==================== pool_output_writer
Fig. 1: pool_output_writer, cell sizes after repair
Scale bar: 20 um.
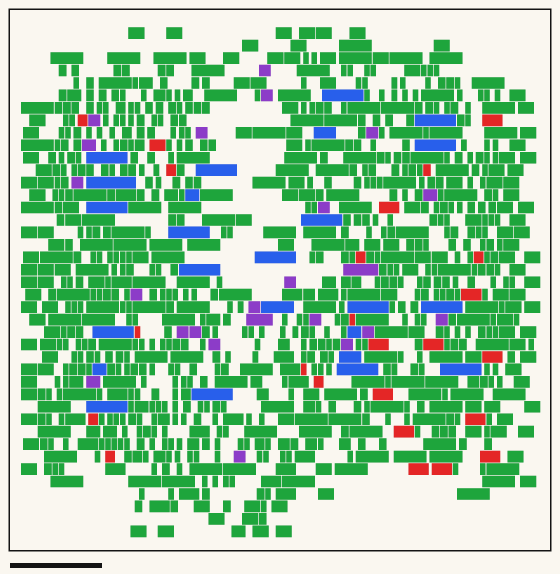

$ cat src/rtl/pool_output_writer_pkg.sv
// pool_output_writer_pkg: shared defaults, window codes and FSM encoding for the pool output writer.
package pool_output_writer_pkg;
  localparam int DESIGN_SIZE_D = 4;
  localparam int DWIDTH_D = 8;
  localparam int AWIDTH_D = 10;
  localparam int MAX_BITS_POOL_D = 3;
  localparam int POOL_W1 = 1;
  localparam int POOL_W2 = 2;
  localparam int POOL_W4 = 4;
  typedef enum logic [1:0] {IDLE, COLLECT, FLUSH, DONE} state_t;
  function automatic logic [1:0] win_shift(input logic [7:0] w);
    return w == 8'(POOL_W4) ? 2'd2 : w == 8'(POOL_W2) ? 2'd1 : 2'd0;
  endfunction
endpackage

$ cat src/rtl/pool_output_writer_lane_packer.sv
// pool_lane_packer: steers the valid lanes of each beat into the next free slot of a pack word.
module pool_lane_packer
  import pool_output_writer_pkg::*;
#(
  parameter int DESIGN_SIZE = DESIGN_SIZE_D,
  parameter int DWIDTH = DWIDTH_D
) (
  input  logic                          clk,
  input  logic                          reset,
  input  logic                          i_clear,
  input  logic                          i_beat,
  input  logic [1:0]                    i_wsh,
  input  logic [DESIGN_SIZE*DWIDTH-1:0] i_data,
  output logic [DESIGN_SIZE*DWIDTH-1:0] o_word,
  output logic                          o_word_valid,
  output logic                          o_partial
);
  localparam int LG = $clog2(DESIGN_SIZE);
  logic [DESIGN_SIZE*DWIDTH-1:0] r_pack;
  logic [1:0] r_fill, w_mask, w_fill_nx;
  assign w_mask = 2'((3'd1 << i_wsh) - 3'd1);
  assign w_fill_nx = (r_fill + 2'd1) & w_mask;
  assign o_word_valid = i_beat && r_fill == w_mask;
  assign o_partial = i_beat ? w_fill_nx != 2'd0 : r_fill != 2'd0;
  // o_word is the pack including the current beat, so a completing beat is written without an extra cycle
  always_comb begin
    o_word = r_pack;
    for (int j = 0; j < DESIGN_SIZE; j++)
      if (i_beat && 2'(j >> (LG - int'(i_wsh))) == r_fill)
        o_word[j*DWIDTH +: DWIDTH] = i_data[(j & ((DESIGN_SIZE >> i_wsh) - 1))*DWIDTH +: DWIDTH];
  end
  always_ff @(posedge clk)
    if (!reset || i_clear) begin
      r_pack <= '0;
      r_fill <= '0;
    end else if (i_beat) begin
      r_pack <= o_word_valid ? '0 : o_word;
      r_fill <= w_fill_nx;
    end
endmodule

$ cat src/rtl/pool_output_writer.sv
// pool_output_writer: packs pool-stage rows into full words and writes them to BRAM with strided addressing.
module pool_output_writer
  import pool_output_writer_pkg::*;
#(
  parameter int DESIGN_SIZE = DESIGN_SIZE_D,
  parameter int DWIDTH = DWIDTH_D,
  parameter int AWIDTH = AWIDTH_D,
  parameter int MAX_BITS_POOL = MAX_BITS_POOL_D
) (
  input  logic                          clk,
  input  logic                          reset,
  input  logic                          enable_writer,
  input  logic [MAX_BITS_POOL-1:0]      pool_window_size,
  input  logic [AWIDTH-1:0]             start_addr,
  input  logic [AWIDTH-1:0]             addr_stride,
  input  logic [DESIGN_SIZE*DWIDTH-1:0] in_data,
  input  logic                          in_data_available,
  input  logic                          in_done_pool,
  output logic [AWIDTH-1:0]             bram_addr,
  output logic [DESIGN_SIZE*DWIDTH-1:0] bram_wdata,
  output logic                          bram_we,
  output logic [15:0]                   words_written,
  output logic                          done_write
);
  state_t r_state, w_next;
  logic [1:0] r_wsh;
  logic [AWIDTH-1:0] r_cur_addr, r_stride, r_addr;
  logic [DESIGN_SIZE*DWIDTH-1:0] r_wdata, w_word;
  logic r_we;
  logic [15:0] r_words;
  logic w_beat, w_full, w_partial, w_start, w_sched;
  assign w_beat = r_state == COLLECT && in_data_available;
  assign w_start = r_state == IDLE && enable_writer;
  // the partial word is scheduled on the done cycle so it is written during FLUSH
  assign w_sched = enable_writer && r_state == COLLECT && (w_full || (in_done_pool && w_partial));
  assign bram_we = r_we && enable_writer;
  assign bram_addr = r_addr;
  assign bram_wdata = r_wdata;
  assign words_written = r_words;
  assign done_write = r_state == DONE;
  pool_lane_packer #(.DESIGN_SIZE(DESIGN_SIZE), .DWIDTH(DWIDTH)) u_packer (
    .clk(clk),
    .reset(reset),
    .i_clear(r_state != COLLECT || !enable_writer),
    .i_beat(w_beat),
    .i_wsh(r_wsh),
    .i_data(in_data),
    .o_word(w_word),
    .o_word_valid(w_full),
    .o_partial(w_partial)
  );
  always_comb begin
    w_next = r_state;
    if (!enable_writer) w_next = IDLE;
    else if (r_state == IDLE) w_next = COLLECT;
    else if (r_state == COLLECT) w_next = in_done_pool ? FLUSH : COLLECT;
    else if (r_state == FLUSH) w_next = DONE;
  end
  always_ff @(posedge clk)
    if (!reset) begin
      r_state <= IDLE;
      r_wsh <= '0;
      r_cur_addr <= '0;
      r_stride <= '0;
      r_addr <= '0;
      r_wdata <= '0;
      r_we <= 1'b0;
      r_words <= '0;
    end else begin
      r_state <= w_next;
      r_we <= w_sched;
      if (w_start) begin
        r_wsh <= win_shift(8'(pool_window_size));
        r_cur_addr <= start_addr;
        r_stride <= addr_stride;
        r_words <= '0;
      end
      if (w_sched) begin
        r_addr <= r_cur_addr;
        r_wdata <= w_word;
        r_cur_addr <= r_cur_addr + r_stride;
      end
      if (bram_we && r_words != 16'hFFFF) r_words <= r_words + 16'd1;
    end
endmodule

$ cat config.mk
export PLATFORM = sky130hd
export DESIGN_NAME = pool_output_writer
export DESIGN_NICKNAME = d
export VERILOG_FILES = /design/src/rtl/pool_output_writer_pkg.sv /design/src/rtl/pool_output_writer_lane_packer.sv /design/src/rtl/pool_output_writer.sv
export SDC_FILE = /design/constraint.sdc
export NUM_CORES = 1
export LEC_CHECK = 0
export ABC_AREA = 1
export CAP_MARGIN = 20
export CORE_MARGIN = 2
export CORE_UTILIZATION = 45
export CTS_CLUSTER_SIZE = 25
export DETAILED_ROUTE_END_ITERATION = 8
export PLACE_DENSITY = 0.8
export SYNTH_ARGS = -nofsm -noshare
export SYNTH_HDL_FRONTEND = slang
export SYNTH_SLANG_ARGS = --single-unit
$ cat constraint.sdc
create_clock -name clk -period 3.34 [get_ports clk]
set_clock_uncertainty 0.05 [all_clocks]
set_input_delay 1.002 -clock clk [delete_from_list [all_inputs] [get_ports clk]]
set_output_delay 1.002 -clock clk [all_outputs]
set_load 0.01 [all_outputs]
==================== sa_result_drain
$ cat config.mk
export PLATFORM = sky130hd
export DESIGN_NAME = sa_result_drain
export DESIGN_NICKNAME = d
export VERILOG_FILES = /design/src/rtl/sa_result_drain.sv
export SDC_FILE = /design/constraint.sdc
export NUM_CORES = 1
export LEC_CHECK = 0
export ABC_AREA = 1
export CAP_MARGIN = 20
export CORE_MARGIN = 2
export CORE_UTILIZATION = 47
export CTS_CLUSTER_SIZE = 20
export DETAILED_ROUTE_END_ITERATION = 8
export GPL_ROUTABILITY_DRIVEN = 0
export PLACE_DENSITY = 0.69
export SLEW_MARGIN = 20
export SYNTH_ARGS = -nofsm -noshare
export SYNTH_HDL_FRONTEND = slang
export SYNTH_SLANG_ARGS = --single-unit
$ cat constraint.sdc
create_clock -name clk -period 11.7 [get_ports clk]
set_input_delay 2.34 -clock clk [delete_from_list [all_inputs] [get_ports clk]]
set_output_delay 2.34 -clock clk [all_outputs]
set_load 0.03 [all_outputs]
$ cat src/rtl/sa_result_drain.sv
// -----------------------------------------------------------------------------
// sa_result_drain
//
// Downstream companion of the systolic array wrapper. Every rising edge of the
// array's `finished` level is one tile event; the signed `result_row` present
// in that cycle is summed into wide accumulators. After the programmed number
// of tiles the sums are requantized (round-half-up arithmetic shift, then
// saturation) into an output buffer and streamed one element per beat over a
// valid/ready interface.
//
// Ports:
//   clk, rstn    clock; synchronous active-low reset
//   finished     array done level (0->1 transition = one tile event)
//   result_row   MATRIX_SIZE signed DATA_WIDTH elements, element j at
//                bits [j*DATA_WIDTH +: DATA_WIDTH]
//   tiles        tiles per output vector (0 behaves as 1), latched per vector
//   shift        requantization right-shift, latched per vector
//   m_valid/m_ready/m_data/m_index/m_last   output element stream
//   busy         a finished vector waits for the output buffer
//   overflow     sticky: a tile event arrived while busy and was dropped
//   clear_ovf    clears overflow (a simultaneous drop wins)
// -----------------------------------------------------------------------------
module sa_result_drain #(
    parameter int MATRIX_SIZE = 5,
    parameter int DATA_WIDTH  = 8,
    parameter int ACC_WIDTH   = 16,
    localparam int IDX_W      = (MATRIX_SIZE > 1) ? $clog2(MATRIX_SIZE) : 1
) (
    input  logic                              clk,
    input  logic                              rstn,
    input  logic                              finished,
    input  logic [MATRIX_SIZE*DATA_WIDTH-1:0] result_row,
    input  logic [3:0]                        tiles,
    input  logic [3:0]                        shift,
    output logic                              m_valid,
    input  logic                              m_ready,
    output logic [DATA_WIDTH-1:0]             m_data,
    output logic [IDX_W-1:0]                  m_index,
    output logic                              m_last,
    output logic                              busy,
    output logic                              overflow,
    input  logic                              clear_ovf
);

    // Working width for the rounding add: must hold acc plus 2^14.
    localparam int EW = ((ACC_WIDTH > 16) ? ACC_WIDTH : 16) + 1;

    typedef enum logic [1:0] {
        IDLE  = 2'd0,
        ACCUM = 2'd1,
        PEND  = 2'd2
    } state_t;

    state_t                        state_r, state_s;
    logic                          fin_d_r;
    logic                          edge_s;
    logic                          first_s, add_s, load_s, drop_s;
    logic                          xfer_s, buf_free_s;
    logic [3:0]                    cnt_r, tiles_r, shift_r;
    logic signed [ACC_WIDTH-1:0]   acc_r [MATRIX_SIZE];
    logic signed [DATA_WIDTH-1:0]  q_s   [MATRIX_SIZE];
    logic signed [DATA_WIDTH-1:0]  buf_r [MATRIX_SIZE];
    logic                          m_valid_r, m_last_r, overflow_r;
    logic [DATA_WIDTH-1:0]         m_data_r;
    logic [IDX_W-1:0]              m_index_r, nxt_idx_s;

    function automatic logic signed [ACC_WIDTH-1:0] sext(input logic [DATA_WIDTH-1:0] x);
        return {{(ACC_WIDTH-DATA_WIDTH){x[DATA_WIDTH-1]}}, x};
    endfunction

    // Round-half-up arithmetic shift followed by saturation to DATA_WIDTH.
    function automatic logic signed [DATA_WIDTH-1:0] requant(
        input logic signed [ACC_WIDTH-1:0] a,
        input logic [3:0]                  sh
    );
        logic signed [EW-1:0] x, y, rnd, maxv, minv;
        logic signed [DATA_WIDTH-1:0] r;
        x    = EW'(a);
        maxv = {{(EW-DATA_WIDTH+1){1'b0}}, {(DATA_WIDTH-1){1'b1}}};
        minv = ~maxv;
        rnd  = {{(EW-1){1'b0}}, 1'b1} << (sh - 4'd1);
        if (sh == 4'd0) begin
            y = x;
        end else begin
            y = (x + rnd) >>> sh;
        end
        if (y > maxv) begin
            r = maxv[DATA_WIDTH-1:0];
        end else if (y < minv) begin
            r = minv[DATA_WIDTH-1:0];
        end else begin
            r = y[DATA_WIDTH-1:0];
        end
        return r;
    endfunction

    assign edge_s     = finished & ~fin_d_r;
    assign xfer_s     = m_valid_r & m_ready;
    // Free when empty, or when the last element leaves this very cycle.
    assign buf_free_s = ~m_valid_r | (xfer_s & m_last_r);
    assign nxt_idx_s  = m_index_r + IDX_W'(1);

    assign m_valid  = m_valid_r;
    assign m_data   = m_data_r;
    assign m_index  = m_index_r;
    assign m_last   = m_last_r;
    assign busy     = (state_r == PEND);
    assign overflow = overflow_r;

    // Requantized view of the accumulators using the latched shift.
    always_comb begin
        for (int j = 0; j < MATRIX_SIZE; j++) begin
            q_s[j] = requant(acc_r[j], shift_r);
        end
    end

    // Accumulator FSM: next state and datapath control strobes.
    always_comb begin
        state_s = state_r;
        first_s = 1'b0;
        add_s   = 1'b0;
        load_s  = 1'b0;
        drop_s  = 1'b0;
        case (state_r)
            IDLE: begin
                if (edge_s) begin
                    first_s = 1'b1;
                    state_s = (tiles <= 4'd1) ? PEND : ACCUM;
                end else begin
                    state_s = IDLE;
                end
            end
            ACCUM: begin
                if (edge_s) begin
                    add_s   = 1'b1;
                    state_s = (cnt_r + 4'd1 == tiles_r) ? PEND : ACCUM;
                end else begin
                    state_s = ACCUM;
                end
            end
            PEND: begin
                drop_s = edge_s;
                if (buf_free_s) begin
                    load_s  = 1'b1;
                    state_s = IDLE;
                end else begin
                    state_s = PEND;
                end
            end
            default: begin
                state_s = IDLE;
            end
        endcase
    end

    // FSM state register.
    always_ff @(posedge clk) begin
        if (!rstn) begin
            state_r <= IDLE;
        end else begin
            state_r <= state_s;
        end
    end

    // Edge detector, accumulators, tile counter and per-vector settings.
    // fin_d resets high so a level already high at reset release is ignored.
    always_ff @(posedge clk) begin
        if (!rstn) begin
            fin_d_r <= 1'b1;
            cnt_r   <= 4'd0;
            tiles_r <= 4'd0;
            shift_r <= 4'd0;
            for (int j = 0; j < MATRIX_SIZE; j++) begin
                acc_r[j] <= {ACC_WIDTH{1'b0}};
            end
        end else begin
            fin_d_r <= finished;
            if (first_s) begin
                tiles_r <= (tiles == 4'd0) ? 4'd1 : tiles;
                shift_r <= shift;
                cnt_r   <= 4'd1;
                for (int j = 0; j < MATRIX_SIZE; j++) begin
                    acc_r[j] <= sext(result_row[j*DATA_WIDTH +: DATA_WIDTH]);
                end
            end else if (add_s) begin
                cnt_r <= cnt_r + 4'd1;
                for (int j = 0; j < MATRIX_SIZE; j++) begin
                    acc_r[j] <= acc_r[j] + sext(result_row[j*DATA_WIDTH +: DATA_WIDTH]);
                end
            end
        end
    end

    // Output buffer and stream registers; a load wins over the last transfer.
    always_ff @(posedge clk) begin
        if (!rstn) begin
            m_valid_r <= 1'b0;
            m_data_r  <= {DATA_WIDTH{1'b0}};
            m_index_r <= {IDX_W{1'b0}};
            m_last_r  <= 1'b0;
            for (int j = 0; j < MATRIX_SIZE; j++) begin
                buf_r[j] <= {DATA_WIDTH{1'b0}};
            end
        end else if (load_s) begin
            m_valid_r <= 1'b1;
            m_data_r  <= q_s[0];
            m_index_r <= {IDX_W{1'b0}};
            m_last_r  <= (MATRIX_SIZE == 1);
            for (int j = 0; j < MATRIX_SIZE; j++) begin
                buf_r[j] <= q_s[j];
            end
        end else if (xfer_s) begin
            if (m_last_r) begin
                m_valid_r <= 1'b0;
                m_last_r  <= 1'b0;
                m_index_r <= {IDX_W{1'b0}};
            end else begin
                m_index_r <= nxt_idx_s;
                m_data_r  <= buf_r[nxt_idx_s];
                m_last_r  <= (nxt_idx_s == IDX_W'(MATRIX_SIZE - 1));
            end
        end
    end

    // Sticky overflow; a drop in the same cycle beats clear_ovf.
    always_ff @(posedge clk) begin
        if (!rstn) begin
            overflow_r <= 1'b0;
        end else if (drop_s) begin
            overflow_r <= 1'b1;
        end else if (clear_ovf) begin
            overflow_r <= 1'b0;
        end else begin
            overflow_r <= overflow_r;
        end
    end

endmodule
Fig. 2: pool_output_writer, sequential cells grouped by signal name
Scale bar: 20 um. Other sequential cells in the stronger grey, the rest of the logic in the fainter grey.
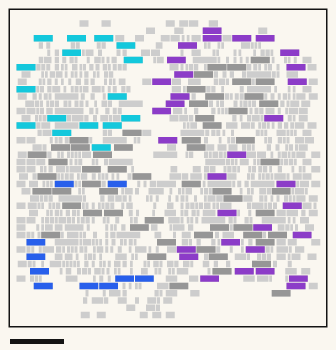
signal	colour	sequential cells
`words_written`	cyan	16
`r_stride`	blue	10
`bram_wdata`	purple	32
not coloured	59
register area: 2342 um2
final core occ: 60.71%
sequential cell power: 1.45 mW
Seq/total area: 30.45%

Fig. 3: pool_output_writer, routing congestion
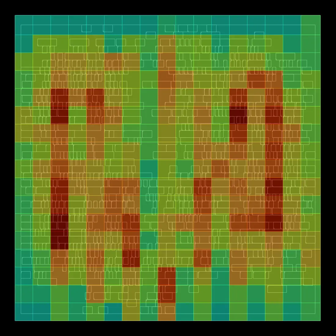
Total GRT Usage: 23.36%
met2 Use GR: 38.77%

Notes on Fig. 1 above:
size	colour	cells	share
x6 and larger	blue	24	2.6%
x3 and x4	purple	23	2.5%
x2	red	24	2.6%
x1 and smaller	green	865	92%
area delta synth->final: 31.68%
non-clock buffer count: 133

==> metrics.cfg, pool_output_writer <==
[worst_setup_path]
r2r_end=bram_addr[3]
rr_worst_depth=12
crit_start=enable_writer
required_ns=2.29

[clock_network]
tritoncts=done
numCtsBuffers=17

[power_and_ir_drop]
leakagePower_nw=3.071
p_switching_mw=0.9484
switching_share_pct=26.17
power.share.sequential_pct=40.0

[sta]
fin_setup_tns_ns=0
maxSlewViolCount=0
min_period_over_period_pct=92.54
fin_hold_ws_ns=0.4296

[detailed_routing]
wl_per_cell_um=14.22
wl_um=15750

[synth]
syn-cell-area_um2=5842
yosysTopAreaCellShare_pct=40.09
synthTopCellsByCount=nand2_1 (184), dfxtp_1 (117), nor2_1 (104)
synth_nets=897
synth-edff-count=0
synth-xor-area-share_pct=1.499
avgSynthCellArea_um2=7.150

[global_routing]
grt_pass1_wl_um=26380
antenna_found_initial=0

[die]
ios=120

[final_layout]
diodes=0

[outcome]
outcome=finished, final reports clean

-- pool_output_writer: final cells by class --
cell class | count | share of cell area (%)
Clock buffer | 19 | 5.888
Timing Repair Buffer | 133 | 17.00
Sequential cell | 117 | 30.45
Multi-Input combinational cell | 587 | 38.97
Inverter | 67 | 3.269
Tap cell | 172 | 2.798
Clock inverter | 13 | 1.627
-- pool_output_writer: layer usage --
layer | global-route usage [%] | share of wire (%) | wire length, um
met5 | 0 | 0 | 0
met4 | 9.864 | 2.2 | 341
met3 | 5.378 | 6.9 | 1082
met2 | 38.77 | 47 | 7427
met1 | 29.08 | 44 | 6902
Fig. 4: sa_result_drain, cell sizes after repair
Scale bar: 50 um.
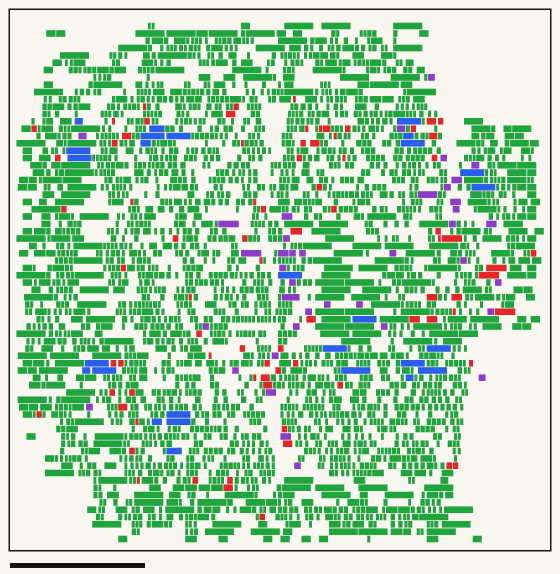
size	colour	cells	share
x2	red	79	2.6%
x1 and smaller	green	2,841	95%
x6 and larger	blue	27	0.90%
x3 and x4	purple	39	1.3%
area delta synth->final: 9.740%
non-clock buffer count: 91
Setup WS post-layout: 6.050 ns
Design Area, Final: 19,910 um2

==> metrics.cfg, sa_result_drain <==
[final_layout]
largest_reg_flops=80
seq_area_um2=4189

[worst_setup_path]
timing.critical_path.slowest_cell_delay_ns=0.54
end_kind=register
path_delay_family=simple AND/OR/NAND/NOR gates

[sta]
fmax_mhz=177.0
fin_hold_ws_ns=0.4680
setup_viol=0

[min_path]
min_path_cells=2

[synth]
netlist_instances=2958
synthTopCellsByCount=nand2_1 (875), nand3_1 (390), inv_1 (320)
synth_nets=3143

[global_routing]
grtUsageMet1_pct=40.74
antenna_found_initial=0

[clock_network]
cts_resized=0

[placed_design]
dp_hpwl_um=44820

[power_and_ir_drop]
switching_share_pct=37.40
internal_power_mw=1.097

[job]
warning_count=27

[outcome]
outcome=finished, final reports clean

[detailed_routing]
dr_total_vias=20290

sa_result_drain: how the worst max path moves through the flow:
stage / cells past startpoint / start / slack (ns) / end
finish: 32 / shift_r[1] / 6.05 / buf_r[2][3]
global route: 30 / shift_r[1] / 5.60 / buf_r[2][6]
CTS: 22 / result_row[8] / 6.15 / acc_r[0][30]
detailed placement: 22 / result_row[8] / 5.67 / acc_r[0][30]
global placement: 22 / result_row[8] / 5.68 / acc_r[0][30]
floorplan: 21 / result_row[0] / 6.85 / acc_r[0][14]

==================== bin2bcd_seq_flat
Fig. 5: bin2bcd_seq_flat, routing congestion
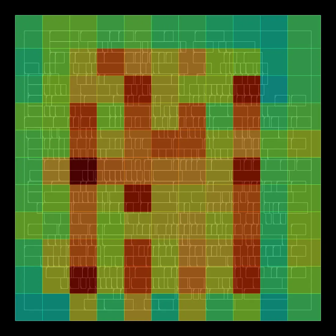

### config.mk
export PLATFORM = sky130hd
export DESIGN_NAME = bin2bcd_seq_flat
export DESIGN_NICKNAME = d
export VERILOG_FILES = /design/src/rtl/bin2bcd_seq_if.sv /design/src/rtl/bin2bcd_seq.sv /design/src/flat_wrapper.sv
export SDC_FILE = /design/constraint.sdc
export NUM_CORES = 1
export LEC_CHECK = 0
export ABC_AREA = 1
export CORE_MARGIN = 2
export CORE_UTILIZATION = 59
export CTS_CLUSTER_SIZE = 14
export DETAILED_ROUTE_END_ITERATION = 8
export PLACE_DENSITY = 0.91
export SKIP_CTS_REPAIR_TIMING = 1
export SYNTH_ARGS = -nofsm -noshare
export SYNTH_HDL_FRONTEND = slang
export SYNTH_SLANG_ARGS = --single-unit
### constraint.sdc
create_clock -name clk -period 3.3 [get_ports clk]
set_clock_uncertainty 0.05 [all_clocks]
set_input_delay 0.825 -clock clk [delete_from_list [all_inputs] [get_ports clk]]
set_output_delay 0.825 -clock clk [all_outputs]
set_load 0.03 [all_outputs]
### src/rtl/bin2bcd_seq_if.sv
// Handshake and result bundle between a conversion requester and bin2bcd_seq.
interface bin2bcd_seq_if #(
  parameter int unsigned WIDTH  = 16,
  parameter int unsigned DIGITS = 5
);
  logic                  start;
  logic [WIDTH-1:0]      in;
  logic                  busy;
  logic                  done;
  logic [4*DIGITS-1:0]   bcd;
  logic                  overflow;

  modport master (output start, in, input busy, done, bcd, overflow);
  modport slave  (input start, in, output busy, done, bcd, overflow);
endinterface

### src/rtl/bin2bcd_seq.sv
// Iterative double-dabble binary-to-BCD converter: one input bit per clock,
// one shared bank of add-3 cells, start/busy/done handshake and overflow flag.
module bin2bcd_seq #(
  parameter int unsigned WIDTH  = 16,
  parameter int unsigned DIGITS = 5
) (
  input  logic         clk,
  input  logic         rst,
  bin2bcd_seq_if.slave bus
);

  localparam int unsigned CW = $clog2(WIDTH + 1);
  localparam int unsigned BW = 4 * DIGITS;
  localparam int unsigned TW = BW + WIDTH;

  typedef enum logic [1:0] {IDLE, SHIFT, DONE} state_t;

  state_t          state, state_nx;
  logic [WIDTH-1:0] bin_sr, bin_sr_nx;
  logic [BW-1:0]   dig, dig_nx;
  logic [BW-1:0]   dig_adj;
  logic [TW:0]     shifted;
  logic            ovf_acc, ovf_acc_nx;
  logic [CW-1:0]   cnt, cnt_nx;
  logic            busy_q, busy_nx;
  logic            done_q, done_nx;
  logic [BW-1:0]   bcd_q, bcd_nx;
  logic            ovf_q, ovf_nx;

  // Add-3 correction on every scratch digit, then one-bit left shift of {digits, bin_sr}.
  always_comb begin
    dig_adj = dig;
    for (int k = 0; k < int'(DIGITS); k++) begin
      if (dig[4*k +: 4] >= 4'd5) dig_adj[4*k +: 4] = dig[4*k +: 4] + 4'd3;
    end
    shifted = {dig_adj, bin_sr, 1'b0};
  end

  always_comb begin
    state_nx   = state;
    bin_sr_nx  = bin_sr;
    dig_nx     = dig;
    ovf_acc_nx = ovf_acc;
    cnt_nx     = cnt;
    bcd_nx     = bcd_q;
    ovf_nx     = ovf_q;
    case (state)
      IDLE, DONE: begin
        if (bus.start) begin
          bin_sr_nx  = bus.in;
          dig_nx     = '0;
          ovf_acc_nx = 1'b0;
          cnt_nx     = CW'(WIDTH);
          state_nx   = SHIFT;
        end else begin
          state_nx = IDLE;
        end
      end
      SHIFT: begin
        dig_nx     = shifted[TW-1:WIDTH];
        bin_sr_nx  = shifted[WIDTH-1:0];
        ovf_acc_nx = ovf_acc | shifted[TW];
        cnt_nx     = cnt - CW'(1);
        // Last bit: publish straight from the shifter so outputs never see scratch values.
        if (cnt == CW'(1)) begin
          bcd_nx   = shifted[TW-1:WIDTH];
          ovf_nx   = ovf_acc | shifted[TW];
          state_nx = DONE;
        end
      end
      default: state_nx = IDLE;
    endcase
    busy_nx = (state_nx == SHIFT);
    done_nx = (state_nx == DONE);
  end

  always_ff @(posedge clk) begin
    if (rst) begin
      state   <= IDLE;
      bin_sr  <= '0;
      dig     <= '0;
      ovf_acc <= 1'b0;
      cnt     <= '0;
      busy_q  <= 1'b0;
      done_q  <= 1'b0;
      bcd_q   <= '0;
      ovf_q   <= 1'b0;
    end else begin
      state   <= state_nx;
      bin_sr  <= bin_sr_nx;
      dig     <= dig_nx;
      ovf_acc <= ovf_acc_nx;
      cnt     <= cnt_nx;
      busy_q  <= busy_nx;
      done_q  <= done_nx;
      bcd_q   <= bcd_nx;
      ovf_q   <= ovf_nx;
    end
  end

  assign bus.busy     = busy_q;
  assign bus.done     = done_q;
  assign bus.bcd      = bcd_q;
  assign bus.overflow = ovf_q;

endmodule

### src/flat_wrapper.sv
// flat-port wrapper written by rule: the top's interface ports become plain ports
module bin2bcd_seq_flat 
#(
  parameter int unsigned WIDTH  = 16,
  parameter int unsigned DIGITS = 5
)
  (clk, rst, bus_start, bus_in, bus_busy, bus_done, bus_bcd, bus_overflow);
  bin2bcd_seq_if #(.WIDTH(WIDTH), .DIGITS(DIGITS)) bus_i ();
  input  logic clk;
  input  logic rst;
  input wire logic [$bits(bus_i.start)-1:0] bus_start;
  input wire logic [$bits(bus_i.in)-1:0] bus_in;
  output wire logic [$bits(bus_i.busy)-1:0] bus_busy;
  output wire logic [$bits(bus_i.done)-1:0] bus_done;
  output wire logic [$bits(bus_i.bcd)-1:0] bus_bcd;
  output wire logic [$bits(bus_i.overflow)-1:0] bus_overflow;
  assign bus_i.start = bus_start;
  assign bus_i.in = bus_in;
  assign bus_busy = bus_i.busy;
  assign bus_done = bus_i.done;
  assign bus_bcd = bus_i.bcd;
  assign bus_overflow = bus_i.overflow;
  bin2bcd_seq #(.WIDTH(WIDTH), .DIGITS(DIGITS)) u_core (.clk(clk), .rst(rst), .bus(bus_i));
endmodule
==================== mem_access_ctrl
==> config.mk <==
export PLATFORM = sky130hd
export DESIGN_NAME = mem_access_ctrl
export DESIGN_NICKNAME = d
export VERILOG_FILES = /design/src/rtl/mem_access_ctrl_pkg.sv /design/src/rtl/mem_access_ctrl.sv
export SDC_FILE = /design/constraint.sdc
export NUM_CORES = 1
export LEC_CHECK = 0
export CELL_PAD_IN_SITES_DETAIL_PLACEMENT = 1
export CELL_PAD_IN_SITES_GLOBAL_PLACEMENT = 1
export CORE_MARGIN = 3
export CORE_UTILIZATION = 25
export CTS_BUF_LIST = sky130_fd_sc_hd__clkbuf_8
export DETAILED_ROUTE_END_ITERATION = 16
export PLACE_DENSITY_LB_ADDON = 0.3
export SYNTH_ARGS = -nofsm -noshare
export SYNTH_HDL_FRONTEND = slang
export SYNTH_SLANG_ARGS = --single-unit
==> constraint.sdc <==
create_clock -name Clock -period 4.1 [get_ports Clock]
set_clock_uncertainty 0.15 [all_clocks]
set_input_delay 0.82 -clock Clock [delete_from_list [all_inputs] [get_ports Clock]]
set_output_delay 0.82 -clock Clock [all_outputs]
set_load 0.005 [all_outputs]
==> src/rtl/mem_access_ctrl_pkg.sv <==
// mem_pkg: shared widths, depth and FSM encoding for the RAM initiator.
package mem_pkg;
    localparam int ADDR_W    = 9;
    localparam int DATA_W    = 32;
    localparam int RAM_DEPTH = 512;

    typedef enum logic [1:0] {
        IDLE    = 2'd0,
        RD_REQ  = 2'd1,
        RD_WAIT = 2'd2,
        WR_REQ  = 2'd3
    } state_t;
endpackage

==> src/rtl/mem_access_ctrl.sv <==
// mem_access_ctrl: single-outstanding load/store initiator for the 512x32 registered-read RAM.
module mem_access_ctrl
    import mem_pkg::*;
#(
    parameter int READ_LATENCY = 1
) (
    input  logic              Clock,
    input  logic              Reset,
    input  logic              req_read,
    input  logic              req_write,
    input  logic [31:0]       addr_in,
    input  logic [DATA_W-1:0] wdata_in,
    output logic [DATA_W-1:0] rdata_out,
    output logic              done,
    output logic              busy,
    output logic              err,
    output logic              Read,
    output logic              Write,
    output logic [ADDR_W-1:0] Address,
    output logic [DATA_W-1:0] Mdatain,
    input  logic [DATA_W-1:0] data_output
);
    state_t     state;
    logic [1:0] cnt;

    always_ff @(posedge Clock or posedge Reset) begin
        if (Reset) begin
            state     <= IDLE;
            cnt       <= '0;
            rdata_out <= '0;
            done      <= 1'b0;
            busy      <= 1'b0;
            err       <= 1'b0;
            Read      <= 1'b0;
            Write     <= 1'b0;
            Address   <= '0;
            Mdatain   <= '0;
        end else begin
            done <= 1'b0;
            err  <= 1'b0;
            case (state)
                IDLE: begin
                    // conflict and range faults share one err pulse and never touch the RAM
                    if (req_read && req_write)
                        err <= 1'b1;
                    else if ((req_read || req_write) && addr_in[31:ADDR_W] != '0)
                        err <= 1'b1;
                    else if (req_read) begin
                        state   <= RD_REQ;
                        busy    <= 1'b1;
                        Read    <= 1'b1;
                        Address <= addr_in[ADDR_W-1:0];
                    end else if (req_write) begin
                        state   <= WR_REQ;
                        busy    <= 1'b1;
                        Write   <= 1'b1;
                        Address <= addr_in[ADDR_W-1:0];
                        Mdatain <= wdata_in;
                    end
                end
                RD_REQ: begin
                    Read  <= 1'b0;
                    cnt   <= 2'(READ_LATENCY - 1);
                    state <= RD_WAIT;
                end
                RD_WAIT: begin
                    if (cnt != 2'd0)
                        cnt <= cnt - 2'd1;
                    else begin
                        rdata_out <= data_output;
                        done      <= 1'b1;
                        busy      <= 1'b0;
                        state     <= IDLE;
                    end
                end
                WR_REQ: begin
                    Write <= 1'b0;
                    done  <= 1'b1;
                    busy  <= 1'b0;
                    state <= IDLE;
                end
            endcase
        end
    end
endmodule

==================== tea_round_sched
===== src/rtl/tea_pkg.sv =====
// Shared TEA constants, FSM state and mode types, and the TEA mixing function.
package tea_pkg;

  localparam logic [31:0]  TEA_DELTA       = 32'h9E37_79B9;
  localparam logic [127:0] TEA_DEFAULT_KEY = 128'h95A8882C_9D2CC113_815AA0CD_A1C489F7;

  localparam logic [1:0] STATUS_NONE    = 2'd0;
  localparam logic [1:0] STATUS_ENC_DONE = 2'd1;
  localparam logic [1:0] STATUS_DEC_DONE = 2'd2;

  typedef enum logic [1:0] {
    IDLE = 2'd0,
    RUN  = 2'd1,
    DONE = 2'd2
  } state_e;

  typedef enum logic {
    ENC = 1'b0,
    DEC = 1'b1
  } mode_e;

  // F(x,s,ka,kb) = ((x<<4)+ka) ^ (x+s) ^ ((x>>5)+kb), all mod 2^32
  function automatic logic [31:0] tea_f(input logic [31:0] x, input logic [31:0] s,
                                        input logic [31:0] ka, input logic [31:0] kb);
    return ((x << 4) + ka) ^ (x + s) ^ ((x >> 5) + kb);
  endfunction

endpackage


===== src/rtl/tea_round.sv =====
// One full TEA cycle (two Feistel half-rounds) for either direction; purely combinational.
module tea_round
  import tea_pkg::*;
#(
  parameter logic [31:0] DELTA = TEA_DELTA
) (
  input  logic [31:0]  v0_i,
  input  logic [31:0]  v1_i,
  input  logic [31:0]  sum_i,
  input  logic [127:0] key_i,
  input  mode_e        mode_i,
  output logic [31:0]  v0_o,
  output logic [31:0]  v1_o,
  output logic [31:0]  sum_o
);

  logic [31:0] k0, k1, k2, k3;
  logic [31:0] s_enc;

  assign k0    = key_i[127:96];
  assign k1    = key_i[95:64];
  assign k2    = key_i[63:32];
  assign k3    = key_i[31:0];
  assign s_enc = sum_i + DELTA;

  // Encrypt updates v0 then v1 with the advanced sum; decrypt undoes v1 then v0 with the current sum.
  always_comb begin
    v0_o  = v0_i;
    v1_o  = v1_i;
    sum_o = sum_i;
    if (mode_i == ENC) begin
      v0_o  = v0_i + tea_f(v1_i, s_enc, k0, k1);
      v1_o  = v1_i + tea_f(v0_o, s_enc, k2, k3);
      sum_o = s_enc;
    end else begin
      v1_o  = v1_i - tea_f(v0_i, sum_i, k2, k3);
      v0_o  = v0_i - tea_f(v1_o, sum_i, k0, k1);
      sum_o = sum_i - DELTA;
    end
  end

endmodule


===== src/rtl/tea_round_sched.sv =====
// Iterative TEA engine: accepts a block, runs ROUNDS cycles through tea_round, holds the result.
module tea_round_sched
  import tea_pkg::*;
#(
  parameter int          ROUNDS = 32,
  parameter logic [31:0] DELTA  = TEA_DELTA
) (
  input  logic         clk,
  input  logic         rst_n,
  input  logic         key_we,
  input  logic [127:0] key_wdata,
  input  logic         in_valid,
  output logic         in_ready,
  input  logic         in_mode,
  input  logic [31:0]  in_a,
  input  logic [31:0]  in_b,
  output logic         out_valid,
  input  logic         out_ready,
  output logic [31:0]  out_a,
  output logic [31:0]  out_b,
  output logic [1:0]   status,
  output logic         busy
);

  localparam int          CNT_W        = (ROUNDS > 1) ? $clog2(ROUNDS) : 1;
  localparam logic [CNT_W-1:0] LAST_RND = CNT_W'(ROUNDS - 1);
  localparam logic [63:0] SUM_DEC_FULL = 64'(DELTA) * 64'(ROUNDS);
  localparam logic [31:0] SUM_DEC      = SUM_DEC_FULL[31:0];

  state_e           state_q, state_d;
  mode_e            mode_q, mode_d;
  logic [31:0]      v0_q, v0_d, v1_q, v1_d, sum_q, sum_d;
  logic [CNT_W-1:0] rnd_cnt_q, rnd_cnt_d;
  logic [127:0]     key_q, key_d;
  logic             out_valid_q, out_valid_d;
  logic [31:0]      out_a_q, out_a_d, out_b_q, out_b_d;
  logic [1:0]       status_q, status_d;
  logic [31:0]      rv0, rv1, rsum;

  tea_round #(.DELTA(DELTA)) u_round (
    .v0_i   (v0_q),
    .v1_i   (v1_q),
    .sum_i  (sum_q),
    .key_i  (key_q),
    .mode_i (mode_q),
    .v0_o   (rv0),
    .v1_o   (rv1),
    .sum_o  (rsum)
  );

  assign in_ready  = (state_q == IDLE);
  assign busy      = (state_q != IDLE);
  assign out_valid = out_valid_q;
  assign out_a     = out_a_q;
  assign out_b     = out_b_q;
  assign status    = status_q;

  // Next-state logic: keys only change in IDLE so a running block always sees one key set.
  always_comb begin
    state_d     = state_q;
    mode_d      = mode_q;
    v0_d        = v0_q;
    v1_d        = v1_q;
    sum_d       = sum_q;
    rnd_cnt_d   = rnd_cnt_q;
    key_d       = key_q;
    out_valid_d = out_valid_q;
    out_a_d     = out_a_q;
    out_b_d     = out_b_q;
    status_d    = status_q;
    case (state_q)
      IDLE: begin
        if (key_we) key_d = key_wdata;
        if (in_valid) begin
          v0_d      = in_a;
          v1_d      = in_b;
          mode_d    = mode_e'(in_mode);
          sum_d     = in_mode ? SUM_DEC : 32'h0;
          rnd_cnt_d = '0;
          state_d   = RUN;
        end
      end
      RUN: begin
        v0_d  = rv0;
        v1_d  = rv1;
        sum_d = rsum;
        if (rnd_cnt_q == LAST_RND) begin
          state_d     = DONE;
          out_valid_d = 1'b1;
          out_a_d     = rv0;
          out_b_d     = rv1;
          status_d    = (mode_q == DEC) ? STATUS_DEC_DONE : STATUS_ENC_DONE;
        end else begin
          rnd_cnt_d = rnd_cnt_q + CNT_W'(1);
        end
      end
      DONE: begin
        if (out_ready) begin
          state_d     = IDLE;
          out_valid_d = 1'b0;
          status_d    = STATUS_NONE;
        end
      end
      default: state_d = IDLE;
    endcase
  end

  // State, data and key registers with asynchronous active-low reset.
  always_ff @(posedge clk or negedge rst_n) begin
    if (!rst_n) begin
      state_q     <= IDLE;
      mode_q      <= ENC;
      v0_q        <= '0;
      v1_q        <= '0;
      sum_q       <= '0;
      rnd_cnt_q   <= '0;
      key_q       <= TEA_DEFAULT_KEY;
      out_valid_q <= 1'b0;
      out_a_q     <= '0;
      out_b_q     <= '0;
      status_q    <= STATUS_NONE;
    end else begin
      state_q     <= state_d;
      mode_q      <= mode_d;
      v0_q        <= v0_d;
      v1_q        <= v1_d;
      sum_q       <= sum_d;
      rnd_cnt_q   <= rnd_cnt_d;
      key_q       <= key_d;
      out_valid_q <= out_valid_d;
      out_a_q     <= out_a_d;
      out_b_q     <= out_b_d;
      status_q    <= status_d;
    end
  end

endmodule

===== config.mk =====
export PLATFORM = sky130hd
export DESIGN_NAME = tea_round_sched
export DESIGN_NICKNAME = d
export VERILOG_FILES = /design/src/rtl/tea_pkg.sv /design/src/rtl/tea_round.sv /design/src/rtl/tea_round_sched.sv
export SDC_FILE = /design/constraint.sdc
export NUM_CORES = 2
export LEC_CHECK = 0
export ABC_AREA = 1
export CORE_UTILIZATION = 40
export CTS_CLUSTER_DIAMETER = 120
export DETAILED_ROUTE_END_ITERATION = 12
export PLACE_DENSITY = 0.62
export SLEW_MARGIN = 25
export SYNTH_ARGS = -nofsm -noshare
export SYNTH_HDL_FRONTEND = slang
export SYNTH_SLANG_ARGS = --single-unit

===== constraint.sdc =====
create_clock -name clk -period 9.8 [get_ports clk]
set_input_delay 1.96 -clock clk [delete_from_list [all_inputs] [get_ports clk]]
set_output_delay 1.96 -clock clk [all_outputs]
set_load 0.01 [all_outputs]

==================== srt_div_sequencer
==> config.mk <==
export PLATFORM = sky130hd
export DESIGN_NAME = srt_div_sequencer
export DESIGN_NICKNAME = d
export VERILOG_FILES = /design/src/rtl/srt_div_sequencer.sv
export SDC_FILE = /design/constraint.sdc
export NUM_CORES = 1
export LEC_CHECK = 0
export ABC_AREA = 0
export CAP_MARGIN = 40
export CELL_PAD_IN_SITES_DETAIL_PLACEMENT = 1
export CELL_PAD_IN_SITES_GLOBAL_PLACEMENT = 1
export CORE_UTILIZATION = 36
export CTS_CLUSTER_DIAMETER = 120
export DETAILED_ROUTE_END_ITERATION = 7
export PLACE_DENSITY_LB_ADDON = 0.1
export SYNTH_ARGS = -nofsm -noshare
export SYNTH_HDL_FRONTEND = slang
export SYNTH_SLANG_ARGS = --single-unit
export TNS_END_PERCENT = 20
==> constraint.sdc <==
create_clock -name clk -period 3.2 [get_ports clk]
set_clock_uncertainty 0.2 [all_clocks]
set_input_delay 0.64 -clock clk [delete_from_list [all_inputs] [get_ports clk]]
set_output_delay 0.64 -clock clk [all_outputs]
set_load 0.02 [all_outputs]
==> src/rtl/srt_div_sequencer.sv <==
// srt_div_sequencer: queues tagged divide requests and runs the SRT divider's
// clear/start/done protocol one operation at a time. Zero divisors are answered
// locally; a watchdog bounds the wait for the divider's done.
//
// Handshakes: a transfer happens on any rising edge where valid and ready are
// both high; a valid source keeps its payload stable until that edge, and ready
// may depend on internal state only (never combinationally on valid).
module srt_div_sequencer #(
    parameter int N       = 16,
    parameter int TAG_W   = 4,
    parameter int DEPTH   = 2,
    parameter int TIMEOUT = 2*N+8
) (
    input  logic             clk,
    input  logic             rst,
    input  logic             in_valid,
    output logic             in_ready,
    input  logic [N-1:0]     in_x,
    input  logic [N-1:0]     in_y,
    input  logic             in_signed,
    input  logic [TAG_W-1:0] in_tag,
    output logic             div_rst,
    output logic             div_start,
    output logic             div_signed,
    output logic [N-1:0]     div_x,
    output logic [N-1:0]     div_y,
    input  logic             div_done,
    input  logic [N-1:0]     div_q,
    input  logic [N-1:0]     div_r,
    input  logic             div_dbz,
    output logic             out_valid,
    input  logic             out_ready,
    output logic [N-1:0]     out_q,
    output logic [N-1:0]     out_r,
    output logic [TAG_W-1:0] out_tag,
    output logic             out_dbz,
    output logic             out_timeout,
    output logic [2:0]       dbg_state
);

    localparam int AW = $clog2(DEPTH);
    localparam int EW = 2*N + 1 + TAG_W;
    localparam int CW = $clog2(TIMEOUT + 1);
    localparam logic [AW:0] PTR_ONE = 1;
    localparam logic [CW-1:0] CNT_ONE = 1;
    localparam logic [CW-1:0] CNT_LAST = CW'(TIMEOUT - 1);

    typedef enum logic [2:0] {
        S_IDLE  = 3'd0,
        S_CLR   = 3'd1,
        S_START = 3'd2,
        S_WAIT  = 3'd3,
        S_RESP  = 3'd4
    } state_t;

    state_t            state_q;
    logic [CW-1:0]     cnt_q;
    logic              clr_q, start_q, signed_q;
    logic [N-1:0]      x_q, y_q, q_q, r_q;
    logic [TAG_W-1:0]  tag_q;
    logic              valid_q, dbz_q, timeout_q;

    // Request FIFO: pointers carry one extra wrap bit to tell full from empty.
    logic [EW-1:0]     mem_q [DEPTH];
    logic [AW:0]       wr_ptr_q, rd_ptr_q, wr_ptr_d, rd_ptr_d;
    logic              full, empty, push, pop;
    logic [EW-1:0]     head;
    logic [N-1:0]      head_x, head_y;
    logic              head_signed;
    logic [TAG_W-1:0]  head_tag;

    assign empty    = (wr_ptr_q == rd_ptr_q);
    assign full     = (wr_ptr_q[AW] != rd_ptr_q[AW]) &&
                      (wr_ptr_q[AW-1:0] == rd_ptr_q[AW-1:0]);
    // in_ready is low when full, so a same-cycle pop never lets a push through.
    assign in_ready = rst & ~full;
    assign push     = in_valid & in_ready;
    assign pop      = (state_q == S_IDLE) & ~empty;

    assign head        = mem_q[rd_ptr_q[AW-1:0]];
    assign head_x      = head[EW-1 -: N];
    assign head_y      = head[EW-1-N -: N];
    assign head_signed = head[TAG_W];
    assign head_tag    = head[TAG_W-1:0];

    // Next pointer values from this cycle's push/pop.
    always_comb begin
        wr_ptr_d = wr_ptr_q;
        rd_ptr_d = rd_ptr_q;
        if (push) wr_ptr_d = wr_ptr_q + PTR_ONE;
        if (pop)  rd_ptr_d = rd_ptr_q + PTR_ONE;
    end

    // FIFO storage: entries need no reset, the pointers define validity.
    always_ff @(posedge clk) begin
        if (push) mem_q[wr_ptr_q[AW-1:0]] <= {in_x, in_y, in_signed, in_tag};
    end

    // FIFO pointers; reset empties the queue.
    always_ff @(posedge clk) begin
        if (!rst) begin
            wr_ptr_q <= '0;
            rd_ptr_q <= '0;
        end else begin
            wr_ptr_q <= wr_ptr_d;
            rd_ptr_q <= rd_ptr_d;
        end
    end

    // Sequencer FSM with all outputs registered on state transitions.
    always_ff @(posedge clk) begin
        if (!rst) begin
            state_q   <= S_IDLE;
            cnt_q     <= '0;
            clr_q     <= 1'b0;
            start_q   <= 1'b0;
            x_q       <= '0;
            y_q       <= '0;
            signed_q  <= 1'b0;
            tag_q     <= '0;
            valid_q   <= 1'b0;
            q_q       <= '0;
            r_q       <= '0;
            dbz_q     <= 1'b0;
            timeout_q <= 1'b0;
        end else begin
            case (state_q)
                S_IDLE: begin
                    if (!empty) begin
                        x_q      <= head_x;
                        y_q      <= head_y;
                        signed_q <= head_signed;
                        tag_q    <= head_tag;
                        if (head_y == '0) begin
                            // Divide by zero never reaches the divider.
                            q_q       <= '1;
                            r_q       <= head_x;
                            dbz_q     <= 1'b1;
                            timeout_q <= 1'b0;
                            valid_q   <= 1'b1;
                            state_q   <= S_RESP;
                        end else begin
                            clr_q   <= 1'b1;
                            state_q <= S_CLR;
                        end
                    end
                end
                S_CLR: begin
                    clr_q   <= 1'b0;
                    start_q <= 1'b1;
                    state_q <= S_START;
                end
                S_START: begin
                    start_q <= 1'b0;
                    cnt_q   <= '0;
                    state_q <= S_WAIT;
                end
                S_WAIT: begin
                    // done has priority over a watchdog expiring in the same cycle.
                    if (div_done) begin
                        q_q       <= div_q;
                        r_q       <= div_r;
                        dbz_q     <= div_dbz;
                        timeout_q <= 1'b0;
                        valid_q   <= 1'b1;
                        state_q   <= S_RESP;
                    end else if (cnt_q == CNT_LAST) begin
                        q_q       <= '0;
                        r_q       <= '0;
                        dbz_q     <= 1'b0;
                        timeout_q <= 1'b1;
                        valid_q   <= 1'b1;
                        state_q   <= S_RESP;
                    end else begin
                        cnt_q <= cnt_q + CNT_ONE;
                    end
                end
                S_RESP: begin
                    if (out_ready) begin
                        valid_q <= 1'b0;
                        state_q <= S_IDLE;
                    end
                end
                default: state_q <= S_IDLE;
            endcase
        end
    end

    // The divider is held cleared for as long as reset is low.
    assign div_rst     = ~rst | clr_q;
    assign div_start   = start_q;
    assign div_signed  = signed_q;
    assign div_x       = x_q;
    assign div_y       = y_q;
    assign out_valid   = valid_q;
    assign out_q       = q_q;
    assign out_r       = r_q;
    assign out_tag     = tag_q;
    assign out_dbz     = dbz_q;
    assign out_timeout = timeout_q;
    assign dbg_state   = state_q;

endmodule

==================== instr_fetch_unit
**config.mk**
```make
export PLATFORM = sky130hd
export DESIGN_NAME = instr_fetch_unit
export DESIGN_NICKNAME = d
export VERILOG_FILES = /design/src/rtl/instr_fetch_unit.sv
export SDC_FILE = /design/constraint.sdc
export NUM_CORES = 1
export LEC_CHECK = 0
export ABC_AREA = 1
export CORE_AREA = 2 2 135 137
export DETAILED_ROUTE_END_ITERATION = 8
export DIE_AREA = 0 0 137 139
export GPL_ROUTABILITY_DRIVEN = 1
export GPL_TIMING_DRIVEN = 0
export PLACE_DENSITY = 0.61
export SYNTH_ARGS = -nofsm -noshare
export SYNTH_HDL_FRONTEND = slang
export SYNTH_SLANG_ARGS = --single-unit
```
**constraint.sdc**
```tcl
create_clock -name clk -period 1.85 [get_ports clk]
set_input_delay 0.4625 -clock clk [delete_from_list [all_inputs] [get_ports clk]]
set_output_delay 0.4625 -clock clk [all_outputs]
set_load 0.05 [all_outputs]
```
**src/rtl/instr_fetch_unit.sv**
```systemverilog
// Instruction fetch unit: owns the PC, fetches one word at a time over a req/valid memory
// handshake, and holds it for the decoder. Optional opcode check under FETCH_OPCHECK_EN.
module instr_fetch_unit #(
  parameter int               WIDTH    = 32,
  parameter logic [WIDTH-1:0] RESET_PC = '0
) (
  input  logic             clk,
  input  logic             rst_n,
  output logic             imem_req,
  output logic [WIDTH-1:0] imem_addr,
  input  logic [WIDTH-1:0] imem_rdata,
  input  logic             imem_valid,
  output logic [WIDTH-1:0] instruction,
  output logic [WIDTH-1:0] pc_out,
  output logic             instr_valid,
  input  logic             instr_ready,
  input  logic             take_branch,
  input  logic [WIDTH-1:0] branch_target,
  output logic             illegal
);

  typedef enum logic [1:0] {IDLE, REQ, HOLD, FLUSH} state_t;

  state_t           state_q, state_d;
  logic [WIDTH-1:0] pc_q, pc_d;
  logic [WIDTH-1:0] flush_addr_q, flush_addr_d;
  logic [WIDTH-1:0] instr_q, instr_d;
  logic [WIDTH-1:0] pc_out_q, pc_out_d;
  logic             valid_q, valid_d;
  logic             capture;
  logic             halted;

`ifdef FETCH_OPCHECK_EN
  logic illegal_q, illegal_d;

  function automatic logic opcode_legal(input logic [6:0] op);
    return (op == 7'b1100011) || (op == 7'b0110011) ||
           (op == 7'b0100011) || (op == 7'b0000011);
  endfunction

  // Capture sets the flag; a redirect out of HOLD is the only way to clear it.
  always_comb begin
    illegal_d = illegal_q;
    if (capture)
      illegal_d = !opcode_legal(imem_rdata[6:0]);
    else if (state_q == HOLD && take_branch)
      illegal_d = 1'b0;
  end

  always_ff @(posedge clk or negedge rst_n) begin
    if (!rst_n) illegal_q <= 1'b0;
    else        illegal_q <= illegal_d;
  end

  assign halted  = illegal_q;
  assign illegal = illegal_q;
`else
  assign halted  = 1'b0;
  assign illegal = 1'b0;
`endif

  // A word returned in the same cycle as a redirect is dropped, never captured.
  assign capture = (state_q == REQ) && imem_valid && !take_branch;

  // NOTE: every signal driven here gets a default first so no path leaves it unassigned
  // (which would infer a latch).
  always_comb begin
    state_d      = state_q;
    pc_d         = pc_q;
    flush_addr_d = flush_addr_q;
    instr_d      = instr_q;
    pc_out_d     = pc_out_q;
    valid_d      = valid_q;
    imem_req     = 1'b0;
    imem_addr    = pc_q;

    unique case (state_q)
      IDLE: state_d = REQ;
      REQ: begin
        imem_req = 1'b1;
        if (capture) begin
          instr_d  = imem_rdata;
          pc_out_d = pc_q;
          pc_d     = pc_q + WIDTH'(4);
          valid_d  = 1'b1;
          state_d  = HOLD;
        end else if (take_branch && !imem_valid) begin
          flush_addr_d = pc_q;
          state_d      = FLUSH;
        end
      end
      HOLD: begin
        if (take_branch || (instr_ready && !halted)) begin
          valid_d = 1'b0;
          state_d = REQ;
        end
      end
      FLUSH: begin
        // The abandoned request keeps its original address until the memory completes it.
        imem_req  = 1'b1;
        imem_addr = flush_addr_q;
        if (imem_valid) state_d = REQ;
      end
      default: state_d = IDLE;
    endcase

    if (take_branch) pc_d = {branch_target[WIDTH-1:2], 2'b00};
  end

  // NOTE: sequential state uses non-blocking assignments so every register samples the
  // pre-edge values regardless of statement order.
  always_ff @(posedge clk or negedge rst_n) begin
    if (!rst_n) begin
      state_q      <= IDLE;
      pc_q         <= RESET_PC;
      flush_addr_q <= '0;
      instr_q      <= '0;
      pc_out_q     <= '0;
      valid_q      <= 1'b0;
    end else begin
      state_q      <= state_d;
      pc_q         <= pc_d;
      flush_addr_q <= flush_addr_d;
      instr_q      <= instr_d;
      pc_out_q     <= pc_out_d;
      valid_q      <= valid_d;
    end
  end

  assign instruction = instr_q;
  assign pc_out      = pc_out_q;
  assign instr_valid = valid_q;

endmodule

```

## Gallery

Routing congestion.
picture 1
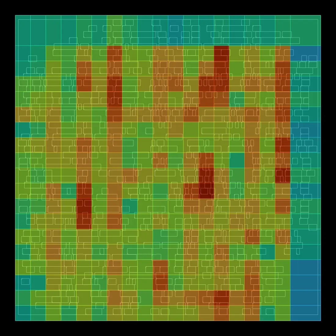
picture 2
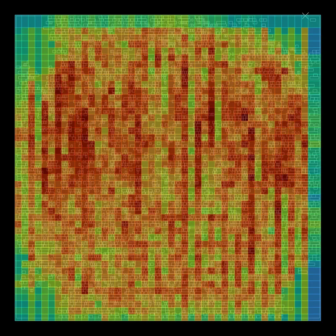
picture 3
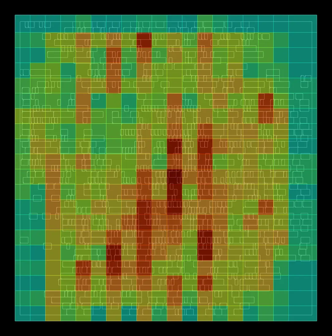
picture 4
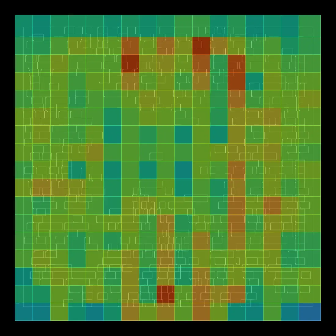
- instr_fetch_unit = picture 3
- mem_access_ctrl = picture 4
- tea_round_sched = picture 2
- srt_div_sequencer = picture 1
- highest track usage: picture 2
- most wire per cell: picture 2

Fig. 6: instr_fetch_unit, cells coloured by class
Scale bar: 50 um.
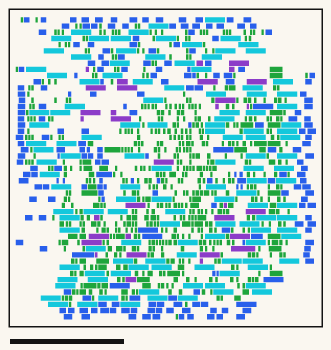
class	colour	cells	share of their area
registers	cyan	125	36%
remaining buffers and delay cells	blue	219	24%
clock drivers and dummy loads	purple	32	6.3%
remaining logic cells	green	624	34%
Core Rows: 49
Design Area, Final: 9096 um2
CORE AREA: 17,660 um2
final core occ: 51.52%

Fig. 7: instr_fetch_unit, sequential cells grouped by signal name
Scale bar: 50 um. Other sequential cells in the stronger grey, the rest of the logic in the fainter grey.
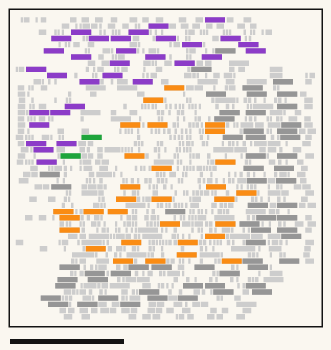
signal	colour	sequential cells
`state_q`	green	2
`pc_q`	orange	30
`instruction`	purple	32
not coloured	61
register area: 3128 um2
Seq/total area: 34.39%

==> metrics.cfg, instr_fetch_unit <==
[outcome]
outcome=complete, but fails checks
failed_checks=negative setup slack

[sta]
setup_slack_ns=-0.1828
tightest_slew_ns=0.6511
setup_viol=30
fmax_mhz=491.9

[min_path]
hp-class=reg -> reg
hold_start=instruction[30]

[clock_network]
post-cts-setup-buffers=2
cts_sinks=125
h-tree-depth=4
tritoncts=done
path_clk_slew_ns=0.06

[detailed_routing]
wl_per_cell_um=15.69
met1Wirelength_um=8625
wl_um=19280

[synth]
synth-xor-area-share_pct=0.2915
synthFlopType=dfrtp_1
synthSimpleGateAreaFrac_pct=29.80
synth-edff-count=0
ys_async_sr_fraction_pct=100.0

[final_layout]
syn2layout_area_growth_pct=51.40
most-common-layout-cells=nand2_1 (305), dfrtp_1 (125), nor2_1 (69)
diodes=0

[global_routing]
antenna_found_initial=0

[die]
die_h_um=139

[worst_setup_path]
crit_slowest_cell=dfrtp_1
crit_buf_inv=3

instr_fetch_unit: worst min path at each step:
stage                       endpoint  slack (ns)  cells after the start
finish               instruction[30]        0.46                      2
global route          instruction[8]        0.49                      2
CTS                  instruction[30]        0.47                      2
detailed placement         pc_out[5]        0.39                      1
global placement      instruction[7]        0.45                      2
floorplan           flush_addr_q[10]        0.17                      0
instr_fetch_unit: area by class of cell:
type	count	share of cell area [%]
flip-flops and latches	125	34.39
multi-input cells	575	30.81
repair buffers	178	19.77
clock buffers	21	5.062
plain buffers	41	3.631
well taps	229	3.150
inverters	48	2.063
clock inverters	11	1.032
repair inverters	1	0.09629
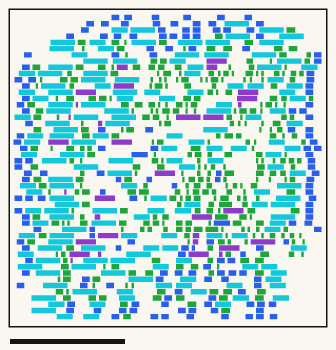
Fig. 8. Cells coloured by class (srt_div_sequencer).
Scale bar: 50 um.
class	colour	cells	share of their area
remaining logic cells	green	346	29%
registers	cyan	162	46%
clock drivers and dummy loads	purple	32	6.6%
remaining buffers and delay cells	blue	165	19%
final core occ: 49.77%
CORE AREA: 18,020 um2
Design Area, Final: 8971 um2

==> metrics.cfg, srt_div_sequencer <==
[outcome]
outcome=finished, final reports clean

[final_layout]
layout_top_cell=clkdlybuf4s50_1
nets=768
most-common-layout-cells=clkdlybuf4s50_1 (151), dfxtp_1 (87), edfxtp_1 (74)
final_cell_count_no_fill=934

[die]
rows=49
fp.dieW_um=137.9

[global_routing]
grt_pass1_wl_um=27630
top_usage_layer=met2

[detailed_routing]
ant_nets=0
met2_length_um=9276
wl_met3_um=830
dr_total_vias=4979
wl_um=17970
route.detailed.drc=0

[worst_setup_path]
r2r_end=out_q[3]
worstSetupEndpoint=in_ready
timing.critical_path.slowest_cell_delay_ns=0.69

[min_path]
hold_start=clr_q
hold_end=clr_q

[synth]
synth_top_cell_by_area=edfxtp_1
synth_adder_area_share_pct=0.1882
syn-cell-area_um2=6649
yosys_warnings=0
ys_seq_share_pct=59.92
ys_sh_mux_pct=6.059
yosysTopAreaCellShare_pct=33.42
yosys-top-cells-area=edfxtp_1 (33%), dfxtp_1 (26%), o211a_1 (4.5%), mux2i_1 (4.4%), nand2_1 (3.2%)
ys_async_sr_fraction_pct=0
synth_cell_type_count=52

[sta]
tightest_slew_ns=0.9139
relSlewSlack_pct=39.08
fin_hold_ws_ns=0.2844

[clock_network]
tritoncts=done
h-tree-depth=4
cts_root_buf=clkbuf_16
clock_path_buffers=2

[placed_design]
place_area_um2=8398

[job]
timing.max_cap.violations=0

## srt_div_sequencer: layout make-up
class	count	area (um2)	area share, %
clock buffer	23	467.9	5.216
inverter	6	22.52	0.2510
timing repair buffer	165	1639	18.27
clock inverter	9	105.1	1.172
sequential	162	3985	44.42
tap	229	286.5	3.194
multi-input combinational	340	2465	27.48
## srt_div_sequencer: critical path, delay by kind of cell (launching register included)
family                 cells  cell delay [ns]
XOR/XNOR                   1             0.17
flip-flops                 1             0.44
AND-OR/OR-AND              1             0.29
buffers and inverters      1             0.69
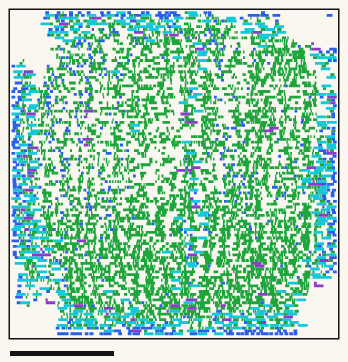
Fig. 9. Cells coloured by class (tea_round_sched).
Scale bar: 100 um.
class	colour	cells	share of their area
clock drivers and dummy loads	purple	76	3.0%
registers	cyan	299	16%
remaining buffers and delay cells	blue	571	11%
remaining logic cells	green	5,150	70%
Core Rows: 115
final core occ: 48.49%
Seq/total area: 15.86%
CORE AREA: 98,280 um2

Fig. 10: tea_round_sched, sequential cells grouped by signal name
Scale bar: 100 um. Other sequential cells in the stronger grey, the rest of the logic in the fainter grey.
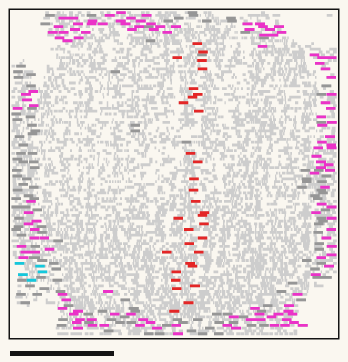
signal	colour	sequential cells	where
`key_q`	magenta	128	all over the die
`rnd_cnt_q`	cyan	5	lower left
`sum_q`	red	32	a column down the middle
register area: 7560 um2

==> metrics.cfg, tea_round_sched <==
[worst_setup_path]
critPathKind=reg -> reg
crit_slowest_cell=xnor2_1
crit_buf_inv=3
end_kind=register
rrSetupSlack_ns=0.22
reg2reg_from=v0_q[5]
required_ns=10.30

[clock_network]
h-tree-depth=2
cts_root_buf=clkbuf_16
path_clk_slew_ns=0.06
numCtsBuffers=41

[synth]
ys_top_logic_family=simple AND/OR/NAND/NOR gates
synth-xor-area-share_pct=15.16
yosysTopAreaCellShare_pct=15.42
ys_sh_mux_pct=3.324
synth_cell_type_count=71
ys_ff=299

[detailed_routing]
route.detailed.drc=2
dr_total_vias=41720
via_per_inst=5.650
wl_um=181100

[outcome]
failed_checks=design-rule violations
outcome=complete, but fails checks

[global_routing]
grt_pass1_wl_um=258500
track_usage_pct=35.40
grt_pass1_vias=40680
grt_max_degree=112
grt-ovfl-total=0

[die]
fp-utilization_pct=40.30
die_h_um=316.7

[placed_design]
gp_congestion=1.007
dp_hpwl_um=152700

[sta]
hold_viol_final=0

[final_layout]
diodes=1
buffers=571
final_cell_count_no_fill=7384
nets=6762
clkbuf_count=56
comb_area_um2=30020

[min_path]
min_path_cells=2

## tea_round_sched: metal layers
layer / routed length [um] / up-vias
met2: 80840 / 1702
met4: 7678 / 0
li1: - / 19760
met5: 0 / -
met3: 14750 / 272
met1: 77800 / 19990
## tea_round_sched: flip-flops by register name, indices dropped and copies added, names as in the netlist
register and flops:
state_q 2, status 2, v1_q 32, out_a 32, v0_q 32, mode_q 1, key_q 128, out_valid 1
out_b 32, rnd_cnt_q 5, sum_q 32
## tea_round_sched: repair_timing
item                       CTS  global route
resized                      9            74
pin swaps                    1            11
setup endpoints to repair    4            17
hold buffers                 0             0
buffers inserted             0             5
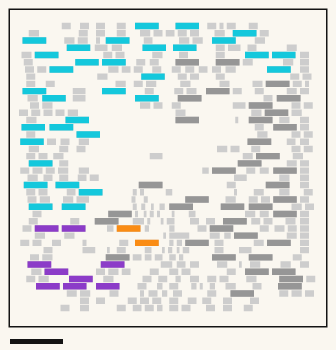
Fig. 11. Sequential cells grouped by signal name (mem_access_ctrl).
Scale bar: 20 um. Other sequential cells in the stronger grey, the rest of the logic in the fainter grey.
signal	colour	sequential cells
`state`	orange	2
`rdata_out`	cyan	32
`Address`	purple	9
final core occ: 43.37%
Seq/total area: 38.59%

==> metrics.cfg, mem_access_ctrl <==
[outcome]
outcome=finished, final reports clean

[worst_setup_path]
crit_buf_inv=2
crit_cells=6
cp-start-kind=input pin
timing.critical_path.slowest_cell_delay_ns=0.42
end_kind=register

[detailed_routing]
first_iter_violations=39
wl_um=8612

[synth]
most_common_cell=dfrtp_1
ys_async_sr_fraction_pct=100.0
synthTopCellsByCount=dfrtp_1 (82), mux2_2 (69), inv_1 (6), nor3_1 (6), nor4_1 (6)
yosys-top-cells-area=dfrtp_1 (64%), mux2_2 (24%), mux2_1 (1.4%), nor4_1 (1.2%), buf_6 (1.1%)
synth_nets=308
ys_ff=82

[final_layout]
largest_cell_class=flip-flops and latches
diodes=0
clock_area_share_pct=3.082

[clock_network]
cts_sinks=82
path_clk_slew_ns=0.08
numCtsBuffers=9
clk_latency_ns=0.35
tritoncts=done

[die]
fp-utilization_pct=26.00
ios=178

[sta]
rsz0062_at_grt=false
fin_hold_ws_ns=0.3416
maxSlewViolCount=0

[job]
warning_count=26

[min_path]
min_path_cells=1

[mem_access_ctrl: metal layers]
metal	vias to the layer above	track usage, %	routed length, um
met5	-	0	0
met4	0	5.648	168
met3	12	5.081	716
met2	102	20.57	4185
met1	1186	14.75	3541
li1	1100	-	-
[mem_access_ctrl: logic make-up after synthesis]
logic type,Yosys count,synth area share (%)
buffers and inverters,15,2.630
muxes,73,25.78
xor gates and xnor gates,1,0.2748
and+or+nand+nor,24,4.396
AOI/OAI and AO/OA,11,2.158
adders and majority gates,1,0.3924
DFF,82,64.36
Fig. 12: bin2bcd_seq_flat, logic cells by family
Scale bar: 20 um.
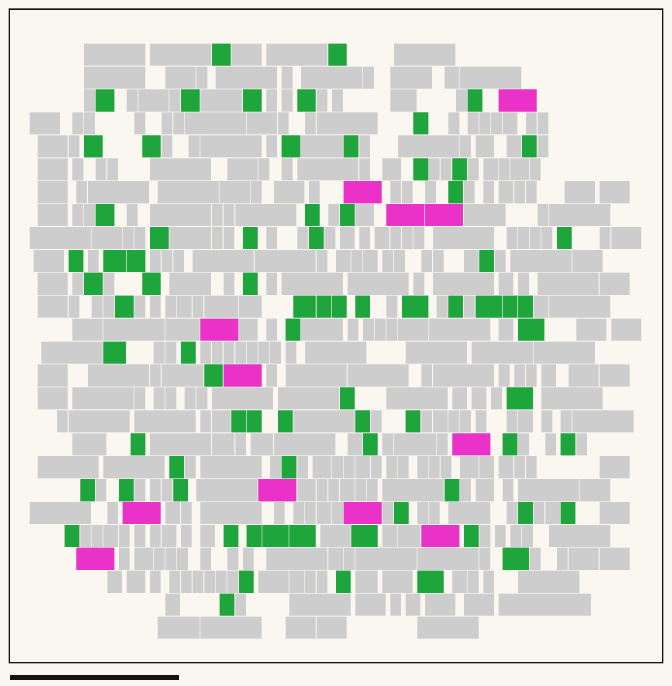
family	colour	cells
fa/ha/maj cells	magenta	12
aoi and oai cells	green	77
Layout Cells excl Fill: 551
Comb/total area: 39.89%
Commonest Layout Cell: nand2_1

Fig. 13: bin2bcd_seq_flat, cells coloured by class
Scale bar: 20 um.
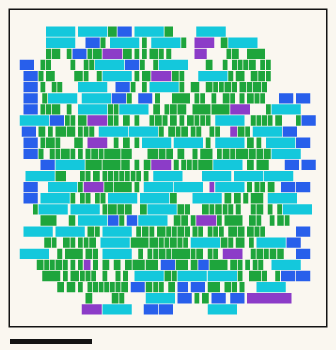
class	colour	cells	share of their area
registers	cyan	67	36%
clock drivers and dummy loads	purple	16	5.5%
remaining buffers and delay cells	blue	45	12%
remaining logic cells	green	353	46%
Core Rows: 26
Seq/total area: 35.60%
CORE AREA: 5140 um2
Design Area, Final: 3767 um2

Notes on Fig. 5 above:
WL/cell: 12.40 um
grt met3 use: 4.767%
GR peak layer: met2
final core occ: 73.30%

==> metrics.cfg, bin2bcd_seq_flat <==
[worst_setup_path]
path_delay_family=buffers and inverters
required_ns=2.42
reg2reg_from=u_core.cnt[1]
critPathKind=reg -> out
crit_cells=1

[sta]
tightest_slew_ns=0.6368
min_period_ns=2.247
setup_viol=0
relSlewSlack_pct=57.49

[detailed_routing]
route.detailed.drc=0
top_layer=met4
ant_nets=0
wl_um=6833
dr_total_vias=2960

[outcome]
outcome=finished, final reports clean

[placed_design]
dp_cells=535
post-place-ws_ns=0.8798
gp_congestion=0.8561

[synth]
ys_ff=67
syn-cell-area_um2=3177
synth-edff-count=0
ys_area_um2=3177
netlist_instances=440

[final_layout]
most-common-layout-cells=nand2_1 (146), dfxtp_1 (67), inv_1 (47)
fill_cells=413
comb_area_um2=1503
clkbuf_count=12
flops=67
syn2layout_area_growth_pct=18.59

[min_path]
hold_end=u_core.bus.bcd[0]
hold_start=u_core.bus.bcd[0]

[clock_network]
h-tree-depth=3
numCtsBuffers=9
clk_latency_ns=0.34

[die]
fp-utilization_pct=61.81
die_h_um=77.38

[global_routing]
grt_max_degree=47
track_usage_pct=23.90

bin2bcd_seq_flat: registers in the layout (all words and copies together) (netlist names), 2 cells and up:
signal	count
u_core.bin_sr	16
u_core.bus.bcd	20
u_core.dig	20
u_core.cnt	5
u_core.state	2
bin2bcd_seq_flat: kinds of logic after synthesis:
kind of cell    Yosys count  synth area share, %
flops                    67                42.22
mux                       1               0.3151
fa+ha+maj                12                4.726
buf+inv                  71                10.48
compound gates           78                14.30
simple gates            211                27.96

==================== seq_shift_add_multiplier
Fig. 14: seq_shift_add_multiplier, routing congestion
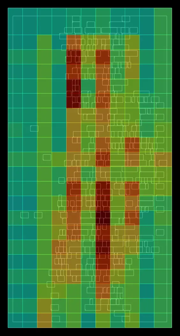

### config.mk
export PLATFORM = sky130hd
export DESIGN_NAME = seq_shift_add_multiplier
export DESIGN_NICKNAME = d
export VERILOG_FILES = /design/src/rtl/seq_shift_add_multiplier.sv
export SDC_FILE = /design/constraint.sdc
export NUM_CORES = 1
export LEC_CHECK = 0
export CAP_MARGIN = 20
export CORE_ASPECT_RATIO = 2
export CORE_MARGIN = 2
export CORE_UTILIZATION = 25
export DETAILED_ROUTE_END_ITERATION = 12
export SLEW_MARGIN = 15
export SYNTH_ARGS = -nofsm -noshare
export SYNTH_HDL_FRONTEND = slang
export SYNTH_SLANG_ARGS = --single-unit
### constraint.sdc
create_clock -name clk -period 2.4 [get_ports clk]
set_clock_uncertainty 0.05 [all_clocks]
set_input_delay 0.36 -clock clk [delete_from_list [all_inputs] [get_ports clk]]
set_output_delay 0.36 -clock clk [all_outputs]
set_load 0.005 [all_outputs]
### src/rtl/seq_shift_add_multiplier.sv
// Iterative shift-add multiplier: one WIDTH+1-bit adder, WIDTH add/shift steps plus a
// finalize step that applies the sign, unsigned or two's-complement per transaction.
module seq_shift_add_multiplier #(
  parameter  int WIDTH = 8,
  localparam int CNT_W = $clog2(WIDTH + 1)
) (
  input  logic               clk,
  input  logic               rst,
  input  logic               in_valid,
  output logic               in_ready,
  input  logic [WIDTH-1:0]   a,
  input  logic [WIDTH-1:0]   b,
  input  logic               signed_mode,
  output logic               out_valid,
  input  logic               out_ready,
  output logic [2*WIDTH-1:0] p,
  output logic               busy
);

  typedef enum logic [1:0] {
    IDLE = 2'd0,
    RUN  = 2'd1,
    DONE = 2'd2
  } state_e;

  state_e               state_q, state_d;
  logic [CNT_W-1:0]     cnt_q, cnt_d;
  logic [WIDTH-1:0]     acc_q, acc_d;
  logic [WIDTH-1:0]     mplier_q, mplier_d;
  logic [WIDTH-1:0]     mcand_q, mcand_d;
  logic                 neg_q, neg_d;
  logic [2*WIDTH-1:0]   p_q, p_d;

  logic                 accept;
  logic [WIDTH:0]       sum;
  logic [WIDTH-1:0]     a_mag, b_mag;
  logic [2*WIDTH-1:0]   prod;

  assign in_ready  = (state_q == IDLE) & ~rst;
  assign busy      = (state_q != IDLE);
  assign out_valid = (state_q == DONE);
  assign p         = p_q;
  assign accept    = in_valid & in_ready;

  // Magnitude of -2^(WIDTH-1) wraps to 2^(WIDTH-1), which is still correct as unsigned.
  assign a_mag = (signed_mode && a[WIDTH-1]) ? (~a + WIDTH'(1)) : a;
  assign b_mag = (signed_mode && b[WIDTH-1]) ? (~b + WIDTH'(1)) : b;
  assign sum   = {1'b0, acc_q} + (mplier_q[0] ? {1'b0, mcand_q} : '0);
  assign prod  = {acc_q, mplier_q};

  // NOTE: every variable is given its hold value first so no path through the case leaves
  // it unassigned; otherwise the combinational block would infer latches.
  always_comb begin
    state_d  = state_q;
    cnt_d    = cnt_q;
    acc_d    = acc_q;
    mplier_d = mplier_q;
    mcand_d  = mcand_q;
    neg_d    = neg_q;
    p_d      = p_q;
    case (state_q)
      IDLE: begin
        if (accept) begin
          mcand_d  = a_mag;
          mplier_d = b_mag;
          acc_d    = '0;
          neg_d    = signed_mode & (a[WIDTH-1] ^ b[WIDTH-1]);
          cnt_d    = CNT_W'(WIDTH);
          state_d  = RUN;
        end
      end
      RUN: begin
        if (cnt_q != '0) begin
          acc_d    = sum[WIDTH:1];
          mplier_d = {sum[0], mplier_q[WIDTH-1:1]};
          cnt_d    = cnt_q - CNT_W'(1);
        end else begin
          // Sign fix-up gets its own cycle so the negator stays off the adder path.
          p_d     = neg_q ? (~prod + (2*WIDTH)'(1)) : prod;
          state_d = DONE;
        end
      end
      DONE: begin
        if (out_ready) state_d = IDLE;
      end
      default: state_d = IDLE;
    endcase
  end

  // NOTE: state registers use non-blocking assignments so every flop samples the
  // pre-edge values, independent of statement order.
  always_ff @(posedge clk) begin
    if (rst) begin
      state_q  <= IDLE;
      cnt_q    <= '0;
      acc_q    <= '0;
      mplier_q <= '0;
      mcand_q  <= '0;
      neg_q    <= 1'b0;
      p_q      <= '0;
    end else begin
      state_q  <= state_d;
      cnt_q    <= cnt_d;
      acc_q    <= acc_d;
      mplier_q <= mplier_d;
      mcand_q  <= mcand_d;
      neg_q    <= neg_d;
      p_q      <= p_d;
    end
  end

endmodule

==================== sisc_fetch
## src/rtl/sisc_fetch.sv

```systemverilog
// SISC instruction fetch: PC, variable-latency memory read, valid/ready issue of ir to the core.
// Optional fetch timeout (sticky fetch_err, halts fetching) when SISC_FETCH_TIMEOUT_EN is defined.
module sisc_fetch #(
  parameter int unsigned       ADDR_W      = 16,
  parameter logic [ADDR_W-1:0] RESET_PC    = '0,
  parameter logic [3:0]        HALT_OP     = 4'hF,
  parameter int unsigned       TIMEOUT_CYC = 64
) (
  input  logic              clk,
  input  logic              rst_f,
  output logic              mem_rd,
  output logic [ADDR_W-1:0] mem_addr,
  input  logic [31:0]       mem_rdata,
  input  logic              mem_ack,
  output logic [31:0]       ir,
  output logic              ir_valid,
  input  logic              ir_ready,
  input  logic              br_taken,
  input  logic [ADDR_W-1:0] br_target,
  output logic [ADDR_W-1:0] pc,
  output logic              halt,
  output logic              fetch_err
);

  typedef enum logic [1:0] {IDLE, REQ, ISSUE, HALTED} state_t;

  state_t            state, state_nxt;
  logic [ADDR_W-1:0] pc_nxt, mem_addr_nxt;
  logic [31:0]       ir_nxt;
  logic              mem_rd_nxt, ir_valid_nxt, halt_nxt;
  logic              timeout;

`ifdef SISC_FETCH_TIMEOUT_EN
  localparam int unsigned TW = (TIMEOUT_CYC > 1) ? $clog2(TIMEOUT_CYC) : 1;

  logic [TW-1:0] to_cnt;
  logic          fetch_err_q;

  // An ack on the terminal count still wins: timeout only fires without ack.
  assign timeout = (state == REQ) && !mem_ack && (to_cnt == TW'(TIMEOUT_CYC - 1));

  always_ff @(posedge clk) begin
    if (!rst_f) begin
      to_cnt      <= '0;
      fetch_err_q <= 1'b0;
    end else begin
      if (state != REQ)
        to_cnt <= '0;
      else if (!mem_ack)
        to_cnt <= to_cnt + 1'b1;
      if (timeout)
        fetch_err_q <= 1'b1;
    end
  end

  assign fetch_err = fetch_err_q;
`else
  assign timeout   = 1'b0;
  assign fetch_err = 1'b0 & (TIMEOUT_CYC != 0);
`endif

  always_ff @(posedge clk) begin
    if (!rst_f) begin
      state    <= IDLE;
      pc       <= RESET_PC;
      mem_rd   <= 1'b0;
      mem_addr <= '0;
      ir       <= 32'h0;
      ir_valid <= 1'b0;
      halt     <= 1'b0;
    end else begin
      state    <= state_nxt;
      pc       <= pc_nxt;
      mem_rd   <= mem_rd_nxt;
      mem_addr <= mem_addr_nxt;
      ir       <= ir_nxt;
      ir_valid <= ir_valid_nxt;
      halt     <= halt_nxt;
    end
  end

  always_comb begin
    state_nxt    = state;
    pc_nxt       = pc;
    mem_rd_nxt   = mem_rd;
    mem_addr_nxt = mem_addr;
    ir_nxt       = ir;
    ir_valid_nxt = ir_valid;
    halt_nxt     = halt;
    case (state)
      IDLE: begin
        mem_rd_nxt   = 1'b1;
        mem_addr_nxt = pc;
        state_nxt    = REQ;
      end
      REQ: begin
        if (mem_ack) begin
          ir_nxt       = mem_rdata;
          ir_valid_nxt = 1'b1;
          mem_rd_nxt   = 1'b0;
          pc_nxt       = pc + 1'b1;
          state_nxt    = ISSUE;
        end else if (timeout) begin
          mem_rd_nxt = 1'b0;
          halt_nxt   = 1'b1;
          state_nxt  = HALTED;
        end
      end
      ISSUE: begin
        if (ir_ready) begin
          ir_valid_nxt = 1'b0;
          // A HALT is final: any redirect offered alongside it is dropped.
          if (ir[31:28] == HALT_OP) begin
            halt_nxt  = 1'b1;
            state_nxt = HALTED;
          end else begin
            pc_nxt       = br_taken ? br_target : pc;
            mem_rd_nxt   = 1'b1;
            mem_addr_nxt = pc_nxt;
            state_nxt    = REQ;
          end
        end
      end
      HALTED: begin
        mem_rd_nxt   = 1'b0;
        ir_valid_nxt = 1'b0;
        halt_nxt     = 1'b1;
      end
      default: state_nxt = IDLE;
    endcase
  end

endmodule

```

## config.mk

```make
export PLATFORM = sky130hd
export DESIGN_NAME = sisc_fetch
export DESIGN_NICKNAME = d
export VERILOG_FILES = /design/src/rtl/sisc_fetch.sv
export SDC_FILE = /design/constraint.sdc
export NUM_CORES = 1
export LEC_CHECK = 0
export ABC_AREA = 1
export CORE_MARGIN = 1
export CORE_UTILIZATION = 51
export CTS_BUF_LIST = sky130_fd_sc_hd__clkbuf_4 sky130_fd_sc_hd__clkbuf_8
export CTS_CLUSTER_DIAMETER = 100
export CTS_CLUSTER_SIZE = 25
export DETAILED_ROUTE_END_ITERATION = 8
export PLACE_DENSITY = 0.87
export SLEW_MARGIN = 25
export SYNTH_ARGS = -nofsm -noshare
export SYNTH_HDL_FRONTEND = slang
export SYNTH_SLANG_ARGS = --single-unit
```

## constraint.sdc

```tcl
create_clock -name clk -period 4.88 [get_ports clk]
set_clock_uncertainty 0.2 [all_clocks]
set_input_delay 0.976 -clock clk [delete_from_list [all_inputs] [get_ports clk]]
set_output_delay 0.976 -clock clk [all_outputs]
set_load 0.02 [all_outputs]
```

==================== freq_div_datapath
$ cat src/rtl/freq_div_pkg.sv
// -----------------------------------------------------------------------------
// freq_div_pkg
// Shared types and defaults for the programmable frequency-divider datapath.
//   fd_state_t : sequencing state of the divider (IDLE/ARMED/RUN/DONE)
//   DW_DEF     : default divisor width
//   PW_DEF     : default period-count width
// -----------------------------------------------------------------------------
package freq_div_pkg;

   localparam int DW_DEF = 8;
   localparam int PW_DEF = 4;

   typedef enum logic [1:0] {
      ST_IDLE  = 2'd0,
      ST_ARMED = 2'd1,
      ST_RUN   = 2'd2,
      ST_DONE  = 2'd3
   } fd_state_t;

endpackage

$ cat src/rtl/freq_div_datapath_counter.sv
// -----------------------------------------------------------------------------
// div_down_counter
// Half-period down-counter for the frequency divider. Counts down while
// enabled; at terminal count (cnt <= 1) it reloads ld_val on the next
// enabled cycle instead of decrementing, so the value never drops below 1
// once running (a loaded 0 behaves like 1).
// Ports:
//   clk    in  1  clock, rising edge
//   rst    in  1  asynchronous reset, active-high
//   clr    in  1  synchronous clear to 0 (wins over ld/en)
//   ld     in  1  load ld_val
//   ld_val in  W  load / reload value
//   en     in  1  count enable
//   term   out 1  terminal count, cnt <= 1
// -----------------------------------------------------------------------------
module div_down_counter #(
   parameter int W = 8
) (
   input  logic         clk,
   input  logic         rst,
   input  logic         clr,
   input  logic         ld,
   input  logic [W-1:0] ld_val,
   input  logic         en,
   output logic         term
);

   logic [W-1:0] cnt;

   assign term = (cnt <= W'(1));

   always_ff @(posedge clk or posedge rst) begin
      if (rst) begin
         cnt <= '0;
      end else if (clr) begin
         cnt <= '0;
      end else if (ld) begin
         cnt <= ld_val;
      end else if (en) begin
         if (term) begin
            cnt <= ld_val;
         end else begin
            cnt <= cnt - W'(1);
         end
      end
   end

endmodule

$ cat src/rtl/freq_div_datapath.sv
// -----------------------------------------------------------------------------
// freq_div_datapath
// Programmable frequency-divider datapath driven by a start/count/load/divide
// sequencing controller. An lds pulse captures the divisor and period count;
// while endiv is held the block produces a 50% duty waveform with half-period
// max(div,1) cycles for nper full periods, then raises zoz until clear or the
// next lds.
//
// Optional build macro FREQ_DIV_STATUS_EN adds status outputs:
//   periods  out PW  completed full periods (per_cnt)
//   overrun  out 1   sticky: lds arrived while running (cleared by clear/rst)
//
// Ports:
//   clk      in  1   clock, rising edge
//   rst      in  1   asynchronous reset, active-high
//   clear    in  1   synchronous clear of all state (beats lds/endiv)
//   lds      in  1   load strobe
//   div_in   in  DW  divisor (0 and 1 both give a half-period of 1 cycle)
//   nper     in  PW  number of full output periods
//   endiv    in  1   run enable; low freezes all counters
//   wave_out out 1   divided waveform
//   tick     out 1   half-period boundary pulse (combinational)
//   zoz      out 1   run complete (level)
//   busy     out 1   ARMED or RUN
//
// state | meaning
// ------+-----------------------------------------------------------
// IDLE  | after reset/clear, nothing loaded
// ARMED | divisor/period count loaded, waiting for endiv
// RUN   | generating wave_out; lds ignored
// DONE  | nper periods generated, zoz high until lds or clear
// -----------------------------------------------------------------------------
module freq_div_datapath
   import freq_div_pkg::*;
#(
   parameter int DW = DW_DEF,
   parameter int PW = PW_DEF
) (
   input  logic          clk,
   input  logic          rst,
   input  logic          clear,
   input  logic          lds,
   input  logic [DW-1:0] div_in,
   input  logic [PW-1:0] nper,
   input  logic          endiv,
   output logic          wave_out,
   output logic          tick,
   output logic          zoz,
   output logic          busy
`ifdef FREQ_DIV_STATUS_EN
   ,
   output logic [PW-1:0] periods,
   output logic          overrun
`endif
);

   fd_state_t     state;
   fd_state_t     state_nxt;

   logic [DW-1:0] div_reg;
   logic [PW-1:0] per_reg;
   logic [PW-1:0] per_cnt;

   logic          load_ok;
   logic          run_en;
   logic          term;
   logic          fall;
   logic          last_per;
   logic [DW-1:0] cnt_ld_val;

   // lds is honoured everywhere except RUN; clear always wins.
   assign load_ok = lds && !clear && (state != ST_RUN);

   // The ARMED cycle that sees endiv already counts as the first RUN cycle,
   // unless nothing is to be generated (per_reg == 0) or a new load wins.
   assign run_en = endiv && !clear &&
                   ((state == ST_RUN) ||
                    ((state == ST_ARMED) && !lds && (per_reg != '0)));

   assign tick     = run_en && term;
   assign fall     = tick && wave_out;
   // per_cnt stays below per_reg while running, so the +1 cannot wrap.
   assign last_per = ((per_cnt + PW'(1)) == per_reg);

   assign busy = (state == ST_ARMED) || (state == ST_RUN);

   assign cnt_ld_val = load_ok ? div_in : div_reg;

   div_down_counter #(
      .W (DW)
   ) u_cnt (
      .clk    (clk),
      .rst    (rst),
      .clr    (clear),
      .ld     (load_ok),
      .ld_val (cnt_ld_val),
      .en     (run_en),
      .term   (term)
   );

   always_ff @(posedge clk or posedge rst) begin
      if (rst) begin
         state <= ST_IDLE;
      end else begin
         state <= state_nxt;
      end
   end

   always_comb begin
      state_nxt = state;
      if (clear) begin
         state_nxt = ST_IDLE;
      end else begin
         case (state)
            ST_IDLE: begin
               if (lds) begin
                  state_nxt = ST_ARMED;
               end
            end
            ST_ARMED: begin
               if (lds) begin
                  state_nxt = ST_ARMED;
               end else if (endiv) begin
                  state_nxt = (per_reg == '0) ? ST_DONE : ST_RUN;
               end
            end
            ST_RUN: begin
               if (fall && last_per) begin
                  state_nxt = ST_DONE;
               end
            end
            ST_DONE: begin
               if (lds) begin
                  state_nxt = ST_ARMED;
               end
            end
            default: begin
               state_nxt = ST_IDLE;
            end
         endcase
      end
   end

   always_ff @(posedge clk or posedge rst) begin
      if (rst) begin
         div_reg  <= '0;
         per_reg  <= '0;
         per_cnt  <= '0;
         wave_out <= 1'b0;
      end else if (clear) begin
         div_reg  <= '0;
         per_reg  <= '0;
         per_cnt  <= '0;
         wave_out <= 1'b0;
      end else if (load_ok) begin
         div_reg  <= div_in;
         per_reg  <= nper;
         per_cnt  <= '0;
         wave_out <= 1'b0;
      end else if (tick) begin
         // A falling toggle closes one full period; the final one also
         // leaves wave_out low for DONE.
         wave_out <= ~wave_out;
         if (fall) begin
            per_cnt <= per_cnt + PW'(1);
         end
      end
   end

   // zoz mirrors the DONE state one register stage after the decision.
   always_ff @(posedge clk or posedge rst) begin
      if (rst) begin
         zoz <= 1'b0;
      end else begin
         zoz <= (state_nxt == ST_DONE);
      end
   end

`ifdef FREQ_DIV_STATUS_EN
   assign periods = per_cnt;

   always_ff @(posedge clk or posedge rst) begin
      if (rst) begin
         overrun <= 1'b0;
      end else if (clear) begin
         overrun <= 1'b0;
      end else if (lds && (state == ST_RUN)) begin
         overrun <= 1'b1;
      end
   end
`endif

endmodule

$ cat config.mk
export PLATFORM = sky130hd
export DESIGN_NAME = freq_div_datapath
export DESIGN_NICKNAME = d
export VERILOG_FILES = /design/src/rtl/freq_div_pkg.sv /design/src/rtl/freq_div_datapath_counter.sv /design/src/rtl/freq_div_datapath.sv
export SDC_FILE = /design/constraint.sdc
export NUM_CORES = 1
export LEC_CHECK = 0
export CORE_MARGIN = 3
export CORE_UTILIZATION = 45
export CTS_CLUSTER_DIAMETER = 30
export DETAILED_ROUTE_END_ITERATION = 7
export PLACE_DENSITY = 0.67
export SLEW_MARGIN = 20
export SYNTH_ARGS = -nofsm -noshare
export SYNTH_HDL_FRONTEND = slang
export SYNTH_SLANG_ARGS = --single-unit
$ cat constraint.sdc
create_clock -name clk -period 2.7 [get_ports clk]
set_input_delay 0.54 -clock clk [delete_from_list [all_inputs] [get_ports clk]]
set_output_delay 0.54 -clock clk [all_outputs]
set_load 0.05 [all_outputs]
Fig. 15: sisc_fetch, sequential cells grouped by signal name
Scale bar: 20 um. Other sequential cells in the stronger grey, the rest of the logic in the fainter grey.
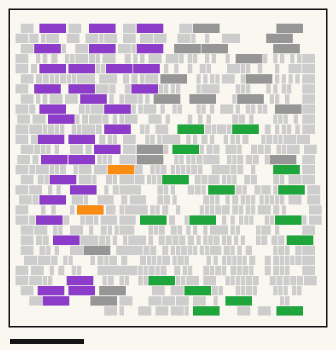
signal	colour	sequential cells
`pc`	green	16
`state`	orange	2
`ir`	purple	32
Seq/total area: 28.43%
final core occ: 74.39%
sequential cell power: 0.864 mW

==> metrics.cfg, sisc_fetch <==
[clock_network]
cts_sinks=69
numCtsBuffers=9
path_clk_slew_ns=0.08
cts_resized=0

[global_routing]
top_usage_layer=met2
grt_pass1_wl_um=15640
grtUsageMet1_pct=31.00
grt_max_degree=67
track_usage_pct=27.50

[synth]
yosys_cells=549
ys_async_sr_fraction_pct=0
synth_nets=607
synthFlopType=dfxtp_1
avgSynthCellArea_um2=6.429

[placed_design]
dp_hpwl_um=6800
gp_congestion=0.8533
dp_cells=716

[final_layout]
final_cell_count_no_fill=732

[worst_setup_path]
end_kind=register
r2r_end=ir[20]
crit_start=mem_ack
reg2reg_from=state[1]
critPathKind=in -> reg
path_common_cell=nor2_1
cp_cell_sequence=clkdlybuf4s50_1 > nand2_1 > inv_1 > nor2_1 > nor2_1

[detailed_routing]
ant_nets=0
route.detailed.drc=0
drtPass1Iterations=8
wl_per_cell_um=13.44
first_iter_violations=321
via_per_inst=5.275

[die]
core_area_um2=6531

[sta]
rsz0062_at_grt=false
min_period_over_period_pct=62.29
fin_setup_tns_ns=0
tightest_slew_ns=0.9236

[min_path]
hold_start=mem_rd
hold_end=mem_rd

[power_and_ir_drop]
pwr-share-comb_pct=54.1
powerClk_mw=0.474
p_per_area_nw_per_um2=599.7

[outcome]
outcome=finished, final reports clean

[job]
timing.max_cap.violations=0

sisc_fetch: cell usage after synthesis, types with 2 or more instances:
cell        n
o21ai_1     2
buf_2       3
nand3_1    31
o211ai_1    2
nand2_1    99
buf_1       2
nor2_4      2
nand4_1     3
nor2_1    159
clkbuf_1   17
buf_6       4
ha_1        5
dfxtp_1    69
o21ai_0    69
a21oi_1    20
inv_1      48
buf_4       4
sisc_fetch: cell type report:
cell class	count	area share, %
Timing Repair Buffer	120	24.62
Clock inverter	7	1.519
Clock buffer	9	2.550
Inverter	49	3.837
Sequential cell	69	28.43
Multi-Input combinational cell	401	37.06
Tap cell	77	1.983
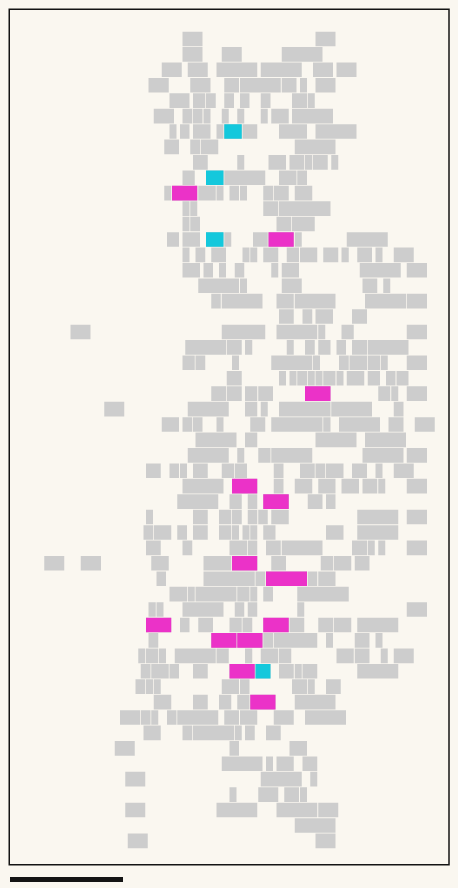
Fig. 16. Logic cells by family (seq_shift_add_multiplier).
Scale bar: 20 um.
family	colour	cells
fa/ha/maj cells	magenta	13
non-inverting ao/oa cells	cyan	4
Comb/total area: 47.64%
Layout Cells excl Fill: 506
Commonest Layout Cell: dfxtp_1

## Picture notes: Fig. 14
met2 Use GR: 25.13%
final core occ: 32.59%
M1 GR Usage: 10.42%
WL/cell: 13.27 um

==> metrics.cfg, seq_shift_add_multiplier <==
[outcome]
outcome=finished, final reports clean

[detailed_routing]
wl_met3_um=145
first_iter_violations=94
ant_nets=0
met2_length_um=3995

[final_layout]
comb_area_um2=1627
clkbuf_count=8
syn2layout_area_growth_pct=27.05

[synth]
ys_sh_mux_pct=0.7449
synth_nets=365
ys_area_um2=2688
ys_top_logic_family=simple AND/OR/NAND/NOR gates
yosys_warnings=0

[job]
warning_count=26

[clock_network]
tritoncts=done
numCtsBuffers=5

[global_routing]
grt_max_degree=51
grt_pass1_wl_um=11110

[worst_setup_path]
required_ns=2.55
critPathMaxFanout=7
crit_start=acc_q[0]
rr_worst_depth=5
r2r_end=p[15]
cp.arrival_ns=2.30

[die]
fp.dieW_um=77.32
core_area_um2=10480
fp-utilization_pct=25.65

[sta]
fin_setup_tns_ns=0

[min_path]
min_path_cells=2

## seq_shift_add_multiplier: flip-flops by register name (all words and copies together) (netlist names)
signal    count
acc_q         8
cnt_q         4
mcand_q       8
mplier_q      8
neg_q         1
p            16
state_q       2
## seq_shift_add_multiplier: worst max-delay path, cell delays in order (launching register included)
cell      delay [ns]
dfxtp_1         0.39
or4_1           0.60
or3_1           0.36
o41ai_1         0.31
xor2_1          0.11
a211oi_1        0.23
## seq_shift_add_multiplier: report_power, final
part | switching (mW) | internal [mW]
registers | 0.0393 | 0.827
clock network | 0.289 | 0.444
logic | 0.180 | 0.175
total | 0.508 | 1.45
Fig. 17: freq_div_datapath, logic cells by family
Scale bar: 20 um.
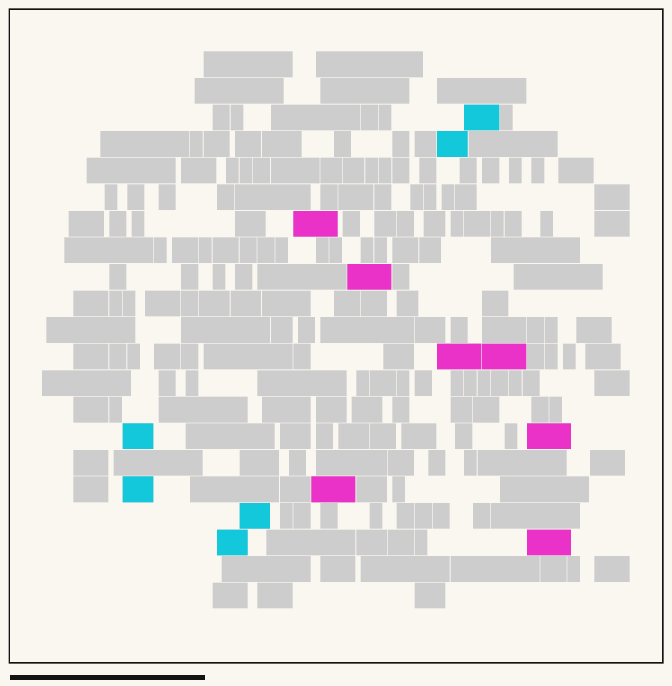
family	colour	cells
non-inverting ao/oa cells	cyan	6
fa/ha/maj cells	magenta	7
Layout Cells excl Fill: 253
Comb/total area: 43.53%
Commonest Layout Cell: dfrtp_1

Fig. 18: freq_div_datapath, routing congestion
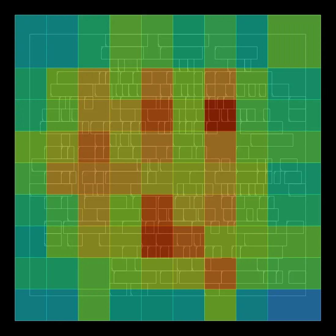
Total GRT Usage: 17.92%
GR peak layer: met2
WL/cell: 14.14 um
met2 Use GR: 28.71%

==> metrics.cfg, freq_div_datapath <==
[sta]
tightest_slew_ns=0.6923

[global_routing]
grt_pass1_vias=1341

[clock_network]
numCtsBuffers=3
clock_path_buffers=2

[die]
core_area_um2=3442

[power_and_ir_drop]
sequentialPower_mw=0.479
clkPwrFrac_pct=30.3
internal_power_mw=0.7650
switching_share_pct=29.16
powerClk_mw=0.327

[worst_setup_path]
rrSetupSlack_ns=0.47
critPathKind=reg -> out
path_common_cell=inv_1
reg2reg_from=u_cnt.cnt[0]

[job]
warning_count=30

[detailed_routing]
top_layer=met4
first_iter_violations=90

[outcome]
outcome=finished, final reports clean

[synth]
yosys_cells=185
ys_area_um2=1662

[final_layout]
syn2layout_area_growth_pct=20.41
clock_area_share_pct=3.565

[min_path]
hold_start=div_reg[0]
hp-class=reg -> reg

[freq_div_datapath: through the flow]
stage	util [%]	area [um2]	hold slack [ns]	setup WS (ns)	std cells
2_1_floorplan	-	1662	0.4807	0.2153	185
3_3_place_gp	55.98	1927	0.5076	0.2299	249
3_5_place_dp	55.98	1927	0.5175	0.1815	249
4_1_cts	58.05	1998	0.5315	0.1565	253
5_1_grt	58.12	2001	0.5597	0.07640	253
6_report	58.12	2001	0.5247	0.1734	253

==================== adc_spi_responder
`src/rtl/adc_spi_responder.sv`:
```
// Serial responder for the 8-channel, 12-bit ADC frame protocol.
// The address captured in one frame selects the channel returned in the next frame.
module adc_spi_responder #(
  parameter int DATA_W     = 12,
  parameter int LEAD_ZEROS = 4,
  parameter int CNT_W      = 16
) (
  input  logic                  clk_50,
  input  logic                  reset,
  input  logic                  sclk,
  input  logic                  cs_n,
  input  logic                  din,
  input  logic [8*DATA_W-1:0]   ch_data,
  output logic                  dout,
  output logic                  busy,
  output logic                  frame_done,
  output logic                  frame_abort,
  output logic [2:0]            last_addr,
  output logic [CNT_W-1:0]      frame_count
);

  localparam int SH_W = LEAD_ZEROS + DATA_W;

  typedef enum logic {IDLE, ACTIVE} state_t;

  state_t            state;
  logic              sclk_s1, sclk_s2, sclk_h;
  logic              cs_s1, cs_s2, cs_h;
  logic              din_s1, din_s2;
  logic [SH_W-1:0]   shreg;
  logic [4:0]        rise_cnt;
  logic [2:0]        addr_sh;
  logic [2:0]        next_ch;
  logic [SH_W-1:0]   load_val;
  logic              sclk_rise, sclk_fall, cs_rise, cs_fall;

  // cs_n idles high, so its synchronizer resets high to avoid a false frame start.
  always_ff @(posedge clk_50) begin
    if (reset) begin
      sclk_s1 <= 1'b0;
      sclk_s2 <= 1'b0;
      sclk_h  <= 1'b0;
      cs_s1   <= 1'b1;
      cs_s2   <= 1'b1;
      cs_h    <= 1'b1;
      din_s1  <= 1'b0;
      din_s2  <= 1'b0;
    end else begin
      // NOTE: non-blocking assignments make each stage capture the previous
      // stage's old value, which is what turns this into a real shift chain.
      sclk_s1 <= sclk;
      sclk_s2 <= sclk_s1;
      sclk_h  <= sclk_s2;
      cs_s1   <= cs_n;
      cs_s2   <= cs_s1;
      cs_h    <= cs_s2;
      din_s1  <= din;
      din_s2  <= din_s1;
    end
  end

  assign sclk_rise = sclk_s2 & ~sclk_h;
  assign sclk_fall = ~sclk_s2 & sclk_h;
  assign cs_rise   = cs_s2 & ~cs_h;
  assign cs_fall   = ~cs_s2 & cs_h;

  assign load_val  = SH_W'(ch_data[next_ch*DATA_W +: DATA_W]);

  // shreg is cleared whenever the frame ends, so its MSB is dout directly.
  assign dout = shreg[SH_W-1];

  always_ff @(posedge clk_50) begin
    if (reset) begin
      state       <= IDLE;
      shreg       <= '0;
      rise_cnt    <= '0;
      addr_sh     <= '0;
      next_ch     <= '0;
      busy        <= 1'b0;
      frame_done  <= 1'b0;
      frame_abort <= 1'b0;
      last_addr   <= '0;
      frame_count <= '0;
    end else begin
      frame_done  <= 1'b0;
      frame_abort <= 1'b0;
      case (state)
        IDLE: begin
          busy <= 1'b0;
          if (cs_fall) begin
            shreg    <= load_val;
            rise_cnt <= '0;
            addr_sh  <= '0;
            busy     <= 1'b1;
            state    <= ACTIVE;
          end
        end
        ACTIVE: begin
          if (cs_rise) begin
            if (rise_cnt == 5'd16) begin
              next_ch     <= addr_sh;
              last_addr   <= addr_sh;
              frame_count <= frame_count + 1'b1;
              frame_done  <= 1'b1;
            end else begin
              frame_abort <= 1'b1;
            end
            shreg <= '0;
            busy  <= 1'b0;
            state <= IDLE;
          end else begin
            if (sclk_rise) begin
              // Address bits ride on the 3rd..5th rising edges, MSB first.
              if (rise_cnt >= 5'd2 && rise_cnt <= 5'd4)
                addr_sh <= {addr_sh[1:0], din_s2};
              if (rise_cnt != 5'd31)
                rise_cnt <= rise_cnt + 5'd1;
            end
            if (sclk_fall)
              shreg <= {shreg[SH_W-2:0], 1'b0};
          end
        end
        default: state <= IDLE;
      endcase
    end
  end

endmodule

```
`config.mk`:
```
export PLATFORM = sky130hd
export DESIGN_NAME = adc_spi_responder
export DESIGN_NICKNAME = d
export VERILOG_FILES = /design/src/rtl/adc_spi_responder.sv
export SDC_FILE = /design/constraint.sdc
export NUM_CORES = 1
export LEC_CHECK = 0
export CORE_ASPECT_RATIO = 1.2
export CORE_MARGIN = 2
export CORE_UTILIZATION = 35
export CTS_BUF_LIST = sky130_fd_sc_hd__clkbuf_8 sky130_fd_sc_hd__clkbuf_16
export CTS_CLUSTER_DIAMETER = 120
export DETAILED_ROUTE_END_ITERATION = 16
export GPL_TIMING_DRIVEN = 0
export PLACE_DENSITY = 0.66
export SLEW_MARGIN = 20
export SYNTH_ARGS = -nofsm -noshare
export SYNTH_HDL_FRONTEND = slang
export SYNTH_SLANG_ARGS = --single-unit
```
`constraint.sdc`:
```
create_clock -name clk_50 -period 2.1 [get_ports clk_50]
set_input_delay 0.525 -clock clk_50 [delete_from_list [all_inputs] [get_ports clk_50]]
set_output_delay 0.525 -clock clk_50 [all_outputs]
set_load 0.005 [all_outputs]
```
==================== instr_sequencer
--- src/rtl/uproc_pkg.sv ---
`timescale 1ns/1ps
`default_nettype none
// +--------------------------------------------------------------------------+
// | Module  : uproc_pkg                                                      |
// | Desc    : Shared opcode, register-select and sequencer state constants.  |
// | Rev     : 1.0  initial release                                           |
// +--------------------------------------------------------------------------+
package uproc_pkg;

    localparam logic [3:0] OPCODE_NOP = 4'h0;
    localparam logic [3:0] OPCODE_ADD = 4'h1;
    localparam logic [3:0] OPCODE_SUB = 4'h2;
    localparam logic [3:0] OPCODE_AND = 4'h3;
    localparam logic [3:0] OPCODE_OR  = 4'h4;
    localparam logic [3:0] OPCODE_XOR = 4'h5;
    localparam logic [3:0] OPCODE_LD  = 4'h6;
    localparam logic [3:0] OPCODE_ST  = 4'h7;

    localparam logic [1:0] R0 = 2'd0;
    localparam logic [1:0] R1 = 2'd1;
    localparam logic [1:0] R2 = 2'd2;
    localparam logic [1:0] R3 = 2'd3;

    localparam logic [2:0] ST_IDLE      = 3'd0;
    localparam logic [2:0] ST_FETCH     = 3'd1;
    localparam logic [2:0] ST_ISSUE     = 3'd2;
    localparam logic [2:0] ST_WAIT_STEP = 3'd3;
    localparam logic [2:0] ST_HALT      = 3'd4;

    typedef enum logic [2:0] {
        IDLE      = ST_IDLE,
        FETCH     = ST_FETCH,
        ISSUE     = ST_ISSUE,
        WAIT_STEP = ST_WAIT_STEP,
        HALT      = ST_HALT
    } seq_state_t;

endpackage
`default_nettype wire

--- src/rtl/instr_sequencer.sv ---
`timescale 1ns/1ps
`default_nettype none
// +--------------------------------------------------------------------------+
// | Module  : instr_sequencer                                                |
// | Desc    : PC owner and fetch/issue controller for the program memory.    |
// | Rev     : 1.0  initial release                                           |
// +--------------------------------------------------------------------------+
module instr_sequencer
    import uproc_pkg::*;
#(
    parameter int ADDR_W   = 5,
    parameter int INS_W    = 6,
    parameter int END_ADDR = 31,
    parameter int WRAP     = 0,
    parameter int NOP_HALT = 2
) (
    input  logic              clk,
    input  logic              rst,
    input  logic              start,
    input  logic              step_mode,
    input  logic              step,
    input  logic              halt_req,
    input  logic              stall,
    output logic [ADDR_W-1:0] mem_addr,
    input  logic [INS_W-1:0]  mem_ins,
    output logic              ins_valid,
    output logic [INS_W-3:0]  opcode,
    output logic [1:0]        reg_sel,
    output logic [ADDR_W-1:0] pc_out,
    output logic              halted,
    output logic [7:0]        issue_cnt
);

    localparam int                OP_W      = INS_W - 2;
    localparam logic [ADDR_W-1:0] C_END     = ADDR_W'(END_ADDR);
    localparam logic [7:0]        C_NOP_LIM = 8'(NOP_HALT);
    localparam logic [OP_W-1:0]   C_NOP_OP  = OP_W'(OPCODE_NOP);

    seq_state_t        r_state;
    logic [ADDR_W-1:0] r_pc;
    logic [ADDR_W-1:0] r_pc_out;
    logic [OP_W-1:0]   r_opcode;
    logic [1:0]        r_reg_sel;
    logic [7:0]        r_nop_run;
    logic [7:0]        r_issue_cnt;

    logic [7:0]        w_nop_next;
    logic              w_nop_hit;

    // NOP run value as it will be once the current issue is accepted
    always_comb begin
        w_nop_next = 8'd0;
        if (r_opcode == C_NOP_OP) begin
            w_nop_next = (r_nop_run >= C_NOP_LIM) ? r_nop_run : r_nop_run + 8'd1;
        end
        w_nop_hit = (NOP_HALT > 0) && (w_nop_next >= C_NOP_LIM);
    end

    always_ff @(posedge clk) begin
        if (rst) begin
            r_state     <= IDLE;
            r_pc        <= '0;
            r_pc_out    <= '0;
            r_opcode    <= C_NOP_OP;
            r_reg_sel   <= R0;
            r_nop_run   <= 8'd0;
            r_issue_cnt <= 8'd0;
        end else begin
            case (r_state)
                IDLE, HALT: begin
                    if (start) begin
                        r_state     <= FETCH;
                        r_pc        <= '0;
                        r_nop_run   <= 8'd0;
                        r_issue_cnt <= 8'd0;
                    end
                end
                FETCH: begin
                    {r_opcode, r_reg_sel} <= mem_ins;
                    r_pc_out              <= r_pc;
                    r_state               <= ISSUE;
                end
                ISSUE: begin
                    if (!stall) begin
                        if (r_issue_cnt != 8'hFF) begin
                            r_issue_cnt <= r_issue_cnt + 8'd1;
                        end
                        r_nop_run <= w_nop_next;
                        if (halt_req || w_nop_hit) begin
                            r_state <= HALT;
                        end else if ((r_pc_out == C_END) && (WRAP == 0)) begin
                            r_state <= HALT;
                        end else begin
                            r_pc    <= (r_pc_out == C_END) ? '0 : r_pc_out + ADDR_W'(1);
                            r_state <= step_mode ? WAIT_STEP : FETCH;
                        end
                    end
                end
                WAIT_STEP: begin
                    if (halt_req) begin
                        r_state <= HALT;
                    end else if (step) begin
                        r_state <= FETCH;
                    end
                end
                default: r_state <= IDLE;
            endcase
        end
    end

    assign mem_addr  = r_pc;
    assign ins_valid = (r_state == ISSUE);
    assign halted    = (r_state == HALT);
    assign opcode    = r_opcode;
    assign reg_sel   = r_reg_sel;
    assign pc_out    = r_pc_out;
    assign issue_cnt = r_issue_cnt;

endmodule
`default_nettype wire

--- config.mk ---
export PLATFORM = sky130hd
export DESIGN_NAME = instr_sequencer
export DESIGN_NICKNAME = d
export VERILOG_FILES = /design/src/rtl/uproc_pkg.sv /design/src/rtl/instr_sequencer.sv
export SDC_FILE = /design/constraint.sdc
export NUM_CORES = 1
export LEC_CHECK = 0
export CAP_MARGIN = 10
export CELL_PAD_IN_SITES_DETAIL_PLACEMENT = 0
export CELL_PAD_IN_SITES_GLOBAL_PLACEMENT = 2
export CORE_ASPECT_RATIO = 1.4
export CORE_MARGIN = 2
export CORE_UTILIZATION = 28
export CTS_BUF_LIST = sky130_fd_sc_hd__clkbuf_4 sky130_fd_sc_hd__clkbuf_8
export CTS_CLUSTER_DIAMETER = 50
export DETAILED_ROUTE_END_ITERATION = 7
export PLACE_DENSITY_LB_ADDON = 0.1
export SLEW_MARGIN = 40
export SYNTH_ARGS = -nofsm -noshare
export SYNTH_HDL_FRONTEND = slang
export SYNTH_SLANG_ARGS = --single-unit
--- constraint.sdc ---
create_clock -name clk -period 2 [get_ports clk]
set_clock_uncertainty 0.05 [all_clocks]
set_input_delay 0.6 -clock clk [delete_from_list [all_inputs] [get_ports clk]]
set_output_delay 0.6 -clock clk [all_outputs]
set_load 0.03 [all_outputs]
==================== clk_div_mc
`config.mk`:
```
export PLATFORM = sky130hd
export DESIGN_NAME = clk_div_mc
export DESIGN_NICKNAME = d
export VERILOG_FILES = /design/src/rtl/clk_div_mc_pkg.sv /design/src/rtl/clk_div_ch.sv /design/src/rtl/clk_div_mc.sv
export SDC_FILE = /design/constraint.sdc
export NUM_CORES = 1
export LEC_CHECK = 0
export CORE_MARGIN = 4
export CORE_UTILIZATION = 60
export DETAILED_ROUTE_END_ITERATION = 8
export GPL_TIMING_DRIVEN = 0
export PLACE_DENSITY = 0.92
export SLEW_MARGIN = 5
export SYNTH_ARGS = -nofsm -noshare
export SYNTH_HDL_FRONTEND = slang
export SYNTH_HIERARCHICAL = 1
export SYNTH_SLANG_ARGS = --single-unit
```
`constraint.sdc`:
```
create_clock -name i_ref_clk -period 3.1 [get_ports i_ref_clk]
set_clock_uncertainty 0.05 [all_clocks]
set_input_delay 0.93 -clock i_ref_clk [delete_from_list [all_inputs] [get_ports i_ref_clk]]
set_output_delay 0.93 -clock i_ref_clk [all_outputs]
set_load 0.01 [all_outputs]
```
`src/rtl/clk_div_mc_pkg.sv`:
```
// Shared constants and types for the multi-channel clock divider.
package clk_div_mc_pkg;

  localparam int RATIO_W_DEF = 8;
  // Ratios at or below this value pass the reference clock straight through
  localparam int BYPASS_MAX = 1;

  typedef logic [RATIO_W_DEF-1:0] ratio_t;

  typedef enum logic {
    CH_IDLE = 1'b0,
    CH_RUN  = 1'b1
  } ch_state_t;

endpackage

```
`src/rtl/clk_div_ch.sv`:
```
// One divider channel: posedge period counter, negedge half-cycle stretch for odd ratios,
// bypass for ratios 0/1. Optional o_tick under CLK_DIV_MC_TICK_EN.
module clk_div_ch
  import clk_div_mc_pkg::*;
#(
  parameter int RATIO_W   = RATIO_W_DEF,
  parameter int RST_RATIO = 2
) (
  input  logic               i_ref_clk,
  input  logic               i_rst_n,
  input  logic               i_clk_en,
  input  logic [RATIO_W-1:0] i_div_ratio,
  input  logic               i_ratio_ld,
  output logic               o_div_clk,
  output logic               o_ratio_ack
`ifdef CLK_DIV_MC_TICK_EN
  ,
  output logic               o_tick
`endif
);

  ch_state_t          state_q, state_d;
  logic [RATIO_W-1:0] n_q, p_q, cnt_q;
  logic               pend_q, ack_q, pos_hi, neg_hi;
  logic               running, bypass, last, boundary;
  logic [RATIO_W:0]   half;

  assign running  = (state_q == CH_RUN);
  assign bypass   = (n_q <= RATIO_W'(BYPASS_MAX));
  assign last     = (cnt_q == n_q - RATIO_W'(1));
  // Idle and bypass channels accept a new ratio on any cycle
  assign boundary = !running || bypass || last;
  assign half     = ({1'b0, n_q} + (RATIO_W+1)'(1)) >> 1;

  always_ff @(posedge i_ref_clk or negedge i_rst_n) begin
    if (!i_rst_n) state_q <= CH_IDLE;
    else          state_q <= state_d;
  end

  always_comb begin
    state_d = state_q;
    if (boundary) state_d = i_clk_en ? CH_RUN : CH_IDLE;
  end

  always_comb begin
    o_div_clk = 1'b0;
    if (bypass)        o_div_clk = running & i_ref_clk;
    else if (n_q[0])   o_div_clk = pos_hi & neg_hi;
    else               o_div_clk = pos_hi;
  end

  always_ff @(posedge i_ref_clk or negedge i_rst_n) begin
    if (!i_rst_n) begin
      n_q    <= RATIO_W'(RST_RATIO);
      cnt_q  <= '0;
      pend_q <= 1'b0;
      ack_q  <= 1'b0;
      pos_hi <= 1'b0;
    end else begin
      pos_hi <= running && !bypass && ({1'b0, cnt_q} < half);
      ack_q  <= 1'b0;
      if (boundary) begin
        cnt_q <= '0;
        // A strobe landing on the boundary wins over any older pending value
        if (i_ratio_ld) begin
          n_q    <= i_div_ratio;
          pend_q <= 1'b0;
          ack_q  <= 1'b1;
        end else if (pend_q) begin
          n_q    <= p_q;
          pend_q <= 1'b0;
          ack_q  <= 1'b1;
        end
      end else begin
        cnt_q <= cnt_q + RATIO_W'(1);
        if (i_ratio_ld) pend_q <= 1'b1;
      end
    end
  end

  always_ff @(posedge i_ref_clk) begin
    if (i_ratio_ld && !boundary) p_q <= i_div_ratio;
  end

  always_ff @(negedge i_ref_clk or negedge i_rst_n) begin
    if (!i_rst_n) neg_hi <= 1'b0;
    else          neg_hi <= pos_hi;
  end

  assign o_ratio_ack = ack_q;

`ifdef CLK_DIV_MC_TICK_EN
  assign o_tick = running && !bypass && (cnt_q == '0);
`endif

endmodule

```
`src/rtl/clk_div_mc.sv`:
```
// Multi-channel 50%-duty clock divider with glitch-free ratio reload.
// Define CLK_DIV_MC_TICK_EN to add the per-channel o_tick period-start pulse.
module clk_div_mc
  import clk_div_mc_pkg::*;
#(
  parameter int NUM_CH    = 4,
  parameter int RATIO_W   = RATIO_W_DEF,
  parameter int RST_RATIO = 2
) (
  input  logic                      i_ref_clk,
  input  logic                      i_rst_n,
  input  logic [NUM_CH-1:0]         i_clk_en,
  input  logic [NUM_CH*RATIO_W-1:0] i_div_ratio,
  input  logic [NUM_CH-1:0]         i_ratio_ld,
  output logic [NUM_CH-1:0]         o_div_clk,
  output logic [NUM_CH-1:0]         o_ratio_ack
`ifdef CLK_DIV_MC_TICK_EN
  ,
  output logic [NUM_CH-1:0]         o_tick
`endif
);

  for (genvar c = 0; c < NUM_CH; c++) begin : g_ch
    clk_div_ch #(
      .RATIO_W  (RATIO_W),
      .RST_RATIO(RST_RATIO)
    ) u_ch (
      .i_ref_clk  (i_ref_clk),
      .i_rst_n    (i_rst_n),
      .i_clk_en   (i_clk_en[c]),
      .i_div_ratio(i_div_ratio[c*RATIO_W +: RATIO_W]),
      .i_ratio_ld (i_ratio_ld[c]),
      .o_div_clk  (o_div_clk[c]),
      .o_ratio_ack(o_ratio_ack[c])
`ifdef CLK_DIV_MC_TICK_EN
      ,
      .o_tick     (o_tick[c])
`endif
    );
  end

endmodule
```

==> screenshots <==
Routing congestion.
(a)
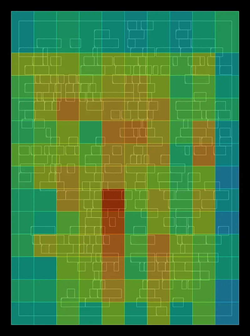
(b)
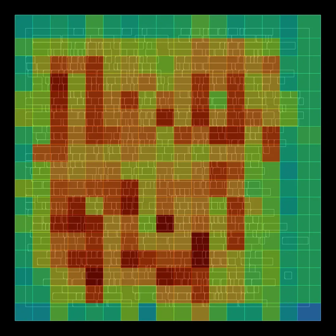
(c)
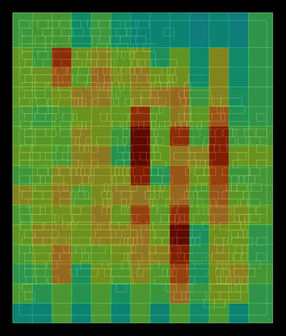
The one with the highest utilization is (b).
The one with the lowest utilization is (a).
| picture | from |
|---|---|
| (c) | adc_spi_responder |
| (a) | instr_sequencer |
| (b) | clk_div_mc |

Fig. 19: adc_spi_responder, sequential cells grouped by signal name
Scale bar: 20 um. Other sequential cells in the stronger grey, the rest of the logic in the fainter grey.
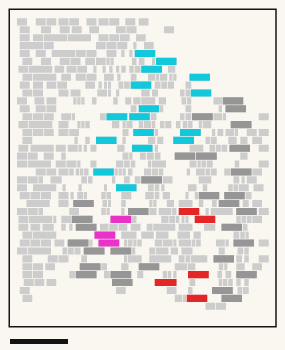
signal	colour	sequential cells
`shreg`	cyan	16
`addr_sh`	magenta	3
`rise_cnt`	red	5
not coloured	31
register area: 1102 um2
sequential cell power: 1.07 mW
Seq/total area: 23.47%
final core occ: 52.27%

Fig. 20: adc_spi_responder, cell sizes after repair
Scale bar: 20 um.
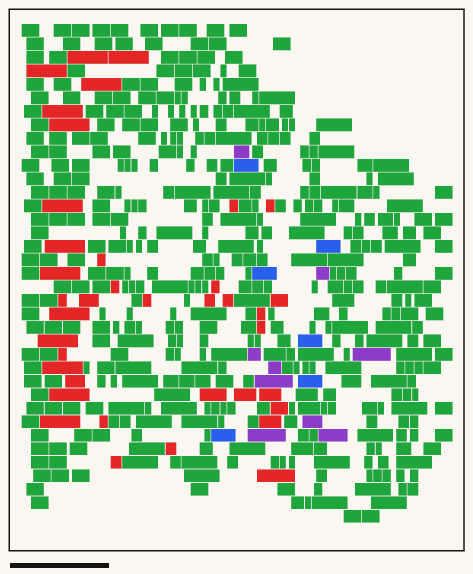
size	colour	cells	share
x3 and x4	purple	9	1.8%
x1 and smaller	green	436	89%
x6 and larger	blue	6	1.2%
x2	red	38	7.8%
Setup WS post-layout: 0.08632 ns
Design Area, Final: 4697 um2
area delta synth->final: 46.58%
non-clock buffer count: 150

==> metrics.cfg, adc_spi_responder <==
[placed_design]
dp_cells=600
place_area_um2=4576

[global_routing]
grt-ovfl-total=0
grt_max_degree=18
grt_pass1_vias=3144

[clock_network]
cts_sinks=55
clk_latency_ns=0.32
numCtsBuffers=5

[synth]
synth_top_cell_by_area=dfxtp_1
ys_area_um2=3204
avgSynthCellArea_um2=8.951
synth_adder_area_share_pct=1.952
yosysTopAreaCellShare_pct=34.36
synthTopCellsByCount=dfxtp_1 (55), nand2_1 (45), nand4_1 (21)
ys_sh_mux_pct=16.79
aoi_share_pct=13.55

[sta]
hold_viol_final=0
fin_hold_ws_ns=0.4232

[die]
taps=120
fp-utilization_pct=35.66
rows=38

[outcome]
outcome=finished, final reports clean

[detailed_routing]
ant_nets=0
dr_total_vias=3151

[final_layout]
most-common-layout-cells=clkdlybuf4s50_1 (122), dfxtp_1 (54), nand2_1 (45)
reg.largest.list=frame_count: 16 flops, shreg: 16 flops, rise_cnt: 5 flops

[worst_setup_path]
rrSetupSlack_ns=0.09
r2r_end=rise_cnt[2]
path_common_cell=ha_1
crit_cells=7

[power_and_ir_drop]
leakagePower_nw=1.515

-- adc_spi_responder: layer usage --
layer / vias up / wire length (um) / global-route usage [%]
li1: 1576 / - / -
met1: 1458 / 3796 / 20.59
met4: 0 / 127 / 5.195
met2: 106 / 4580 / 34.18
met3: 11 / 587 / 4.285
met5: - / 0 / 0
-- adc_spi_responder: power by group --
| group | switching, mW | internal, mW |
|---|---|---|
| logic | 0.102 | 0.220 |
| registers | 0.00954 | 1.06 |
| clock network | 0.355 | 0.270 |
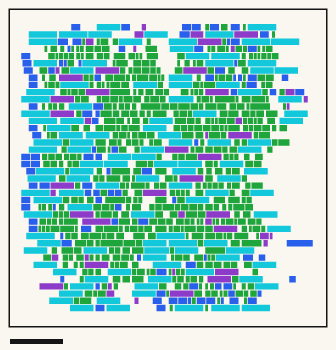
Fig. 21. Cells coloured by class (clk_div_mc).
Scale bar: 20 um.
class	colour	cells	share of their area
remaining logic cells	green	549	46%
clock drivers and dummy loads	purple	49	8.8%
registers	cyan	116	35%
remaining buffers and delay cells	blue	103	10%
Core Rows: 40
final core occ: 74.41%
Design Area, Final: 8975 um2
CORE AREA: 12,060 um2
Seq/total area: 34.20%

==> metrics.cfg, clk_div_mc <==
[outcome]
outcome=complete, but fails checks
failed_checks=negative setup slack

[placed_design]
port_buffers=49
dp_cells=938
gp_congestion=0.9186

[detailed_routing]
via_per_inst=6.166
wl_um=18460
top_layer=met4
route.detailed.drc=0
drtPass1Iterations=6
wl_per_cell_um=18.74
met1Wirelength_um=7436

[worst_setup_path]
cp-start-kind=register
worstSetupEndpoint=o_div_clk[0]
critPathMaxFanout=1
rr_worst_depth=8
required_ns=2.12

[final_layout]
drive_gt1_share_pct=17.75
clkbuf_count=30
buffers=103
layout_top_cell=dfrtp_1
clock_area_share_pct=7.960
num-multi-input-gates=545
most-common-layout-cells=dfrtp_1 (75), xnor2_1 (46), nand2_1 (44), clkdlybuf4s50_1 (44)
fill_cells=728

[power_and_ir_drop]
maxPowerGroup=combinational cells
p_total_mw=9.933
powerClk_mw=2.33
pwr-share-comb_pct=49.2
clkPwrFrac_pct=23.5
switching_share_pct=40.31

[synth]
ys_async_sr_fraction_pct=72.41
ys_sh_mux_pct=0.4031
avgSynthCellArea_um2=10.35
ys_seq_share_pct=41.18
most_common_cell=dfrtp_1

[global_routing]
grt-ovfl-total=0
grt_use_met3_pct=8.167

[sta]
maxSlewViolCount=0
setup_viol=5
setup_slack_ns=-0.7115

[clk_div_mc: sequential cells by signal, summed over array words and instances, names as in the netlist]
register,flops
g_ch.u_ch/p_q,32
g_ch.u_ch/o_ratio_ack,4
g_ch.u_ch/pend_q,4
g_ch.u_ch/neg_hi,4
g_ch.u_ch/running,4
g_ch.u_ch/cnt_q,32
g_ch.u_ch/n_q,32
g_ch.u_ch/pos_hi,4
[clk_div_mc: critical path: cells and delay by family (launching register included)]
family | cells | cell delay [ns]
compound gates | 1 | 0.05
buf+inv | 1 | 0.15
flops | 1 | 0.41
mux | 1 | 0.13
Fig. 22: instr_sequencer, cell sizes after repair
Scale bar: 20 um.
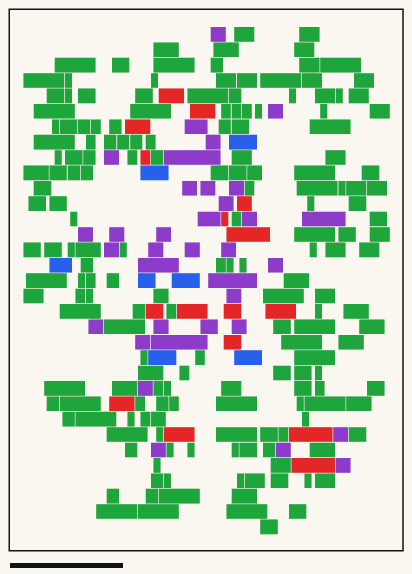
size	colour	cells	share
x6 and larger	blue	7	3.0%
x1 and smaller	green	179	76%
x3 and x4	purple	35	15%
x2	red	16	6.8%
Design Area, Final: 2417 um2
area delta synth->final: 44.61%
Setup WS post-layout: 0.04740 ns
non-clock buffer count: 62

==> metrics.cfg, instr_sequencer <==
[outcome]
outcome=finished, final reports clean

[detailed_routing]
wl_per_cell_um=13.66
first_iter_violations=41
drtPass1Iterations=4

[sta]
maxSlewViolCount=0
fin_setup_tns_ns=0
hold_viol_final=0
setup_viol=0

[synth]
yosys_cells=172
synth_cell_type_count=51
ys_area_um2=1672
avgSynthCellArea_um2=9.719
syn-cell-area_um2=1672
synthFlopType=dfxtp_1
synthSimpleGateAreaFrac_pct=26.57
synth-edff-count=0

[final_layout]
fill_cells=586
largest_cell_class=logic gates
drive_gt1_share_pct=24.47
most-common-layout-cells=dfxtp_1 (31), buf_4 (25), nor2_1 (23)
layout_top_cell=dfxtp_1
postLayoutCoreUtil_pct=41.52
nets=254

[placed_design]
gp_congestion=0.7034
dp_cells=296

[clock_network]
post-cts-setup-buffers=1
numCtsBuffers=5
tritoncts=done

[global_routing]
grt_max_degree=23

[worst_setup_path]
cp-start-kind=register
critPathKind=reg -> out
end_kind=output pin

[power_and_ir_drop]
maxPowerGroup=sequential cells
pwr-share-comb_pct=18.9

[die]
core_area_um2=5822
fp.dieW_um=69.30
rows=33

[min_path]
hold_end=r_nop_run[5]

instr_sequencer: worst max-delay path, cell delays in order (launching register included):
cell and delay [ns]:
dfxtp_1 0.34, or3_4 0.45, inv_6 0.10, buf_6 0.13
instr_sequencer: per-layer routing:
layer,part of all wire (%),GRT usage [%],up-vias
met1,43,14.87,713
met3,3.1,2.854,6
met2,52,25.48,30
li1,-,-,746
met4,1.7,5.392,0
met5,0,0,-


==> screenshots <==
Cells coloured by class.
image #1
Scale bar: 20 um.
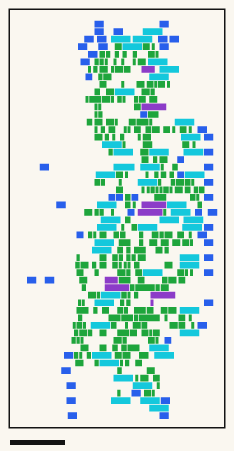
image #2
Scale bar: 50 um.
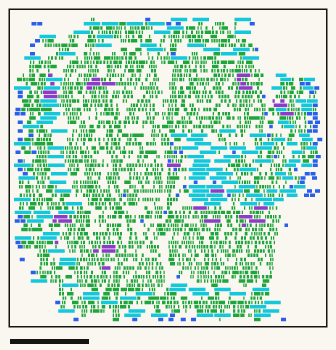
image #3
Scale bar: 20 um.
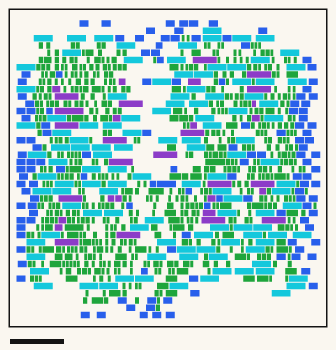
image #4
Scale bar: 20 um.
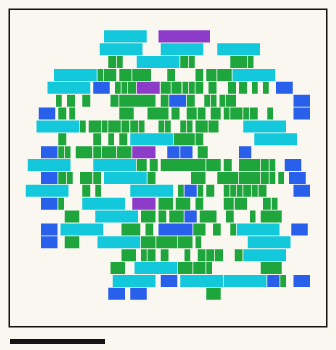
image #5
Scale bar: 20 um.
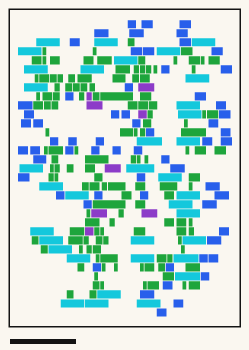
image #6
Scale bar: 20 um.
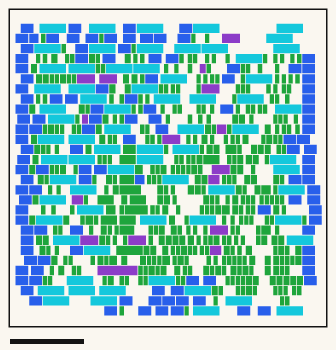
The one with the lowest utilization is image #1.
The one with the fewest cells is image #4.
Image #4 is freq_div_datapath.
Image #1 is seq_shift_add_multiplier.
Image #3 is pool_output_writer.
Image #6 is sisc_fetch.
Image #5 is instr_sequencer.
Image #2 is sa_result_drain.


==> notes/layouts.md <==
Pictures saved along the way, in no particular order.

Logic cells by family.
Plate I
Scale bar: 20 um.
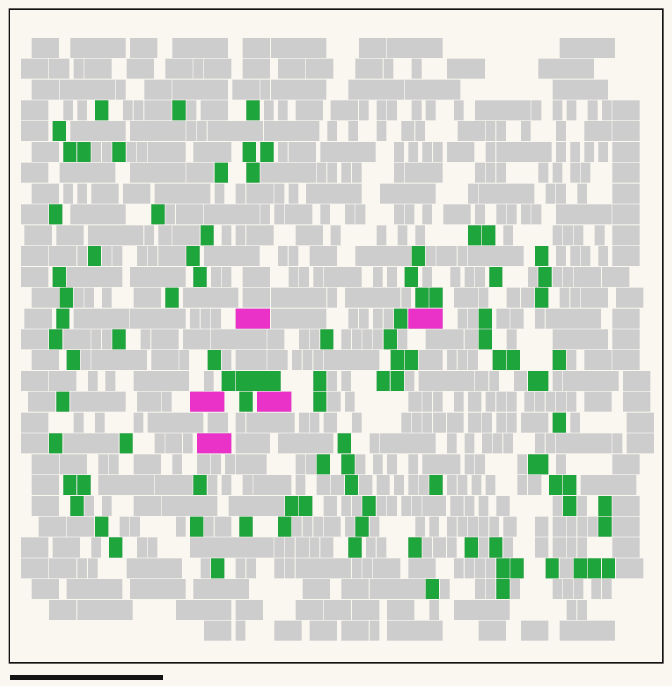
Plate II
Scale bar: 20 um.
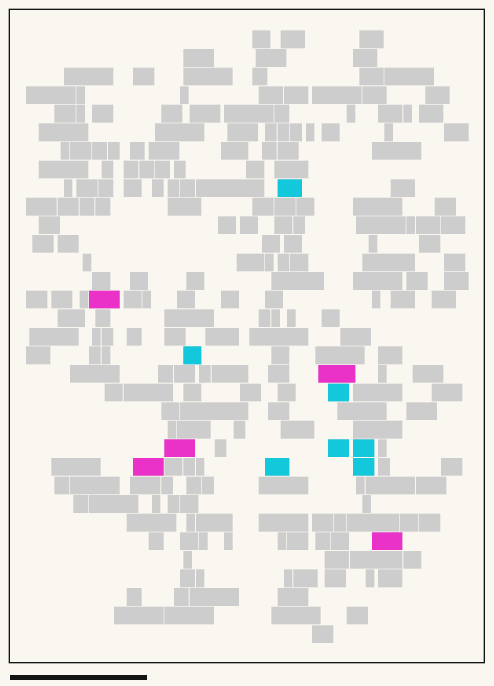
Plate III
Scale bar: 50 um.
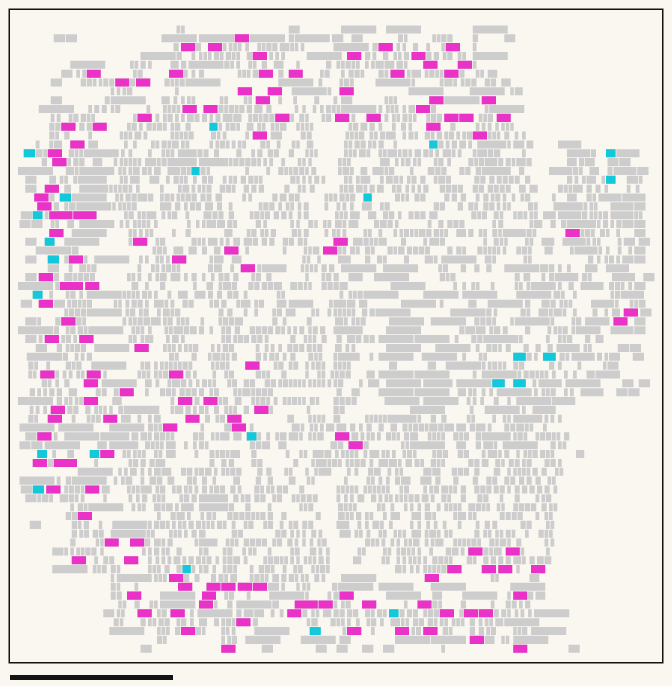
Plate IV
Scale bar: 50 um.
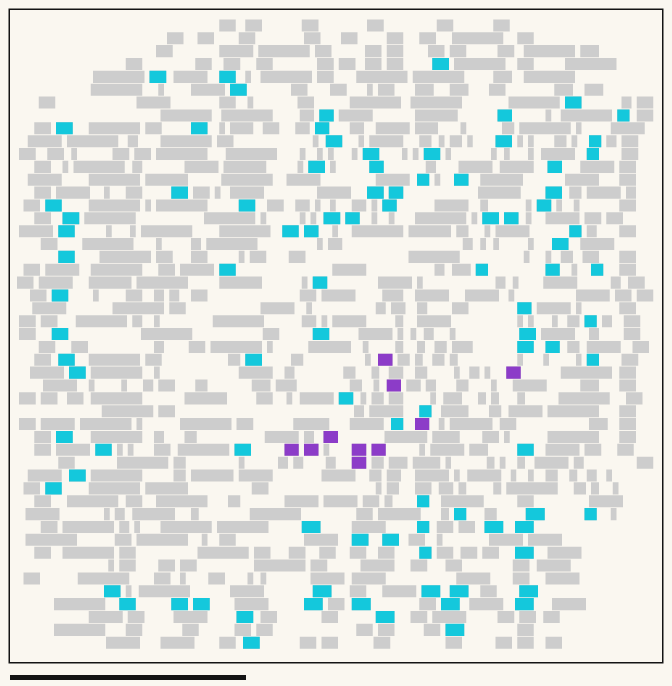
Plate V
Scale bar: 20 um.
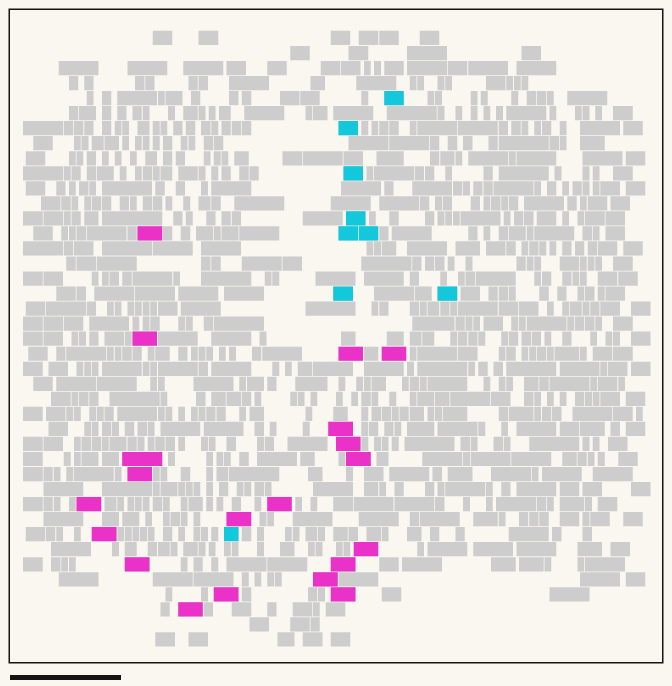
Plate VI
Scale bar: 20 um.
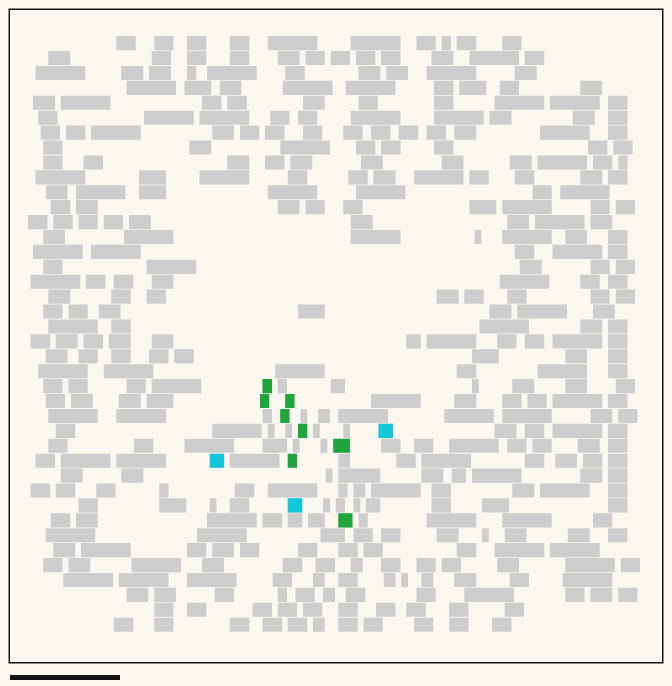
- fewest cells: Plate II
- largest die: Plate III
Plate IV is srt_div_sequencer.
Plate III is sa_result_drain.
Plate II is instr_sequencer.
Plate I is sisc_fetch.
Plate VI is mem_access_ctrl.
Plate V is pool_output_writer.

Key to Plate II:
family	colour	cells
fa/ha/maj cells	magenta	5
non-inverting ao/oa cells	cyan	7

Power and IR drop assume default switching activity.
